=== div_unit32 ===
### config.mk
export PLATFORM = sky130hd
export DESIGN_NAME = div_unit32
export DESIGN_NICKNAME = d
export VERILOG_FILES = /design/src/rtl/div_unit32.sv
export SDC_FILE = /design/constraint.sdc
export NUM_CORES = 1
export LEC_CHECK = 0
export CORE_ASPECT_RATIO = 1.1
export CORE_UTILIZATION = 54
export CTS_BUF_LIST = sky130_fd_sc_hd__clkbuf_8
export DETAILED_ROUTE_END_ITERATION = 6
export GPL_TIMING_DRIVEN = 0
export PLACE_DENSITY_LB_ADDON = 0.1
export SLEW_MARGIN = 20
export SYNTH_ARGS = -nofsm -noshare
export SYNTH_HDL_FRONTEND = slang
export SYNTH_SLANG_ARGS = --single-unit
### constraint.sdc
create_clock -name clk -period 13.2 [get_ports clk]
set_input_delay 2.64 -clock clk [delete_from_list [all_inputs] [get_ports clk]]
set_output_delay 2.64 -clock clk [all_outputs]
set_load 0.1 [all_outputs]
### src/rtl/div_unit32.sv
// Iterative restoring radix-2 divider for RV32M DIV/DIVU/REM/REMU.
// Fixed 32-cycle RUN phase followed by a one-cycle DONE pulse.
module div_unit32 #(
    parameter int XLEN = 32
) (
    input  logic            clk,
    input  logic            rst,
    input  logic            start,
    input  logic [1:0]      op,
    input  logic [XLEN-1:0] a,
    input  logic [XLEN-1:0] b,
    output logic            busy,
    output logic            done,
    output logic [XLEN-1:0] result
);

    typedef enum logic [1:0] {
        IDLE = 2'd0,
        RUN  = 2'd1,
        DONE = 2'd2
    } state_t;

    state_t          state_reg;
    logic [1:0]      op_reg;
    logic [XLEN-1:0] a_reg;
    logic [XLEN-1:0] b_reg;
    logic [XLEN-1:0] dvd_reg;
    logic [XLEN-1:0] dvs_reg;
    logic [XLEN-1:0] quo_reg;
    logic [XLEN:0]   rem_reg;
    logic [4:0]      cnt_reg;
    logic            neg_q_reg;
    logic            neg_r_reg;
    logic            busy_reg;
    logic            done_reg;
    logic [XLEN-1:0] result_reg;

    logic            start_signed;
    logic [XLEN-1:0] abs_a;
    logic [XLEN-1:0] abs_b;

    logic [XLEN:0]   rem_shift;
    logic [XLEN:0]   trial;
    logic            qbit;
    logic [XLEN:0]   rem_next;
    logic [XLEN-1:0] quo_next;
    logic [XLEN-1:0] q_signed;
    logic [XLEN-1:0] r_signed;
    logic            is_rem;
    logic            is_signed;
    logic            div_zero;
    logic            ovf;
    logic [XLEN-1:0] final_next;

    // Operand magnitudes captured at acceptance; 0x80000000 maps to itself.
    always_comb begin
        start_signed = ~op[0];
        abs_a = (start_signed && a[XLEN-1]) ? (~a + 1'b1) : a;
        abs_b = (start_signed && b[XLEN-1]) ? (~b + 1'b1) : b;
    end

    always_comb begin
        rem_shift = {rem_reg[XLEN-1:0], dvd_reg[XLEN-1]};
        trial     = rem_shift - {1'b0, dvs_reg};
        qbit      = ~trial[XLEN];
        rem_next  = qbit ? trial : rem_shift;
        quo_next  = {quo_reg[XLEN-2:0], qbit};
        q_signed  = neg_q_reg ? (~quo_next + 1'b1) : quo_next;
        r_signed  = neg_r_reg ? (~rem_next[XLEN-1:0] + 1'b1) : rem_next[XLEN-1:0];
        is_rem    = op_reg[1];
        is_signed = ~op_reg[0];
        div_zero  = (b_reg == '0);
        ovf       = is_signed && (a_reg == 32'h8000_0000) && (b_reg == 32'hFFFF_FFFF);
        // Architecturally defined results take priority over the iterative one.
        if (div_zero) begin
            final_next = is_rem ? a_reg : '1;
        end else if (ovf) begin
            final_next = is_rem ? '0 : 32'h8000_0000;
        end else begin
            final_next = is_rem ? r_signed : q_signed;
        end
    end

    always_ff @(posedge clk) begin
        if (rst) begin
            state_reg  <= IDLE;
            op_reg     <= '0;
            a_reg      <= '0;
            b_reg      <= '0;
            dvd_reg    <= '0;
            dvs_reg    <= '0;
            quo_reg    <= '0;
            rem_reg    <= '0;
            cnt_reg    <= '0;
            neg_q_reg  <= 1'b0;
            neg_r_reg  <= 1'b0;
            busy_reg   <= 1'b0;
            done_reg   <= 1'b0;
            result_reg <= '0;
        end else begin
            case (state_reg)
                IDLE: begin
                    done_reg <= 1'b0;
                    if (start) begin
                        op_reg    <= op;
                        a_reg     <= a;
                        b_reg     <= b;
                        dvd_reg   <= abs_a;
                        dvs_reg   <= abs_b;
                        quo_reg   <= '0;
                        rem_reg   <= '0;
                        cnt_reg   <= '0;
                        neg_q_reg <= start_signed && (a[XLEN-1] ^ b[XLEN-1]);
                        neg_r_reg <= start_signed && a[XLEN-1];
                        busy_reg  <= 1'b1;
                        state_reg <= RUN;
                    end
                end
                RUN: begin
                    rem_reg <= rem_next;
                    quo_reg <= quo_next;
                    dvd_reg <= {dvd_reg[XLEN-2:0], 1'b0};
                    cnt_reg <= cnt_reg + 5'd1;
                    if (cnt_reg == 5'd31) begin
                        result_reg <= final_next;
                        done_reg   <= 1'b1;
                        state_reg  <= DONE;
                    end
                end
                DONE: begin
                    done_reg  <= 1'b0;
                    busy_reg  <= 1'b0;
                    state_reg <= IDLE;
                end
                default: begin
                    done_reg  <= 1'b0;
                    busy_reg  <= 1'b0;
                    state_reg <= IDLE;
                end
            endcase
        end
    end

    assign busy   = busy_reg;
    assign done   = done_reg;
    assign result = result_reg;

endmodule

=== moore_seq_detector_flat ===
$ cat src/rtl/moore_seq_detector_pkg.sv
// Shared constants and elaboration-time helpers for the Moore serial pattern detector.
// The hit counter itself is gated by MOORE_SEQ_HITCNT_EN; nothing here depends on it.
package moore_seq_pkg;

  localparam bit MODE_NONOVERLAP = 1'b0;
  localparam bit MODE_OVERLAP    = 1'b1;

  // Patterns are passed to the helpers right-aligned in a fixed-width container.
  localparam int SEQ_MAX_PAT_W = 64;

  typedef logic [SEQ_MAX_PAT_W-1:0] seq_pattern_t;

  function automatic int SEQ_STATE_W(input int pat_w);
    return (pat_w < 1) ? 1 : $clog2(pat_w + 1);
  endfunction

  // Longest prefix of the pattern that is a suffix of (first k pattern bits, inBit);
  // pattern[pat_w-1] is the first bit of the sequence on the wire.
  function automatic int seq_next(input int state, input logic inBit,
                                  input seq_pattern_t pattern, input int pat_w,
                                  input bit overlap);
    int   k;
    int   best;
    int   pos;
    bit   ok;
    logic seqBit;
    k    = (state == pat_w && overlap == MODE_NONOVERLAP) ? 0 : state;
    best = 0;
    for (int j = 1; j <= pat_w; j++) begin
      if (j <= k + 1) begin
        ok = 1'b1;
        for (int i = 0; i < j; i++) begin
          pos    = k + 1 - j + i;
          seqBit = (pos == k) ? inBit : pattern[pat_w-1-pos];
          if (pattern[pat_w-1-i] != seqBit) ok = 1'b0;
        end
        if (ok) best = j;
      end
    end
    return best;
  endfunction

endpackage

$ cat src/rtl/moore_seq_detector_if.sv
// Stream-side bundle of the pattern detector: source drives clear/valid/data, detector returns status.
// The hit_count wire exists only when MOORE_SEQ_HITCNT_EN is defined.
interface moore_seq_detector_if
  import moore_seq_pkg::*;
#(
  parameter int PAT_W = 4
`ifdef MOORE_SEQ_HITCNT_EN
  , parameter int CNT_W = 8
`endif
) ();

  logic                          clear;
  logic                          in_valid;
  logic                          in;
  logic                          match;
  logic [SEQ_STATE_W(PAT_W)-1:0] state_o;
`ifdef MOORE_SEQ_HITCNT_EN
  logic [CNT_W-1:0]              hit_count;
`endif

  modport master (
    output clear,
    output in_valid,
    output in,
    input  match,
    input  state_o
`ifdef MOORE_SEQ_HITCNT_EN
    , input hit_count
`endif
  );

  modport slave (
    input  clear,
    input  in_valid,
    input  in,
    output match,
    output state_o
`ifdef MOORE_SEQ_HITCNT_EN
    , output hit_count
`endif
  );

endinterface

$ cat src/rtl/moore_seq_detector_hit_counter.sv
// Saturating match counter with synchronous clear and asynchronous reset.
// Only compiled and instantiated when MOORE_SEQ_HITCNT_EN is defined.
`ifdef MOORE_SEQ_HITCNT_EN
module moore_seq_hit_counter #(
  parameter int CNT_W = 8
) (
  input  logic             clk,
  input  logic             areset,
  input  logic             clear_i,
  input  logic             inc_i,
  output logic [CNT_W-1:0] count_o
);

  logic [CNT_W-1:0] count_q;
  logic [CNT_W-1:0] count_d;

  // Hold at all-ones rather than wrapping, so a full counter still means "at least this many".
  always_comb begin
    count_d = count_q;
    if (clear_i) begin
      count_d = '0;
    end else if (inc_i && count_q != {CNT_W{1'b1}}) begin
      count_d = count_q + 1'b1;
    end
  end

  always_ff @(posedge clk or posedge areset) begin
    if (areset) begin
      count_q <= '0;
    end else begin
      count_q <= count_d;
    end
  end

  assign count_o = count_q;

endmodule
`endif

$ cat src/rtl/moore_seq_detector.sv
// Moore detector for an arbitrary PAT_W-bit serial pattern, overlapping or restarting after a match.
// Optional saturating hit counter is enabled with MOORE_SEQ_HITCNT_EN.
module moore_seq_detector
  import moore_seq_pkg::*;
#(
  parameter int             PAT_W   = 4,
  parameter logic [PAT_W-1:0] PATTERN = 4'b1011,
  parameter bit             OVERLAP = MODE_OVERLAP
`ifdef MOORE_SEQ_HITCNT_EN
  , parameter int           CNT_W   = 8
`endif
) (
  input  logic               clk,
  input  logic               areset,
  moore_seq_detector_if.slave bus
);

  localparam int            SW        = SEQ_STATE_W(PAT_W);
  localparam int            NUM_CODES = 2 ** SW;
  localparam logic [SW-1:0] ST_IDLE   = '0;
  localparam logic [SW-1:0] ST_MATCH  = SW'(PAT_W);

  logic [SW-1:0] state_q;
  logic [SW-1:0] state_d;
  logic          match_q;
  logic          match_d;
  logic [SW-1:0] step_state;

  // Transition table is fixed at elaboration; unreachable encodings fall back to idle.
  logic [SW-1:0] next_lut [NUM_CODES][2];

  for (genvar k = 0; k < NUM_CODES; k++) begin : g_state
    for (genvar b = 0; b < 2; b++) begin : g_bit
      if (k <= PAT_W) begin : g_live
        assign next_lut[k][b] =
          SW'(seq_next(k, 1'(b), SEQ_MAX_PAT_W'(PATTERN), PAT_W, OVERLAP));
      end else begin : g_dead
        assign next_lut[k][b] = ST_IDLE;
      end
    end
  end

  assign step_state = next_lut[state_q][bus.in];

  // Clear beats an accepted bit; without a valid bit everything simply holds.
  always_comb begin
    state_d = state_q;
    match_d = match_q;
    if (bus.clear) begin
      state_d = ST_IDLE;
      match_d = 1'b0;
    end else if (bus.in_valid) begin
      state_d = step_state;
      match_d = (step_state == ST_MATCH);
    end
  end

  always_ff @(posedge clk or posedge areset) begin
    if (areset) begin
      state_q <= ST_IDLE;
      match_q <= 1'b0;
    end else begin
      state_q <= state_d;
      match_q <= match_d;
    end
  end

  assign bus.match   = match_q;
  assign bus.state_o = state_q;

`ifdef MOORE_SEQ_HITCNT_EN
  logic hit_inc;

  assign hit_inc = !bus.clear && bus.in_valid && (step_state == ST_MATCH);

  moore_seq_hit_counter #(
    .CNT_W (CNT_W)
  ) u_hit_counter (
    .clk     (clk),
    .areset  (areset),
    .clear_i (bus.clear),
    .inc_i   (hit_inc),
    .count_o (bus.hit_count)
  );
`endif

endmodule

$ cat src/flat_wrapper.sv
// flat-port wrapper written by rule: the top's interface ports become plain ports
module moore_seq_detector_flat import moore_seq_pkg::*;
#(
  parameter int             PAT_W   = 4,
  parameter logic [PAT_W-1:0] PATTERN = 4'b1011,
  parameter bit             OVERLAP = MODE_OVERLAP

)
  (clk, areset, bus_clear, bus_in_valid, bus_in, bus_match, bus_state_o);
  moore_seq_detector_if #(.PAT_W(PAT_W)) bus_i ();
  input  logic clk;
  input  logic areset;
  input wire logic [$bits(bus_i.clear)-1:0] bus_clear;
  input wire logic [$bits(bus_i.in_valid)-1:0] bus_in_valid;
  input wire logic [$bits(bus_i.in)-1:0] bus_in;
  output wire logic [$bits(bus_i.match)-1:0] bus_match;
  output wire logic [$bits(bus_i.state_o)-1:0] bus_state_o;
  assign bus_i.clear = bus_clear;
  assign bus_i.in_valid = bus_in_valid;
  assign bus_i.in = bus_in;
  assign bus_match = bus_i.match;
  assign bus_state_o = bus_i.state_o;
  moore_seq_detector #(.PAT_W(PAT_W), .PATTERN(PATTERN), .OVERLAP(OVERLAP)) u_core (.clk(clk), .areset(areset), .bus(bus_i));
endmodule
$ cat config.mk
export PLATFORM = sky130hd
export DESIGN_NAME = moore_seq_detector_flat
export DESIGN_NICKNAME = d
export VERILOG_FILES = /design/src/rtl/moore_seq_detector_pkg.sv /design/src/rtl/moore_seq_detector_if.sv /design/src/rtl/moore_seq_detector_hit_counter.sv /design/src/rtl/moore_seq_detector.sv /design/src/flat_wrapper.sv
export SDC_FILE = /design/constraint.sdc
export NUM_CORES = 1
export LEC_CHECK = 0
export ABC_CLOCK_PERIOD_IN_PS = 1200
export CAP_MARGIN = 40
export CORE_AREA = 5 5 42 44
export CTS_CLUSTER_SIZE = 12
export DETAILED_ROUTE_END_ITERATION = 8
export DIE_AREA = 0 0 47 49
export HOLD_SLACK_MARGIN = 0.1
export PLACE_DENSITY = 0.36
export SLEW_MARGIN = 10
export SYNTH_ARGS = -nofsm -noshare
export SYNTH_HDL_FRONTEND = slang
export SYNTH_SLANG_ARGS = --single-unit
$ cat constraint.sdc
create_clock -name clk -period 1.2 [get_ports clk]
set_clock_uncertainty 0.2 [all_clocks]
set_input_delay 0.12 -clock clk [delete_from_list [all_inputs] [get_ports clk]]
set_output_delay 0.12 -clock clk [all_outputs]
set_load 0.05 [all_outputs]
div_unit32/wires.png
Drawn at 2 px/um. Two of the layers only.
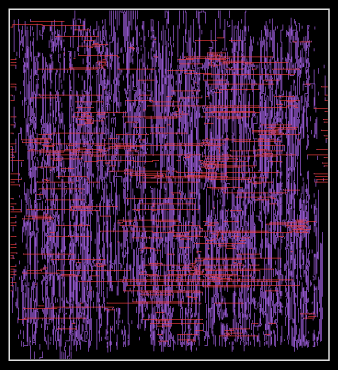
legend:
  red:
    layer: metal 3
    wire_length: 4670 um
  purple:
    layer: metal 2
    wire_length: 24.4 mm
overall routing resource usage: 37.75%
routed wirelength normalized by instance count: 21.74 um
Detailed Route WL: 53390 um
vias after detailed routing: 15672

==> run notes, div_unit32 <==
The flow run is done. Post-synthesis share of cell area spent on and-or and or-and gates landed at 27.26%. The report shows a maximum critical-path fanout of 10. The critical path is of the reg -> reg type. Post-layout utilization of the core landed at 64.86%. Violation tally from detailed-route iteration zero landed at 1480. Logic area landed at 0.009239 mm^2.

Relative max-transition margin landed at 28.37%. The layout has 2404 filler cells. The run finished with clean final reports. The synthesis stats list as the most numerous cell nand2_1. The script computed the net switching share of total power as 32.27%.

Signal nets in the final route climb as high as met4. The number of maximum-capacitance violations recorded for the run is 0. Number of nets produced by synthesis landed at 2032. The transition time recorded at the tightest slew-check pin is 1.061 ns.

In the final layout, clock buffers and inverters account for 5.756% of the cell area. Detailed placement HPWL landed at 41020 um. Data arrival time of the critical path landed at 7.59 ns. Number of buffers and inverters on the critical path landed at 5. In the Yosys stats the netlist draws on 89 distinct library cells. The worst setup path is captured at a flip-flop. The first detailed-routing pass ran for 6 iterations.

The layout summary lists the proportion of cells stronger than drive strength 1 as 6.084%. Among cell families on the critical path, the largest total delay comes from AND-OR/OR-AND gates. Per the synthesis report, the adder-cell share of the synthesized area is 3.381%. According to the timing report, the data required time at the worst endpoint equals 13.71 ns. Maximum achievable frequency landed at 0.1412 GHz.

Number of failing setup endpoints in the final timing report landed at 0. Non-clock buffer count in the final layout landed at 221. For this run, the script counts the antenna cells in the layout as 0. Met1 layer wirelength in the final routing landed at 22260 um.
div_unit32: how the worst min path moves through the flow:
stage	endpoint	slack (ns)	cells past startpoint
floorplan	dvd_reg[2]	0.43	2
finish	dvs_reg[30]	0.46	2
detailed placement	result[19]	0.45	2
global placement	result[19]	0.44	2
global route	dvs_reg[26]	0.47	2
CTS	dvs_reg[30]	0.46	2
div_unit32: power groups by stage:
stage / Combinational (mW) / Sequential, mW / Clock [mW]
detailed placement: 0.397 / 0.783 / 0
CTS: 0.399 / 0.767 / 0.789
floorplan: 0.267 / 0.773 / 0
finish: 0.410 / 0.769 / 0.789
global route: 0.446 / 0.771 / 0.824
global placement: 0.391 / 0.781 / 0
div_unit32: metrics by stage:
stage | cell area (um^2) | worst slack [ns] | power (mW) | cells
finish | 17110 | 6.117 | 1.968 | 2456
global route | 17110 | 5.875 | 2.041 | 2456
CTS | 17110 | 6.375 | 1.955 | 2456
detailed placement | 16120 | 6.423 | 1.180 | 2378
global placement | 16120 | 6.474 | 1.173 | 2378
floorplan | 14650 | 8.022 | 1.040 | 1924
moore_seq_detector_flat/detail.png
Window x 8 to 38, y 10 to 40 um. Cells in grey, sequential cells in the stronger grey; small squares are vias.
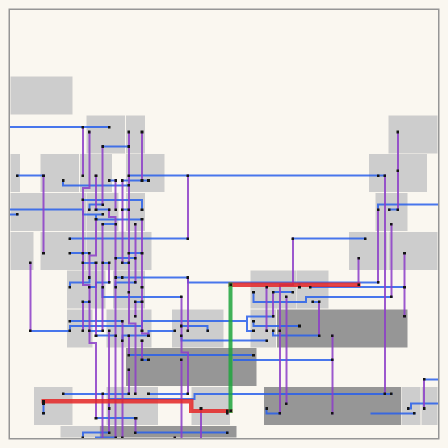
legend:
  green:
    layer: metal 4
  red:
    layer: metal 3
  blue:
    layer: metal 1
  purple:
    layer: metal 2
cells with their middle in the window: 29
sequential cells in the window: 3
most frequent: clkbuf_4 (3), buf_4 (3)
netlist names of flops here include: `u_core.bus.state_o` (2), `u_core.bus.match` (1)

==> run notes, moore_seq_detector_flat <==
The flow run is done. The run finished, with violations left. The checks that failed: negative setup slack. Once the clock tree was built, the resizer swapped 3 gates to a different size. Per the timing report, the biggest fanout along the worst path comes to 5. The clock network accounts for 43.9% of the total power. In the final report, the number of endpoints failing setup comes to 5. Longest individual stage delay on the worst path landed at 0.42 ns. The final timing report lists a hold violation count of 0. Sorting the Yosys area breakdown by cell type puts at the top dfrtp_1. Number of hold buffers added after cts landed at 1. The synthesized netlist has a Yosys-reported chip area of 210.2 um^2. Per report_power, the Combinational row totals 72.6 uW. The clock passes through at most 2 buffers.

In the post-route analysis, the smallest setup slack over all paths is -0.1407 ns. For this run, global-route usage on met1 was measured as 8.628%.
## moore_seq_detector_flat: path summary, 6_finish.rpt
path	start	end	slack [ns]	cells past startpoint
max in group asynchronous	areset	u_core.bus.state_o[1]	0.22	3
setup reg to reg	u_core.bus.state_o[1]	u_core.bus.state_o[0]	-0.14	2
hold reg to reg	u_core.bus.match	u_core.bus.match	0.39	2
hold / removal	bus_clear	u_core.bus.state_o[2]	0.31	2
min in group asynchronous	areset	u_core.bus.match	0.42	3
setup / recovery	u_core.bus.state_o[1]	u_core.bus.state_o[0]	-0.14	2
## moore_seq_detector_flat: logic make-up (layout without fill, tap and decap cells)
family | count (synthesis) | after routing | synth area share, %
and+or+nand+nor | 9 | 9 | 29.76
AOI/OAI and AO/OA | 7 | 7 | 20.83
DFF | 4 | 4 | 47.62
buffers and inverters | 1 | 18 | 1.784
## moore_seq_detector_flat: synth_stat cells
cell      n
a21oi_1   3
a311oi_1  1
a31oi_1   2
and3b_2   1
and4bb_2  1
dfrtp_1   4
inv_1     1
nand2_1   1
nand2b_1  2
nand3_1   1
nor2_1    1
nor2b_1   1
o21bai_1  1
or3b_1    1

=== peak_picker ===
==> src/rtl/peak_picker.sv <==
// peak_picker
//   Selects the strongest peak reported by NUM_BRANCHES parallel detector
//   branches. The first peak opens a collection window of HOLD_LEN valid
//   samples. Within that window a later peak replaces the stored one only
//   when its score is strictly larger. At the end of the window the winner
//   (sample index, branch number, score) is presented on an AXI-stream
//   style output and held until the downstream side accepts it.
//
// Optional feature (compile-time macro): PEAK_PICKER_DROP_CNT_EN
//   Adds dropped_cnt_o. This is a saturating 16-bit count of valid samples
//   that carried a peak and were discarded while a result waited for
//   acceptance.
//
// Ports
//   clk_i              clock, rising edge
//   reset_i            asynchronous active-high reset
//   s_axis_in_tvalid   sample strobe shared by all branches
//   peak_detected_i    per-branch peak flag (bit b = branch b)
//   score_i            per-branch unsigned score, branch b at [b*SCORE_DW +: SCORE_DW]
//   m_axis_out_tvalid  result valid (registered)
//   m_axis_out_tready  downstream accept
//   m_axis_out_tdata   sample index of the winning peak
//   m_axis_out_tuser   winning branch number
//   score_o            winning score
//   dropped_cnt_o      dropped-peak count (only with PEAK_PICKER_DROP_CNT_EN)
module peak_picker #(
  parameter int SCORE_DW     = 32,
  parameter int NUM_BRANCHES = 3,
  parameter int HOLD_LEN     = 16,
  parameter int CNT_DW       = 32
) (
  input  logic                               clk_i,
  input  logic                               reset_i,
  input  logic                               s_axis_in_tvalid,
  input  logic [NUM_BRANCHES-1:0]            peak_detected_i,
  input  logic [NUM_BRANCHES*SCORE_DW-1:0]   score_i,
  output logic                               m_axis_out_tvalid,
  input  logic                               m_axis_out_tready,
  output logic [CNT_DW-1:0]                  m_axis_out_tdata,
  output logic [$clog2(NUM_BRANCHES)-1:0]    m_axis_out_tuser,
  output logic [SCORE_DW-1:0]                score_o
`ifdef PEAK_PICKER_DROP_CNT_EN
  ,
  output logic [15:0]                        dropped_cnt_o
`endif
);

  localparam int BR_W   = $clog2(NUM_BRANCHES);
  localparam int HOLD_W = (HOLD_LEN > 1) ? $clog2(HOLD_LEN) : 1;

  typedef enum logic [1:0] {
    ST_IDLE   = 2'd0,
    ST_HOLD   = 2'd1,
    ST_OUTPUT = 2'd2
  } state_t;

  state_t              state, state_nxt;
  logic [CNT_DW-1:0]   sample_cnt;
  logic [HOLD_W-1:0]   hold_cnt;
  logic                hold_last;
  logic                capture;
  logic                update;
  logic                hold_inc;
  logic                handshake;

  // Scores are unsigned magnitudes, so the comparisons below are unsigned.
  logic                cand_vld_p0;
  logic [BR_W-1:0]     cand_br_p0;
  logic [SCORE_DW-1:0] cand_score_p0;

`ifdef PEAK_PICKER_DROP_CNT_EN
  function automatic logic [15:0] sat_inc16(input logic [15:0] v);
    return (v == 16'hFFFF) ? v : v + 16'd1;
  endfunction
`endif

  // ---- stage p0: per-sample candidate (combinational) ----
  // Ascending scan with a strict compare keeps the lowest branch on ties.
  always_comb begin
    cand_vld_p0   = 1'b0;
    cand_br_p0    = '0;
    cand_score_p0 = '0;
    for (int b = 0; b < NUM_BRANCHES; b++) begin
      if (peak_detected_i[b] &&
          (!cand_vld_p0 || (score_i[b*SCORE_DW +: SCORE_DW] > cand_score_p0))) begin
        cand_vld_p0   = 1'b1;
        cand_br_p0    = BR_W'(b);
        cand_score_p0 = score_i[b*SCORE_DW +: SCORE_DW];
      end
    end
  end

  assign hold_last = (hold_cnt == HOLD_W'(HOLD_LEN - 1));
  assign handshake = (state == ST_OUTPUT) && m_axis_out_tready;

  always_comb begin
    state_nxt = state;
    capture   = 1'b0;
    hold_inc  = 1'b0;
    update    = 1'b0;
    case (state)
      ST_IDLE: begin
        if (s_axis_in_tvalid && cand_vld_p0) begin
          capture   = 1'b1;
          state_nxt = ST_HOLD;
        end
      end
      ST_HOLD: begin
        if (s_axis_in_tvalid) begin
          hold_inc = 1'b1;
          update   = cand_vld_p0 && (cand_score_p0 > score_o);
          if (hold_last) state_nxt = ST_OUTPUT;
        end
      end
      ST_OUTPUT: begin
        // A peak that arrives together with the accept starts the next window.
        if (m_axis_out_tready) begin
          if (s_axis_in_tvalid && cand_vld_p0) begin
            capture   = 1'b1;
            state_nxt = ST_HOLD;
          end else begin
            state_nxt = ST_IDLE;
          end
        end
      end
      default: state_nxt = ST_IDLE;
    endcase
  end

  always_ff @(posedge clk_i or posedge reset_i) begin
    if (reset_i) state <= ST_IDLE;
    else         state <= state_nxt;
  end

  // ---- stage p1: registered counters, best candidate and outputs ----
  always_ff @(posedge clk_i or posedge reset_i) begin
    if (reset_i) begin
      sample_cnt        <= '0;
      hold_cnt          <= '0;
      m_axis_out_tvalid <= 1'b0;
      m_axis_out_tdata  <= '0;
      m_axis_out_tuser  <= '0;
      score_o           <= '0;
    end else begin
      if (s_axis_in_tvalid) sample_cnt <= sample_cnt + 1'b1;
      m_axis_out_tvalid <= (state_nxt == ST_OUTPUT);
      if (capture) begin
        hold_cnt <= '0;
      end else if (hold_inc) begin
        hold_cnt <= hold_cnt + 1'b1;
      end
      // The best registers drive the outputs directly; they only change
      // outside OUTPUT or on the accept cycle, so the result stays stable.
      if (capture || update) begin
        m_axis_out_tdata <= sample_cnt;
        m_axis_out_tuser <= cand_br_p0;
        score_o          <= cand_score_p0;
      end
    end
  end

`ifdef PEAK_PICKER_DROP_CNT_EN
  logic drop;
  assign drop = (state == ST_OUTPUT) && !handshake && s_axis_in_tvalid && cand_vld_p0;

  always_ff @(posedge clk_i or posedge reset_i) begin
    if (reset_i)   dropped_cnt_o <= 16'd0;
    else if (drop) dropped_cnt_o <= sat_inc16(dropped_cnt_o);
  end
`endif

endmodule

==> config.mk <==
export PLATFORM = sky130hd
export DESIGN_NAME = peak_picker
export DESIGN_NICKNAME = d
export VERILOG_FILES = /design/src/rtl/peak_picker.sv
export SDC_FILE = /design/constraint.sdc
export NUM_CORES = 1
export LEC_CHECK = 0
export CAP_MARGIN = 25
export CORE_ASPECT_RATIO = 1.75
export CORE_MARGIN = 3
export CORE_UTILIZATION = 40
export DETAILED_ROUTE_END_ITERATION = 8
export PLACE_DENSITY = 0.65
export SLEW_MARGIN = 10
export SYNTH_ARGS = -nofsm -noshare
export SYNTH_HDL_FRONTEND = slang
export SYNTH_SLANG_ARGS = --single-unit
==> constraint.sdc <==
create_clock -name clk_i -period 6.7 [get_ports clk_i]
set_input_delay 1.34 -clock clk_i [delete_from_list [all_inputs] [get_ports clk_i]]
set_output_delay 1.34 -clock clk_i [all_outputs]
set_load 0.005 [all_outputs]
=== vga_sync_decoder ===
==> config.mk <==
export PLATFORM = sky130hd
export DESIGN_NAME = vga_sync_decoder
export DESIGN_NICKNAME = d
export VERILOG_FILES = /design/src/rtl/vga_sync_decoder.sv
export SDC_FILE = /design/constraint.sdc
export NUM_CORES = 1
export LEC_CHECK = 0
export CAP_MARGIN = 15
export CELL_PAD_IN_SITES_DETAIL_PLACEMENT = 1
export CELL_PAD_IN_SITES_GLOBAL_PLACEMENT = 1
export CORE_AREA = 2 2 111 113
export CTS_CLUSTER_SIZE = 25
export DETAILED_ROUTE_END_ITERATION = 8
export DIE_AREA = 0 0 113 115
export GPL_TIMING_DRIVEN = 0
export HOLD_SLACK_MARGIN = 0.03
export PLACE_DENSITY_LB_ADDON = 0.1
export SLEW_MARGIN = 10
export SYNTH_ARGS = -nofsm -noshare
export SYNTH_HDL_FRONTEND = slang
export SYNTH_SLANG_ARGS = --single-unit
==> constraint.sdc <==
create_clock -name clk -period 3 [get_ports clk]
set_input_delay 0.75 -clock clk [delete_from_list [all_inputs] [get_ports clk]]
set_output_delay 0.75 -clock clk [all_outputs]
set_load 0.02 [all_outputs]
==> src/rtl/vga_sync_decoder.sv <==
// -----------------------------------------------------------------------------
// vga_sync_decoder
//
// Receive-side VGA timing recovery. Watches active-low hsync/vsync on pixel
// strobe cycles, rebuilds the pixel coordinate (hpos/vpos), measures the
// length of each completed line and frame, and declares lock once the
// incoming timing has matched H_TOTAL x V_TOTAL for LOCK_FRAMES consecutive
// frames. Loss of lock is flagged with a one-cycle err pulse.
//
// Parameters
//   H_TOTAL      expected pixels per line
//   V_TOTAL      expected lines per frame
//   LOCK_FRAMES  consecutive good frames needed to lock (1..15)
//
// Ports
//   clk          system clock
//   rst_n        asynchronous active-low reset
//   pix_en       one-cycle pixel strobe; nothing is sampled or counted without it
//   hsync_n      horizontal sync, active-low, synchronous to clk
//   vsync_n      vertical sync, active-low, synchronous to clk
//   hpos         pixel index in the current line (0 = hsync falling-edge pixel)
//   vpos         line index in the current frame (0 = first line after vsync fall)
//   line_len     length of the last complete line, in pixels
//   frame_lines  length of the last complete frame, in lines
//   locked       incoming timing matches the expected mode
//   err          one-cycle pulse when lock is lost
// -----------------------------------------------------------------------------
module vga_sync_decoder #(
    parameter int H_TOTAL     = 800,
    parameter int V_TOTAL     = 525,
    parameter int LOCK_FRAMES = 2
) (
    input  logic       clk,
    input  logic       rst_n,
    input  logic       pix_en,
    input  logic       hsync_n,
    input  logic       vsync_n,
    output logic [9:0] hpos,
    output logic [9:0] vpos,
    output logic [9:0] line_len,
    output logic [9:0] frame_lines,
    output logic       locked,
    output logic       err
);

    typedef enum logic [1:0] {
        ST_SEARCH,
        ST_VERIFY,
        ST_LOCKED
    } state_e;

    localparam logic [9:0] H_EXP  = 10'(H_TOTAL);
    localparam logic [9:0] V_EXP  = 10'(V_TOTAL);
    localparam logic [3:0] LOCK_N = 4'(LOCK_FRAMES);
    localparam logic [9:0] CNT_MAX = 10'h3FF;

    // Sync history and counters
    logic       hs_prev_q, hs_prev_d;
    logic       vs_prev_q, vs_prev_d;
    logic       armed_q, armed_d;
    logic [9:0] hpos_q, hpos_d;
    logic [9:0] vpos_q, vpos_d;
    logic [9:0] line_len_q, line_len_d;
    logic [9:0] frame_lines_q, frame_lines_d;
    logic       vpend_q, vpend_d;

    // Lock tracking
    state_e     state_q, state_d;
    logic [3:0] good_cnt_q, good_cnt_d;
    logic       frame_ok_q, frame_ok_d;
    logic       skip_q, skip_d;
    logic       locked_q;
    logic       err_q, err_d;

    logic       hfall, vfall, frame_start;
    logic       hpos_sat, line_bad, frame_len_ok;
    logic [9:0] line_len_new, frame_lines_new;
    logic [3:0] good_inc;

    // The history registers reset high, yet a sync line already held low when
    // reset releases must not look like a fresh edge. armed_q blocks edge
    // detection until the first post-reset pix_en sample has been taken.
    assign hfall = pix_en & armed_q & hs_prev_q & ~hsync_n;
    assign vfall = pix_en & armed_q & vs_prev_q & ~vsync_n;

    // A vsync fall is only acted on at the next hsync fall (or the same one).
    assign frame_start = hfall & (vpend_q | vfall);

    assign line_len_new    = hpos_q + 10'd1;
    assign frame_lines_new = vpos_q + 10'd1;
    assign frame_len_ok    = (frame_lines_new == V_EXP);
    assign good_inc        = good_cnt_q + 4'd1;

    // A runaway line is declared bad the moment hpos lands on its ceiling,
    // without waiting for an hsync that may never come.
    assign hpos_sat = pix_en & ~hfall & (hpos_q == CNT_MAX - 10'd1);

    // The first line measured after leaving SEARCH is exempt from the length check.
    assign line_bad = (hfall & ~skip_q & (line_len_new != H_EXP)) | hpos_sat;

    always_comb begin
        hs_prev_d     = hs_prev_q;
        vs_prev_d     = vs_prev_q;
        armed_d       = armed_q;
        hpos_d        = hpos_q;
        vpos_d        = vpos_q;
        line_len_d    = line_len_q;
        frame_lines_d = frame_lines_q;
        vpend_d       = vpend_q;
        skip_d        = skip_q;
        state_d       = state_q;
        good_cnt_d    = good_cnt_q;
        frame_ok_d    = frame_ok_q;
        err_d         = 1'b0;

        if (pix_en) begin
            hs_prev_d = hsync_n;
            vs_prev_d = vsync_n;
            armed_d   = 1'b1;

            if (hfall) begin
                hpos_d     = '0;
                line_len_d = line_len_new;
                skip_d     = 1'b0;
            end else if (hpos_q != CNT_MAX) begin
                hpos_d = hpos_q + 10'd1;
            end

            if (frame_start) begin
                vpos_d        = '0;
                frame_lines_d = frame_lines_new;
                vpend_d       = 1'b0;
            end else begin
                if (hfall && (vpos_q != CNT_MAX)) begin
                    vpos_d = vpos_q + 10'd1;
                end
                if (vfall) begin
                    vpend_d = 1'b1;
                end
            end
        end

        case (state_q)
            ST_SEARCH: begin
                if (frame_start) begin
                    state_d    = ST_VERIFY;
                    good_cnt_d = '0;
                    frame_ok_d = 1'b1;
                    skip_d     = 1'b1;
                end
            end
            ST_VERIFY: begin
                // A bad closing line and a wrong frame height both fail the frame.
                if (frame_start) begin
                    if (frame_ok_q && !line_bad && frame_len_ok) begin
                        good_cnt_d = good_inc;
                        frame_ok_d = 1'b1;
                        if (good_inc == LOCK_N) begin
                            state_d = ST_LOCKED;
                        end
                    end else begin
                        state_d = ST_SEARCH;
                    end
                end else if (line_bad) begin
                    frame_ok_d = 1'b0;
                end
            end
            ST_LOCKED: begin
                if (line_bad || (frame_start && !frame_len_ok)) begin
                    state_d = ST_SEARCH;
                    err_d   = 1'b1;
                end
            end
            default: begin
                state_d = ST_SEARCH;
            end
        endcase
    end

    always_ff @(posedge clk or negedge rst_n) begin
        if (!rst_n) begin
            hs_prev_q     <= 1'b1;
            vs_prev_q     <= 1'b1;
            armed_q       <= 1'b0;
            hpos_q        <= '0;
            vpos_q        <= '0;
            line_len_q    <= '0;
            frame_lines_q <= '0;
            vpend_q       <= 1'b0;
            skip_q        <= 1'b0;
            state_q       <= ST_SEARCH;
            good_cnt_q    <= '0;
            frame_ok_q    <= 1'b0;
            locked_q      <= 1'b0;
            err_q         <= 1'b0;
        end else begin
            hs_prev_q     <= hs_prev_d;
            vs_prev_q     <= vs_prev_d;
            armed_q       <= armed_d;
            hpos_q        <= hpos_d;
            vpos_q        <= vpos_d;
            line_len_q    <= line_len_d;
            frame_lines_q <= frame_lines_d;
            vpend_q       <= vpend_d;
            skip_q        <= skip_d;
            state_q       <= state_d;
            good_cnt_q    <= good_cnt_d;
            frame_ok_q    <= frame_ok_d;
            locked_q      <= (state_d == ST_LOCKED);
            err_q         <= err_d;
        end
    end

    assign hpos        = hpos_q;
    assign vpos        = vpos_q;
    assign line_len    = line_len_q;
    assign frame_lines = frame_lines_q;
    assign locked      = locked_q;
    assign err         = err_q;

endmodule

=== dl_sample_detect ===
`src/rtl/dl_sample_detect.sv`:
```
// dl_sample_detect: brings the D latch Q/Qb outputs into the clk domain and
// derives edge pulses, a sampled history, a "1011" overlapping sequence
// detector, a saturating rising-edge count and a sticky illegal-state flag.
//
// There is no valid/ready handshake here. Every output is a registered
// value, or a combinational function of registers, that is valid in every
// clk cycle after reset. Consumers sample them on any clk edge.
//
// SHIFT_W must be at least 4 so the history can hold one full "1011" window.
module dl_sample_detect #(
  parameter int SHIFT_W = 8,
  parameter int CNT_W   = 4
) (
  input  logic               clk,
  input  logic               rst_n,
  input  logic               q_in,
  input  logic               qb_in,
  input  logic               en,
  input  logic               clr,
  output logic               q_sync,
  output logic               rise,
  output logic               fall,
  output logic [SHIFT_W-1:0] shift_out,
  output logic               match,
  output logic [CNT_W-1:0]   edge_cnt,
  output logic               err,
  output logic [1:0]         state_dbg
);

  typedef enum logic [1:0] {
    S0   = 2'd0,
    S1   = 2'd1,
    S10  = 2'd2,
    S101 = 2'd3
  } state_t;

  localparam logic [CNT_W-1:0] CNT_MAX = '1;

  logic   q_s1;
  logic   qb_s1;
  logic   qb_sync;
  logic   q_d;
  logic   eq_prev;
  logic   eq_now;
  state_t state;
  state_t state_nxt;
  logic   match_nxt;

  // Two-flop synchronizers on both latch outputs plus the one-cycle delay for
  // edge detection. The Qb chain resets to 1 so a reset latch reads as legal.
  // clr deliberately leaves this path alone.
  always_ff @(posedge clk or negedge rst_n) begin
    if (!rst_n) begin
      q_s1    <= 1'b0;
      q_sync  <= 1'b0;
      qb_s1   <= 1'b1;
      qb_sync <= 1'b1;
      q_d     <= 1'b0;
    end else begin
      q_s1    <= q_in;
      q_sync  <= q_s1;
      qb_s1   <= qb_in;
      qb_sync <= qb_s1;
      q_d     <= q_sync;
    end
  end

  // Edge pulses come straight from registers, so each lasts exactly one cycle.
  always_comb begin
    rise = q_sync & ~q_d;
    fall = ~q_sync & q_d;
  end

  // Sampled history: the newest q_sync value enters at bit 0.
  always_ff @(posedge clk or negedge rst_n) begin
    if (!rst_n) begin
      shift_out <= '0;
    end else if (clr) begin
      shift_out <= '0;
    end else if (en) begin
      shift_out <= {shift_out[SHIFT_W-2:0], q_sync};
    end
  end

  // Detector state and registered match pulse.
  always_ff @(posedge clk or negedge rst_n) begin
    if (!rst_n) begin
      state <= S0;
      match <= 1'b0;
    end else begin
      state <= state_nxt;
      match <= match_nxt;
    end
  end

  // Overlapping "1011" transitions. Each state is the longest prefix of the
  // pattern that is also a suffix of the accepted bits. match is raised only
  // when the completing 1 is accepted. With en low the state holds and match
  // drops.
  always_comb begin
    state_nxt = state;
    match_nxt = 1'b0;
    if (clr) begin
      state_nxt = S0;
    end else if (en) begin
      case (state)
        S0:   state_nxt = q_sync ? S1 : S0;
        S1:   state_nxt = q_sync ? S1 : S10;
        S10:  state_nxt = q_sync ? S101 : S0;
        S101: begin
          if (q_sync) begin
            state_nxt = S1;
            match_nxt = 1'b1;
          end else begin
            state_nxt = S10;
          end
        end
        default: state_nxt = S0;
      endcase
    end
  end

  assign state_dbg = state;

  // Saturating count of rise pulses. It counts regardless of en.
  always_ff @(posedge clk or negedge rst_n) begin
    if (!rst_n) begin
      edge_cnt <= '0;
    end else if (clr) begin
      edge_cnt <= '0;
    end else if (rise && (edge_cnt != CNT_MAX)) begin
      edge_cnt <= edge_cnt + 1'b1;
    end
  end

  assign eq_now = (q_sync == qb_sync);

  // Illegal-state flag. Q==Qb must persist across two consecutive edges,
  // so the one-cycle skew of a normal latch transition is ignored.
  // eq_prev is a history bit and is not cleared by clr.
  always_ff @(posedge clk or negedge rst_n) begin
    if (!rst_n) begin
      eq_prev <= 1'b0;
      err     <= 1'b0;
    end else begin
      eq_prev <= eq_now;
      if (clr) begin
        err <= 1'b0;
      end else if (eq_now && eq_prev) begin
        err <= 1'b1;
      end
    end
  end

endmodule

```
`config.mk`:
```
export PLATFORM = sky130hd
export DESIGN_NAME = dl_sample_detect
export DESIGN_NICKNAME = d
export VERILOG_FILES = /design/src/rtl/dl_sample_detect.sv
export SDC_FILE = /design/constraint.sdc
export NUM_CORES = 1
export LEC_CHECK = 0
export CAP_MARGIN = 20
export CORE_UTILIZATION = 45
export CTS_CLUSTER_DIAMETER = 100
export CTS_CLUSTER_SIZE = 25
export DETAILED_ROUTE_END_ITERATION = 8
export PLACE_DENSITY = 0.87
export SLEW_MARGIN = 0
export SYNTH_ARGS = -nofsm -noshare
export SYNTH_HDL_FRONTEND = slang
export SYNTH_SLANG_ARGS = --single-unit
```
`constraint.sdc`:
```
create_clock -name clk -period 1.65 [get_ports clk]
set_clock_uncertainty 0.05 [all_clocks]
set_input_delay 0.33 -clock clk [delete_from_list [all_inputs] [get_ports clk]]
set_output_delay 0.33 -clock clk [all_outputs]
set_load 0.02 [all_outputs]
```
=== data_cache ===
--- src/rtl/data_cache.sv ---
// Direct-mapped, write-through, no-write-allocate data cache for an in-order pipeline.
// Load hits return data combinationally; misses refill a whole line; stores write through one beat.
module data_cache #(
    parameter int DATA_WIDTH     = 32,
    parameter int ADDR_WIDTH     = 32,
    parameter int SETS           = 16,
    parameter int WORDS_PER_LINE = 4
) (
    input  logic                  clk_i,
    input  logic                  rst_i,
    input  logic                  req_i,
    input  logic                  we_i,
    input  logic [ADDR_WIDTH-1:0] addr_i,
    input  logic [DATA_WIDTH-1:0] wdata_i,
    output logic [DATA_WIDTH-1:0] rdata_o,
    output logic                  stall_o,
    output logic                  mem_req_o,
    output logic                  mem_we_o,
    output logic [ADDR_WIDTH-1:0] mem_addr_o,
    output logic [DATA_WIDTH-1:0] mem_wdata_o,
    input  logic [DATA_WIDTH-1:0] mem_rdata_i,
    input  logic                  mem_ready_i
);
    localparam int OFF_W = $clog2(WORDS_PER_LINE);
    localparam int IDX_W = $clog2(SETS);
    localparam int TAG_W = ADDR_WIDTH - 2 - OFF_W - IDX_W;
    localparam int LOC_W = IDX_W + OFF_W;
    localparam logic [OFF_W-1:0] LAST_BEAT = OFF_W'(WORDS_PER_LINE - 1);
    localparam logic [OFF_W-1:0] BEAT_ONE  = OFF_W'(1);

    typedef enum logic [1:0] {
        ST_IDLE   = 2'd0,
        ST_REFILL = 2'd1,
        ST_WRITE  = 2'd2
    } state_e;

    state_e                  state_q, state_d;
    logic [OFF_W-1:0]        beat_q, beat_d;
    logic [SETS-1:0]         valid_q, valid_d;
    logic [TAG_W-1:0]        ref_tag_q, ref_tag_d;
    logic [IDX_W-1:0]        ref_idx_q, ref_idx_d;

    logic [DATA_WIDTH-1:0]   data_q [SETS*WORDS_PER_LINE];
    logic [TAG_W-1:0]        tag_q  [SETS];

    logic [OFF_W-1:0]        off_s;
    logic [IDX_W-1:0]        idx_s;
    logic [TAG_W-1:0]        tag_s;
    logic                    hit_s;
    logic                    stall_s;
    logic                    data_we_s;
    logic [LOC_W-1:0]        data_waddr_s;
    logic [DATA_WIDTH-1:0]   data_wval_s;
    logic                    tag_we_s;
    logic                    unused_addr_s;

    assign off_s         = addr_i[2 +: OFF_W];
    assign idx_s         = addr_i[2 + OFF_W +: IDX_W];
    assign tag_s         = addr_i[ADDR_WIDTH-1 -: TAG_W];
    assign hit_s         = req_i & valid_q[idx_s] & (tag_q[idx_s] == tag_s);
    assign rdata_o       = data_q[{idx_s, off_s}];
    assign unused_addr_s = ^addr_i[1:0];

    // Stall is forced low while reset is asserted, even with a request pending.
    assign stall_o = stall_s & rst_i;

    // Next-state, memory-port and array-write decode for the controller.
    always_comb begin
        state_d      = state_q;
        beat_d       = beat_q;
        valid_d      = valid_q;
        ref_tag_d    = ref_tag_q;
        ref_idx_d    = ref_idx_q;
        stall_s      = 1'b0;
        mem_req_o    = 1'b0;
        mem_we_o     = 1'b0;
        mem_addr_o   = {ADDR_WIDTH{1'b0}};
        mem_wdata_o  = {DATA_WIDTH{1'b0}};
        data_we_s    = 1'b0;
        data_waddr_s = {idx_s, off_s};
        data_wval_s  = wdata_i;
        tag_we_s     = 1'b0;
        case (state_q)
            ST_IDLE: begin
                if (req_i && we_i) begin
                    stall_s = 1'b1;
                    state_d = ST_WRITE;
                end else if (req_i && !hit_s) begin
                    // Drop the line now so a reset mid-refill can never leave it half-valid.
                    stall_s          = 1'b1;
                    state_d          = ST_REFILL;
                    beat_d           = {OFF_W{1'b0}};
                    valid_d[idx_s]   = 1'b0;
                    ref_tag_d        = tag_s;
                    ref_idx_d        = idx_s;
                end else begin
                    stall_s = 1'b0;
                end
            end
            ST_REFILL: begin
                stall_s    = 1'b1;
                mem_req_o  = 1'b1;
                mem_addr_o = {ref_tag_q, ref_idx_q, beat_q, 2'b00};
                if (mem_ready_i) begin
                    data_we_s    = 1'b1;
                    data_waddr_s = {ref_idx_q, beat_q};
                    data_wval_s  = mem_rdata_i;
                    if (beat_q == LAST_BEAT) begin
                        beat_d             = {OFF_W{1'b0}};
                        valid_d[ref_idx_q] = 1'b1;
                        tag_we_s           = 1'b1;
                        state_d            = ST_IDLE;
                    end else begin
                        beat_d = beat_q + BEAT_ONE;
                    end
                end else begin
                    beat_d = beat_q;
                end
            end
            ST_WRITE: begin
                stall_s     = 1'b1;
                mem_req_o   = 1'b1;
                mem_we_o    = 1'b1;
                mem_addr_o  = {addr_i[ADDR_WIDTH-1:2], 2'b00};
                mem_wdata_o = wdata_i;
                if (mem_ready_i) begin
                    // Release the pipeline in the completion cycle so the store is not replayed.
                    stall_s   = 1'b0;
                    state_d   = ST_IDLE;
                    data_we_s = hit_s;
                end else begin
                    state_d = ST_WRITE;
                end
            end
            default: begin
                state_d = ST_IDLE;
            end
        endcase
    end

    // Controller state, beat counter, valid bits and latched refill line address.
    always_ff @(posedge clk_i or negedge rst_i) begin
        if (!rst_i) begin
            state_q   <= ST_IDLE;
            beat_q    <= {OFF_W{1'b0}};
            valid_q   <= {SETS{1'b0}};
            ref_tag_q <= {TAG_W{1'b0}};
            ref_idx_q <= {IDX_W{1'b0}};
        end else begin
            state_q   <= state_d;
            beat_q    <= beat_d;
            valid_q   <= valid_d;
            ref_tag_q <= ref_tag_d;
            ref_idx_q <= ref_idx_d;
        end
    end

    // Data and tag storage; contents are meaningless until the valid bit is set.
    always_ff @(posedge clk_i) begin
        if (data_we_s) begin
            data_q[data_waddr_s] <= data_wval_s;
        end
        if (tag_we_s) begin
            tag_q[ref_idx_q] <= ref_tag_q;
        end
    end
endmodule

--- config.mk ---
export PLATFORM = sky130hd
export DESIGN_NAME = data_cache
export DESIGN_NICKNAME = d
export VERILOG_FILES = /design/src/rtl/data_cache.sv
export SDC_FILE = /design/constraint.sdc
export NUM_CORES = 2
export LEC_CHECK = 0
export ABC_AREA = 1
export CORE_UTILIZATION = 50
export DETAILED_ROUTE_END_ITERATION = 7
export PLACE_DENSITY = 0.69
export REMOVE_ABC_BUFFERS = 1
export SLEW_MARGIN = 10
export SYNTH_ARGS = -nofsm -noshare
export SYNTH_HDL_FRONTEND = slang
export SYNTH_SLANG_ARGS = --single-unit
export TNS_END_PERCENT = 1
--- constraint.sdc ---
create_clock -name clk_i -period 5 [get_ports clk_i]
set_input_delay 0.5 -clock clk_i [delete_from_list [all_inputs] [get_ports clk_i]]
set_output_delay 0.5 -clock clk_i [all_outputs]
set_load 0.03 [all_outputs]
peak_picker/logic_types.png
Drawn at 2 px/um.
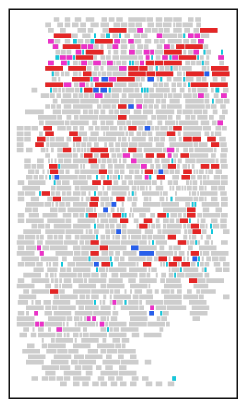
legend:
  magenta:
    family: and/or cells
    cells: 57
    where: all over the die
  cyan:
    family: inv cells
    cells: 74
  blue:
    family: non-inverting ao/oa cells
    cells: 17
  red:
    family: fa/ha/maj cells
    cells: 98
post-route non-filler standard cell count: 1523
combinational share of cell area: 43.90%
most common cell after layout, fill and taps aside: buf_4

==> run notes, peak_picker <==
The flow run is done. Logic area landed at 0.006212 mm^2. Final standard cell area without fillers landed at 0.01415 mm^2. For this run, the final setup violation count is recorded as 66. The arrival time of data at the worst endpoint is listed as 7.75 ns. Met3 usage in global routing landed at 2.842%.

Clock tree cell share of total cell area landed at 1.998%. The tightest min-delay check is of the reg -> reg type. Clock latency at the later pin of the worst-skew pair landed at 0.35 ns. Per the synth log, the flip-flop and latch total comes to 105. Number of fillers in the final layout landed at 1365. Post-synthesis share of cell area spent on and-or and or-and gates landed at 21.08%. In this run the worst path has a maximum fanout of 8. The checks that failed: negative setup slack. On the final layout, the worst clock skew is 0.009350 ns. In this run, the number of DRC markers left after iteration 0 of detailed routing was 377. The routed design uses 1147 um of met3 wire. Met1 routing resource usage after global routing landed at 27.24%. Post-route worst setup slack landed at -0.8166 ns.

TritonCTS built the clock tree. The flow ran to the end, but the final reports show violations. Sequential group share of total power landed at 26.5%. Power in the clock group landed at 512 uW. Final hold analysis gives a worst-case slack of 0.4824 ns.

Per the run report, area growth between synthesis and finish was 75.59%. Multi-input combinational cells in the finished layout were counted as 626. The floorplan has 68 rows. Hold-check failures listed in the final report amount to 0. Share of the final layout cell area in sequential cells landed at 18.57%.
==> peak_picker: worst paths after layout <==
| check | start | end | slack, ns | depth (start not counted) |
|---|---|---|---|---|
| setup / recovery | score_i[1] | m_axis_out_tdata[9] | -0.82 | 30 |
| hold / removal | sample_cnt[31] | sample_cnt[31] | 0.48 | 1 |
| setup reg to reg | score_o[31] | m_axis_out_tdata[9] | 4.13 | 9 |
| hold reg to reg | sample_cnt[31] | sample_cnt[31] | 0.48 | 1 |
| max in group asynchronous | reset_i | score_o[21] | 4.15 | 3 |
| min in group asynchronous | reset_i | m_axis_out_tdata[28] | 1.49 | 2 |
==> peak_picker: worst max-delay path, delay by kind of cell <==
kind | cells | cell delay [ns]
AOI/OAI and AO/OA | 9 | 1.84
adders and majority gates | 3 | 0.88
buffers and inverters | 8 | 1.47
muxes | 1 | 0.29
and+or+nand+nor | 9 | 1.90
==> peak_picker: kinds of logic after synthesis <==
family / after synthesis
xor+xnor: 34
compound gates: 189
buf+inv: 111
simple gates: 275
fa+ha+maj: 98
flops: 105
mux: 29
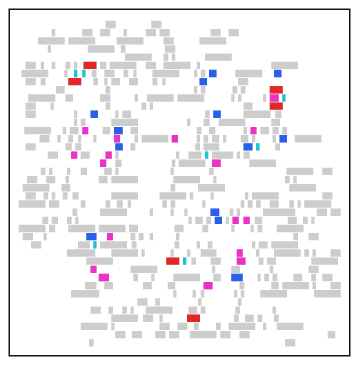
vga_sync_decoder/logic_types.png
Drawn at 3 px/um.
legend:
  red:
    family: fa/ha/maj cells
    cells: 6
  cyan:
    family: inv cells
    cells: 7
  magenta:
    family: and/or cells
    cells: 17
  blue:
    family: non-inverting ao/oa cells
    cells: 13
combinational share of cell area: 38.68%
post-route non-filler standard cell count: 514
most common cell after layout, fill and taps aside: nand2_1

==> run notes, vga_sync_decoder <==
The flow run is done. Once the clock tree was built, the setup fixing pass inserted 0 buffers. Async set or reset register ratio after synthesis landed at 100.0%. Count of input and output buffers landed at 45.

Detailed placement HPWL landed at 5888 um. Number of synthesized register bits landed at 54. Longest individual stage delay on the worst path landed at 0.43 ns. Per the timing report, the most critical flop-to-flop path finishes at good_cnt_q[1]. Power in combinational cells landed at 744 uW.

Counting the warning lines in the Yosys log gives 0. Shortest clock period the worst path allows after layout landed at 2.629 ns. CTS sink count landed at 54. Initial cell density of the core landed at 24.25%. Hold analysis lists the worst path endpoint as frame_lines[2]. The flow ran to the end, but the final reports show violations. The placement stage leaves a total instance area of 0.003496 mm^2. The detailed router placed 2461 vias in this run. Post-cts sizing count landed at 0. The worst VDD IR drop from the latest analysis is 0.0002536 V.

Setup TNS landed at 0 ns. The final reports fail on design-rule violations. CTS placed an instance of clkbuf_16 at the clock tree root. Instance count of the mapped netlist landed at 314. Number of buffers and inverters on the critical path landed at 2. According to the I/O placement log, the pin count is 47. Once iteration 0 of detailed routing completed, the report listed 54 DRC markers. Cell total after placement landed at 506.

DRC violation count after routing landed at 1. After detailed routing, no signal wire sits above met4. Listed in order, past its start point the critical path passes clkdlybuf4s50_1 > and4b_1 > buf_2 > nand2_1 > nor3_1 > nand3_1 > a21oi_1 > o21a_1. Area share of xor/xnor cells in the synthesized design landed at 4.893%. Biggest fanout along the worst timing path landed at 10. Proportion of power drawn by combinational gates landed at 30.7%. The worst setup path is launched from an input pin. Per the post-synthesis report, the nets total 325.

In the layout the commonest cells are 56 x nand2_1, 52 x dfrtp_1, 44 x clkdlybuf4s50_1. In this run, flip-flops and latches consume 40.3% of the power. Summed over all nets, wire length on met3 after detailed routing comes to 226 um. Number of vias per cell landed at 4.788. The worst setup path is captured at a flip-flop.
## vga_sync_decoder: cell type report
type | instances | area, um^2 | share of cell area [%]
multi-input cells | 237 | 1418 | 38.68
flip-flops and latches | 54 | 1354 | 36.94
repair buffers | 45 | 447.9 | 12.22
well taps | 147 | 183.9 | 5.019
clock buffers | 5 | 125.1 | 3.414
plain buffers | 16 | 66.31 | 1.809
clock inverters | 3 | 43.79 | 1.195
inverters | 7 | 26.28 | 0.7170
## vga_sync_decoder: kinds of logic after synthesis
logic type,count (synthesis)
AOI/OAI and AO/OA,85
xor gates and xnor gates,16
adders and majority gates,6
buffers and inverters,23
DFF,54
muxes,3
and+or+nand+nor,127
## vga_sync_decoder: per-stage QoR
stage / util (%) / total power, mW
after CTS: 31.03 / 2.472
final: 31.03 / 2.424
after global placement: 29.62 / 1.744
after floorplan: - / 1.408
after global routing: 31.03 / 2.587
after detailed placement: 29.60 / 1.751
## vga_sync_decoder: worst min-delay path: cells and delay by family (launching register included)
kind | cells | cell delay (ns)
simple gates | 1 | 0.05
compound gates | 1 | 0.06
flops | 1 | 0.34
data_cache/placement.png
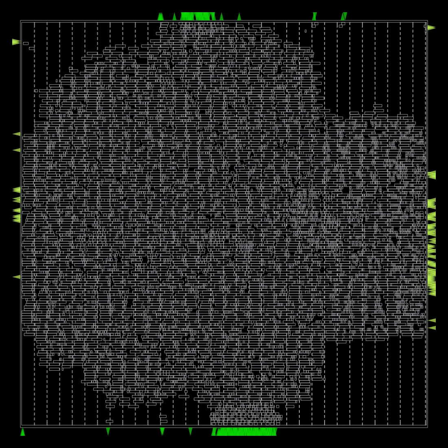
Core Region: 0.1952 mm^2
filler cell count in the final layout: 14899
Seq area share: 65.19%
total number of placement rows: 162
post-route non-filler standard cell count: 10915

data_cache/detail.png
Window x 208 to 238, y 208 to 238 um. Cells in grey, sequential cells in the stronger grey; small squares are vias.
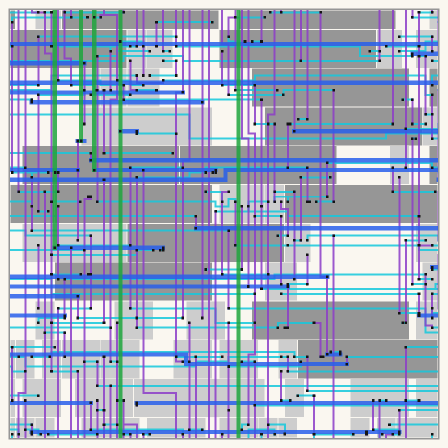
legend:
  blue:
    layer: metal 3
  purple:
    layer: metal 2
  green:
    layer: metal 4
  cyan:
    layer: metal 1
netlist names of flops here include: `data_q` (12)
sequential cells in the window: 12
cells with their middle in the window: 56
most frequent: edfxtp_1 (12), nor2_1 (11), buf_4 (8)

==> run notes, data_cache <==
The flow run is done. The run finished with clean final reports. The tree is rooted in a clkbuf_16. Per the synthesis report, the XOR/XNOR share of the synthesized area is 0%.

Cells with a size suffix above 1 make up 10.46% of the layout. After the last flow step, the layout net total stands at 8193. The synthesized netlist handed to floorplanning was reported with a cell count of 7820. Counting every sink on the clock net gives 2480. Post-synthesis share of cell area spent on and-or and or-and gates landed at 10.76%.

edfxtp_1 is the most common cell in the netlist. Per Yosys stat, the portion of area used by sequential elements is 75.46%. Total number of vias landed at 66665. Combinational logic burns 11.1% of the power.

Number of failing setup endpoints in the final timing report landed at 0. Post-synthesis instance area landed at 0.09837 mm^2. Summed over all layers, the global routing overflow is 0. Met1 layer wirelength in the final routing landed at 106400 um. Dividing the detail-routed via count by the number of cells gives 6.108. After legalization and detailed placement, the total HPWL measured 163600 um. Number of post-CTS setup repair buffers landed at 0. Per the Yosys statistics, synthesis produced 7820 cells. The script extracted a net switching power of 12.45 mW.
==> data_cache: area by class of cell <==
class	instances	area [um^2]	area share, %
multi-input cells	4726	22450	19.71
repair buffers	539	5528	4.854
well taps	2624	3283	2.883
clock buffers	283	6080	5.339
clock inverters	154	1869	1.642
inverters	107	427.9	0.3758
flip-flops and latches	2480	74230	65.19
diodes	2	5.005	0.004395
==> data_cache: worst max-delay path, delay by kind of cell <==
kind                   cells  cell delay (ns)
buffers and inverters      7             2.51
AOI/OAI and AO/OA          3             0.57
and+or+nand+nor            2             0.40
==> data_cache: cells in the final DEF (no fill, tap or decap), drive strengths merged, types with 83 or more instances in the layout <==
cell type and count:
edfxtp 2432, nand4 83, o21ai 1093, nand2 1470
clkdlybuf4s50 157, o22ai 511, clkbuf 283, clkinv 107
nor2 1203, inv 107, buf 381
==> data_cache: stage by stage <==
stage	instance area [um^2]	cells
2_1_floorplan	96390	7313
3_3_place_gp	105900	10475
3_5_place_dp	105900	10475
4_1_cts	113900	10913
5_1_grt	113900	10913
6_report	113900	10915
==> data_cache: flip-flops by register name, summed over array words and instances, names as in the netlist <==
name       cells
state_q        2
valid_q       16
ref_tag_q     24
data_q      2048
beat_q         2
ref_idx_q      4
tag_q        384
dl_sample_detect/placement.png
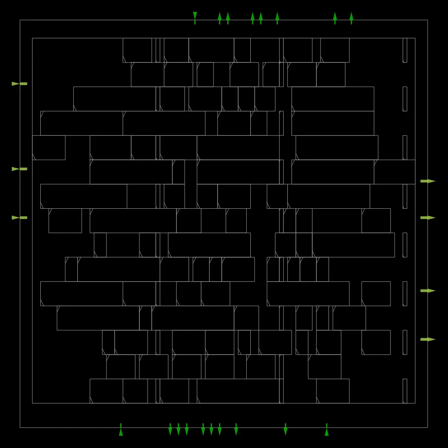
post-route non-filler standard cell count: 123
filler cell count in the final layout: 148
Core Region: 0.001745 mm^2
Seq area share: 46.63%
tap cells: 25

dl_sample_detect/logic_types.png
Drawn at 8 px/um.
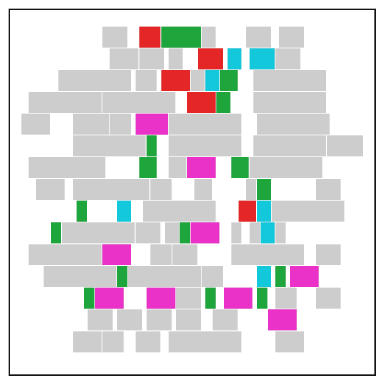
legend:
  red:
    family: and/or cells
    cells: 5
    where: top middle
  cyan:
    family: aoi and oai cells
    cells: 7
  magenta:
    family: mux cells
    cells: 9
  green:
    family: nor cells
    cells: 15
combinational share of cell area: 26.41%
most common cell after layout, fill and taps aside: dfrtp_1

==> run notes, dl_sample_detect <==
The flow run is done. The run finished with clean final reports. The root buffer cell chosen for the clock tree is clkbuf_4. Clock latency on the worst-skew pair, taken at its later pin, is 0.29 ns.

The main area contributors are dfrtp_1 56%, mux2i_1 9.4%, dfstp_2 6.2%. Post-cts sizing count landed at 20. The routed wirelength on the met1 layer is recorded as 702 um.

In this run the deepest clock path goes through 2 buffers. Post-synthesis area per instance landed at 12.19 um^2. On met1, the global router reports a usage of 22.66%. Async set or reset register ratio after synthesis landed at 100.0%. Final standard cell area without fillers landed at 0.001132 mm^2.

The final timing report lists a hold violation count of 0. For reference, the mux area share after synthesis is 10.70%. The slowest stage of the critical path belongs to the cell dfrtp_1. Post-layout total power landed at 891.8 uW.

In the finished design the tool counted flip-flops and latches totalling 21. The cell family contributing the most delay on the critical path is flip-flops. After floorplanning, the core was divided into 15 placement rows. First-pass GRT wire length landed at 2373 um. Reg2reg setup slack landed at 0.22 ns. The most frequently used library cell after synthesis is dfrtp_1. Number of synthesized register bits landed at 21.

The commonest register cell is dfrtp_1. met2 is the most crowded layer. After layout, the minimum clock period comes to 1.486 ns. Yosys shows that the main logic family after synthesis is simple AND/OR/NAND/NOR gates.

The worst setup path is captured at an output pin. The critical path in this run is classified as reg -> out. The die is 45.55 um wide. Using the TritonRoute via totals, the vias-per-cell ratio works out to 4.919. The number of global-route vias before repair is 515. Total congestion overflow after global routing landed at 0. The analysis reports a worst IR drop on VDD of 0.0006402 V. Hold repair after CTS inserted 0 buffers.
dl_sample_detect: layout by cell type (no fill, tap or decap), drive strengths merged:
cell type      instances
dfstp                  2
inv                    1
xnor2                  1
a311oi                 1
nor2                   9
dfrtp                 19
or2                    1
and4b                  2
mux2i                  8
nor3                   2
dlygate4sd2           16
a21oi                  5
clkdlybuf4s50          5
nand2b                 2
dlymetal6s2s           1
mux2                   1
ha                     1
o21ai                  1
nor2b                  4
clkbuf                 5
nand2                  3
buf                    4
and2                   1
nand3                  1
clkinv                 1
and2b                  1
dl_sample_detect: registers in the layout, summed over array words and instances (netlist names):
| register | flops |
|---|---|
| edge_cnt | 4 |
| q_sync | 1 |
| qb_sync | 1 |
| match | 1 |
| state_dbg | 1 |
| qb_s1 | 1 |
| err | 1 |
| q_s1 | 1 |
| q_d | 1 |
| shift_out | 8 |
| eq_prev | 1 |
dl_sample_detect: where the power goes:
part | internal, mW | switching, mW | total, mW
sequential | 0.534 | 0.0132 | 0.547
clock | 0.0903 | 0.148 | 0.238
combinational | 0.0486 | 0.0584 | 0.107

==> gallery <==
Wire density map.
picture 1
Drawn at 6 px/um. 9 x 9 tiles, from dark purple (low) to yellow (high), scaled to the fullest tile. Values are wire area over tile area, all layers added.
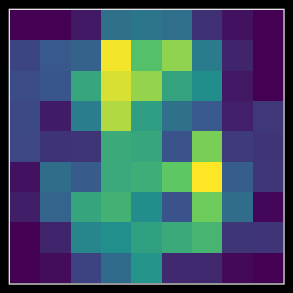
picture 2
Drawn at 2 px/um. 23 x 39 tiles, from dark purple (low) to yellow (high), scaled to the fullest tile. Values are wire area over tile area, all layers added.
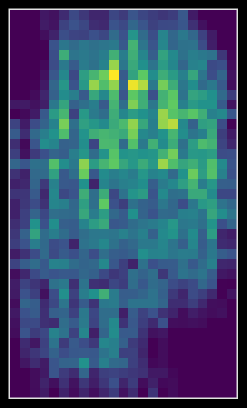
picture 3
Drawn at 0.5 px/um. 22 x 22 tiles, from dark purple (low) to yellow (high), scaled to the fullest tile. Values are wire area over tile area, all layers added.
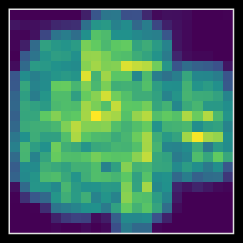
picture 4
Drawn at 2 px/um. 23 x 23 tiles, from dark purple (low) to yellow (high), scaled to the fullest tile. Values are wire area over tile area, all layers added.
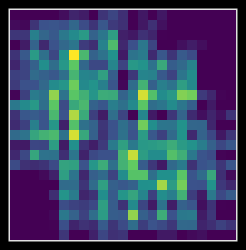
Of these, largest die: picture 3
vga_sync_decoder: picture 4
dl_sample_detect: picture 1
data_cache: picture 3
peak_picker: picture 2



==> gallery <==
Zoomed window.
shot_01.png
Window x 8 to 38, y 8 to 38 um. Cells in grey, sequential cells in the stronger grey; small squares are vias.
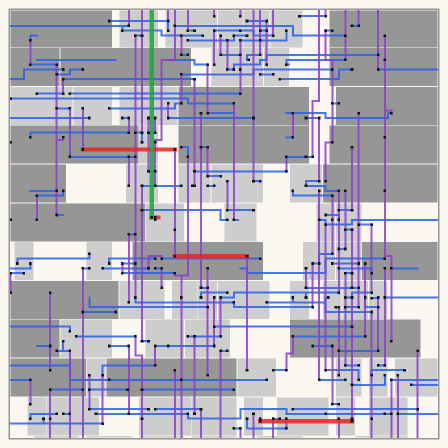
shot_02.png
Window x 65 to 95, y 72 to 102 um. Cells in grey, sequential cells in the stronger grey; small squares are vias.
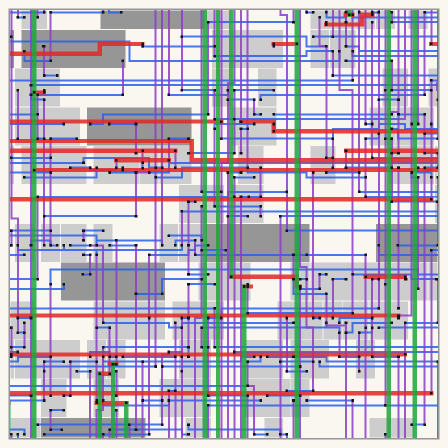
shot_03.png
Window x 42 to 72, y 82 to 112 um. Cells in grey, sequential cells in the stronger grey; small squares are vias.
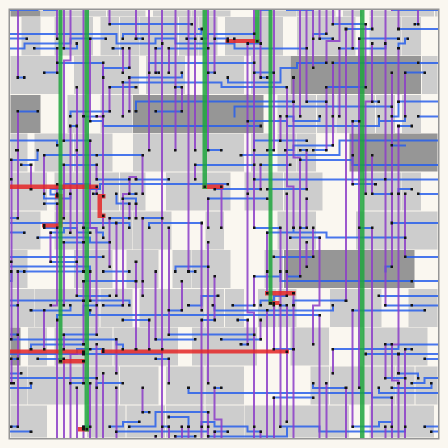
shot_04.png
Window x 42 to 72, y 42 to 72 um. Cells in grey, sequential cells in the stronger grey; small squares are vias.
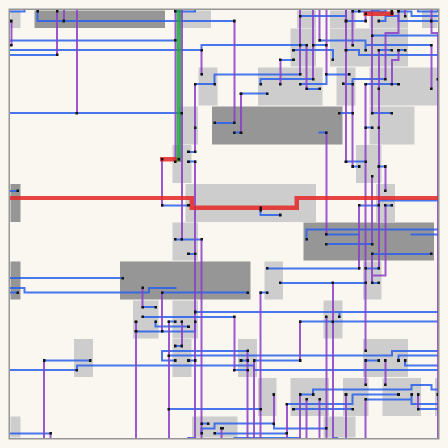
- peak_picker = shot_03.png
- dl_sample_detect = shot_01.png
- vga_sync_decoder = shot_04.png
- div_unit32 = shot_02.png

Key to shot_01.png:
legend:
  blue:
    layer: metal 1
  green:
    layer: metal 4
  red:
    layer: metal 3
  purple:
    layer: metal 2
sequential cells in the window: 17
cells with their middle in the window: 64
netlist names of flops here include: `shift_out` (6), `edge_cnt` (4)
most frequent: dfrtp_1 (16), nor2_1 (8), mux2i_1 (7)


==> notes/layouts.md <==
Pictures saved along the way, in no particular order.

Wiring by layer.
panel A
Drawn at 2 px/um. Two of the layers only.
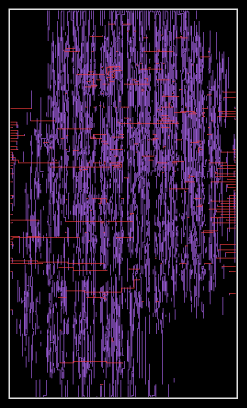
panel B
Drawn at 8 px/um. Two of the layers only.
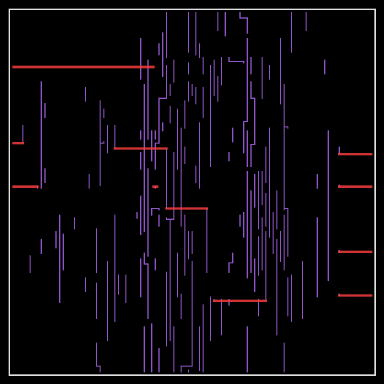
panel C
Drawn at 1 px/um. Two of the layers only.
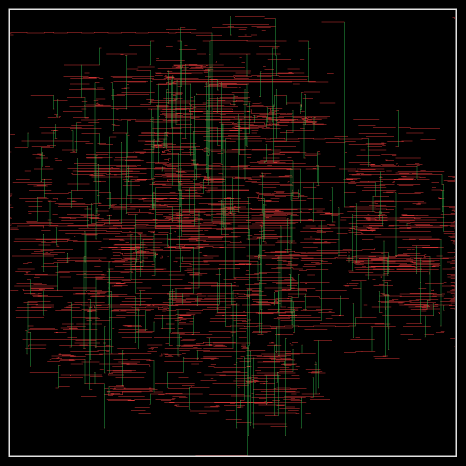
panel D
Drawn at 8 px/um. Two of the layers only.
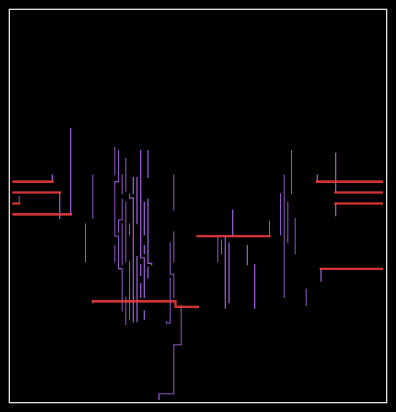
panel E
Drawn at 3 px/um. Two of the layers only.
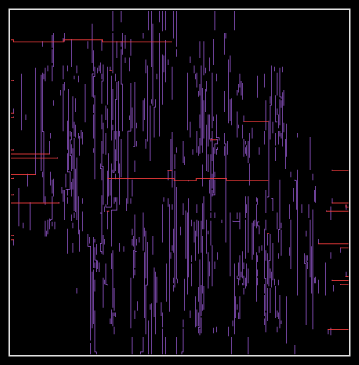
- most wire: panel C
- largest die: panel C
moore_seq_detector_flat: panel D
peak_picker: panel A
data_cache: panel C
dl_sample_detect: panel B
vga_sync_decoder: panel E

Power figures rest on the tool's default switching activity, not on a simulated workload.
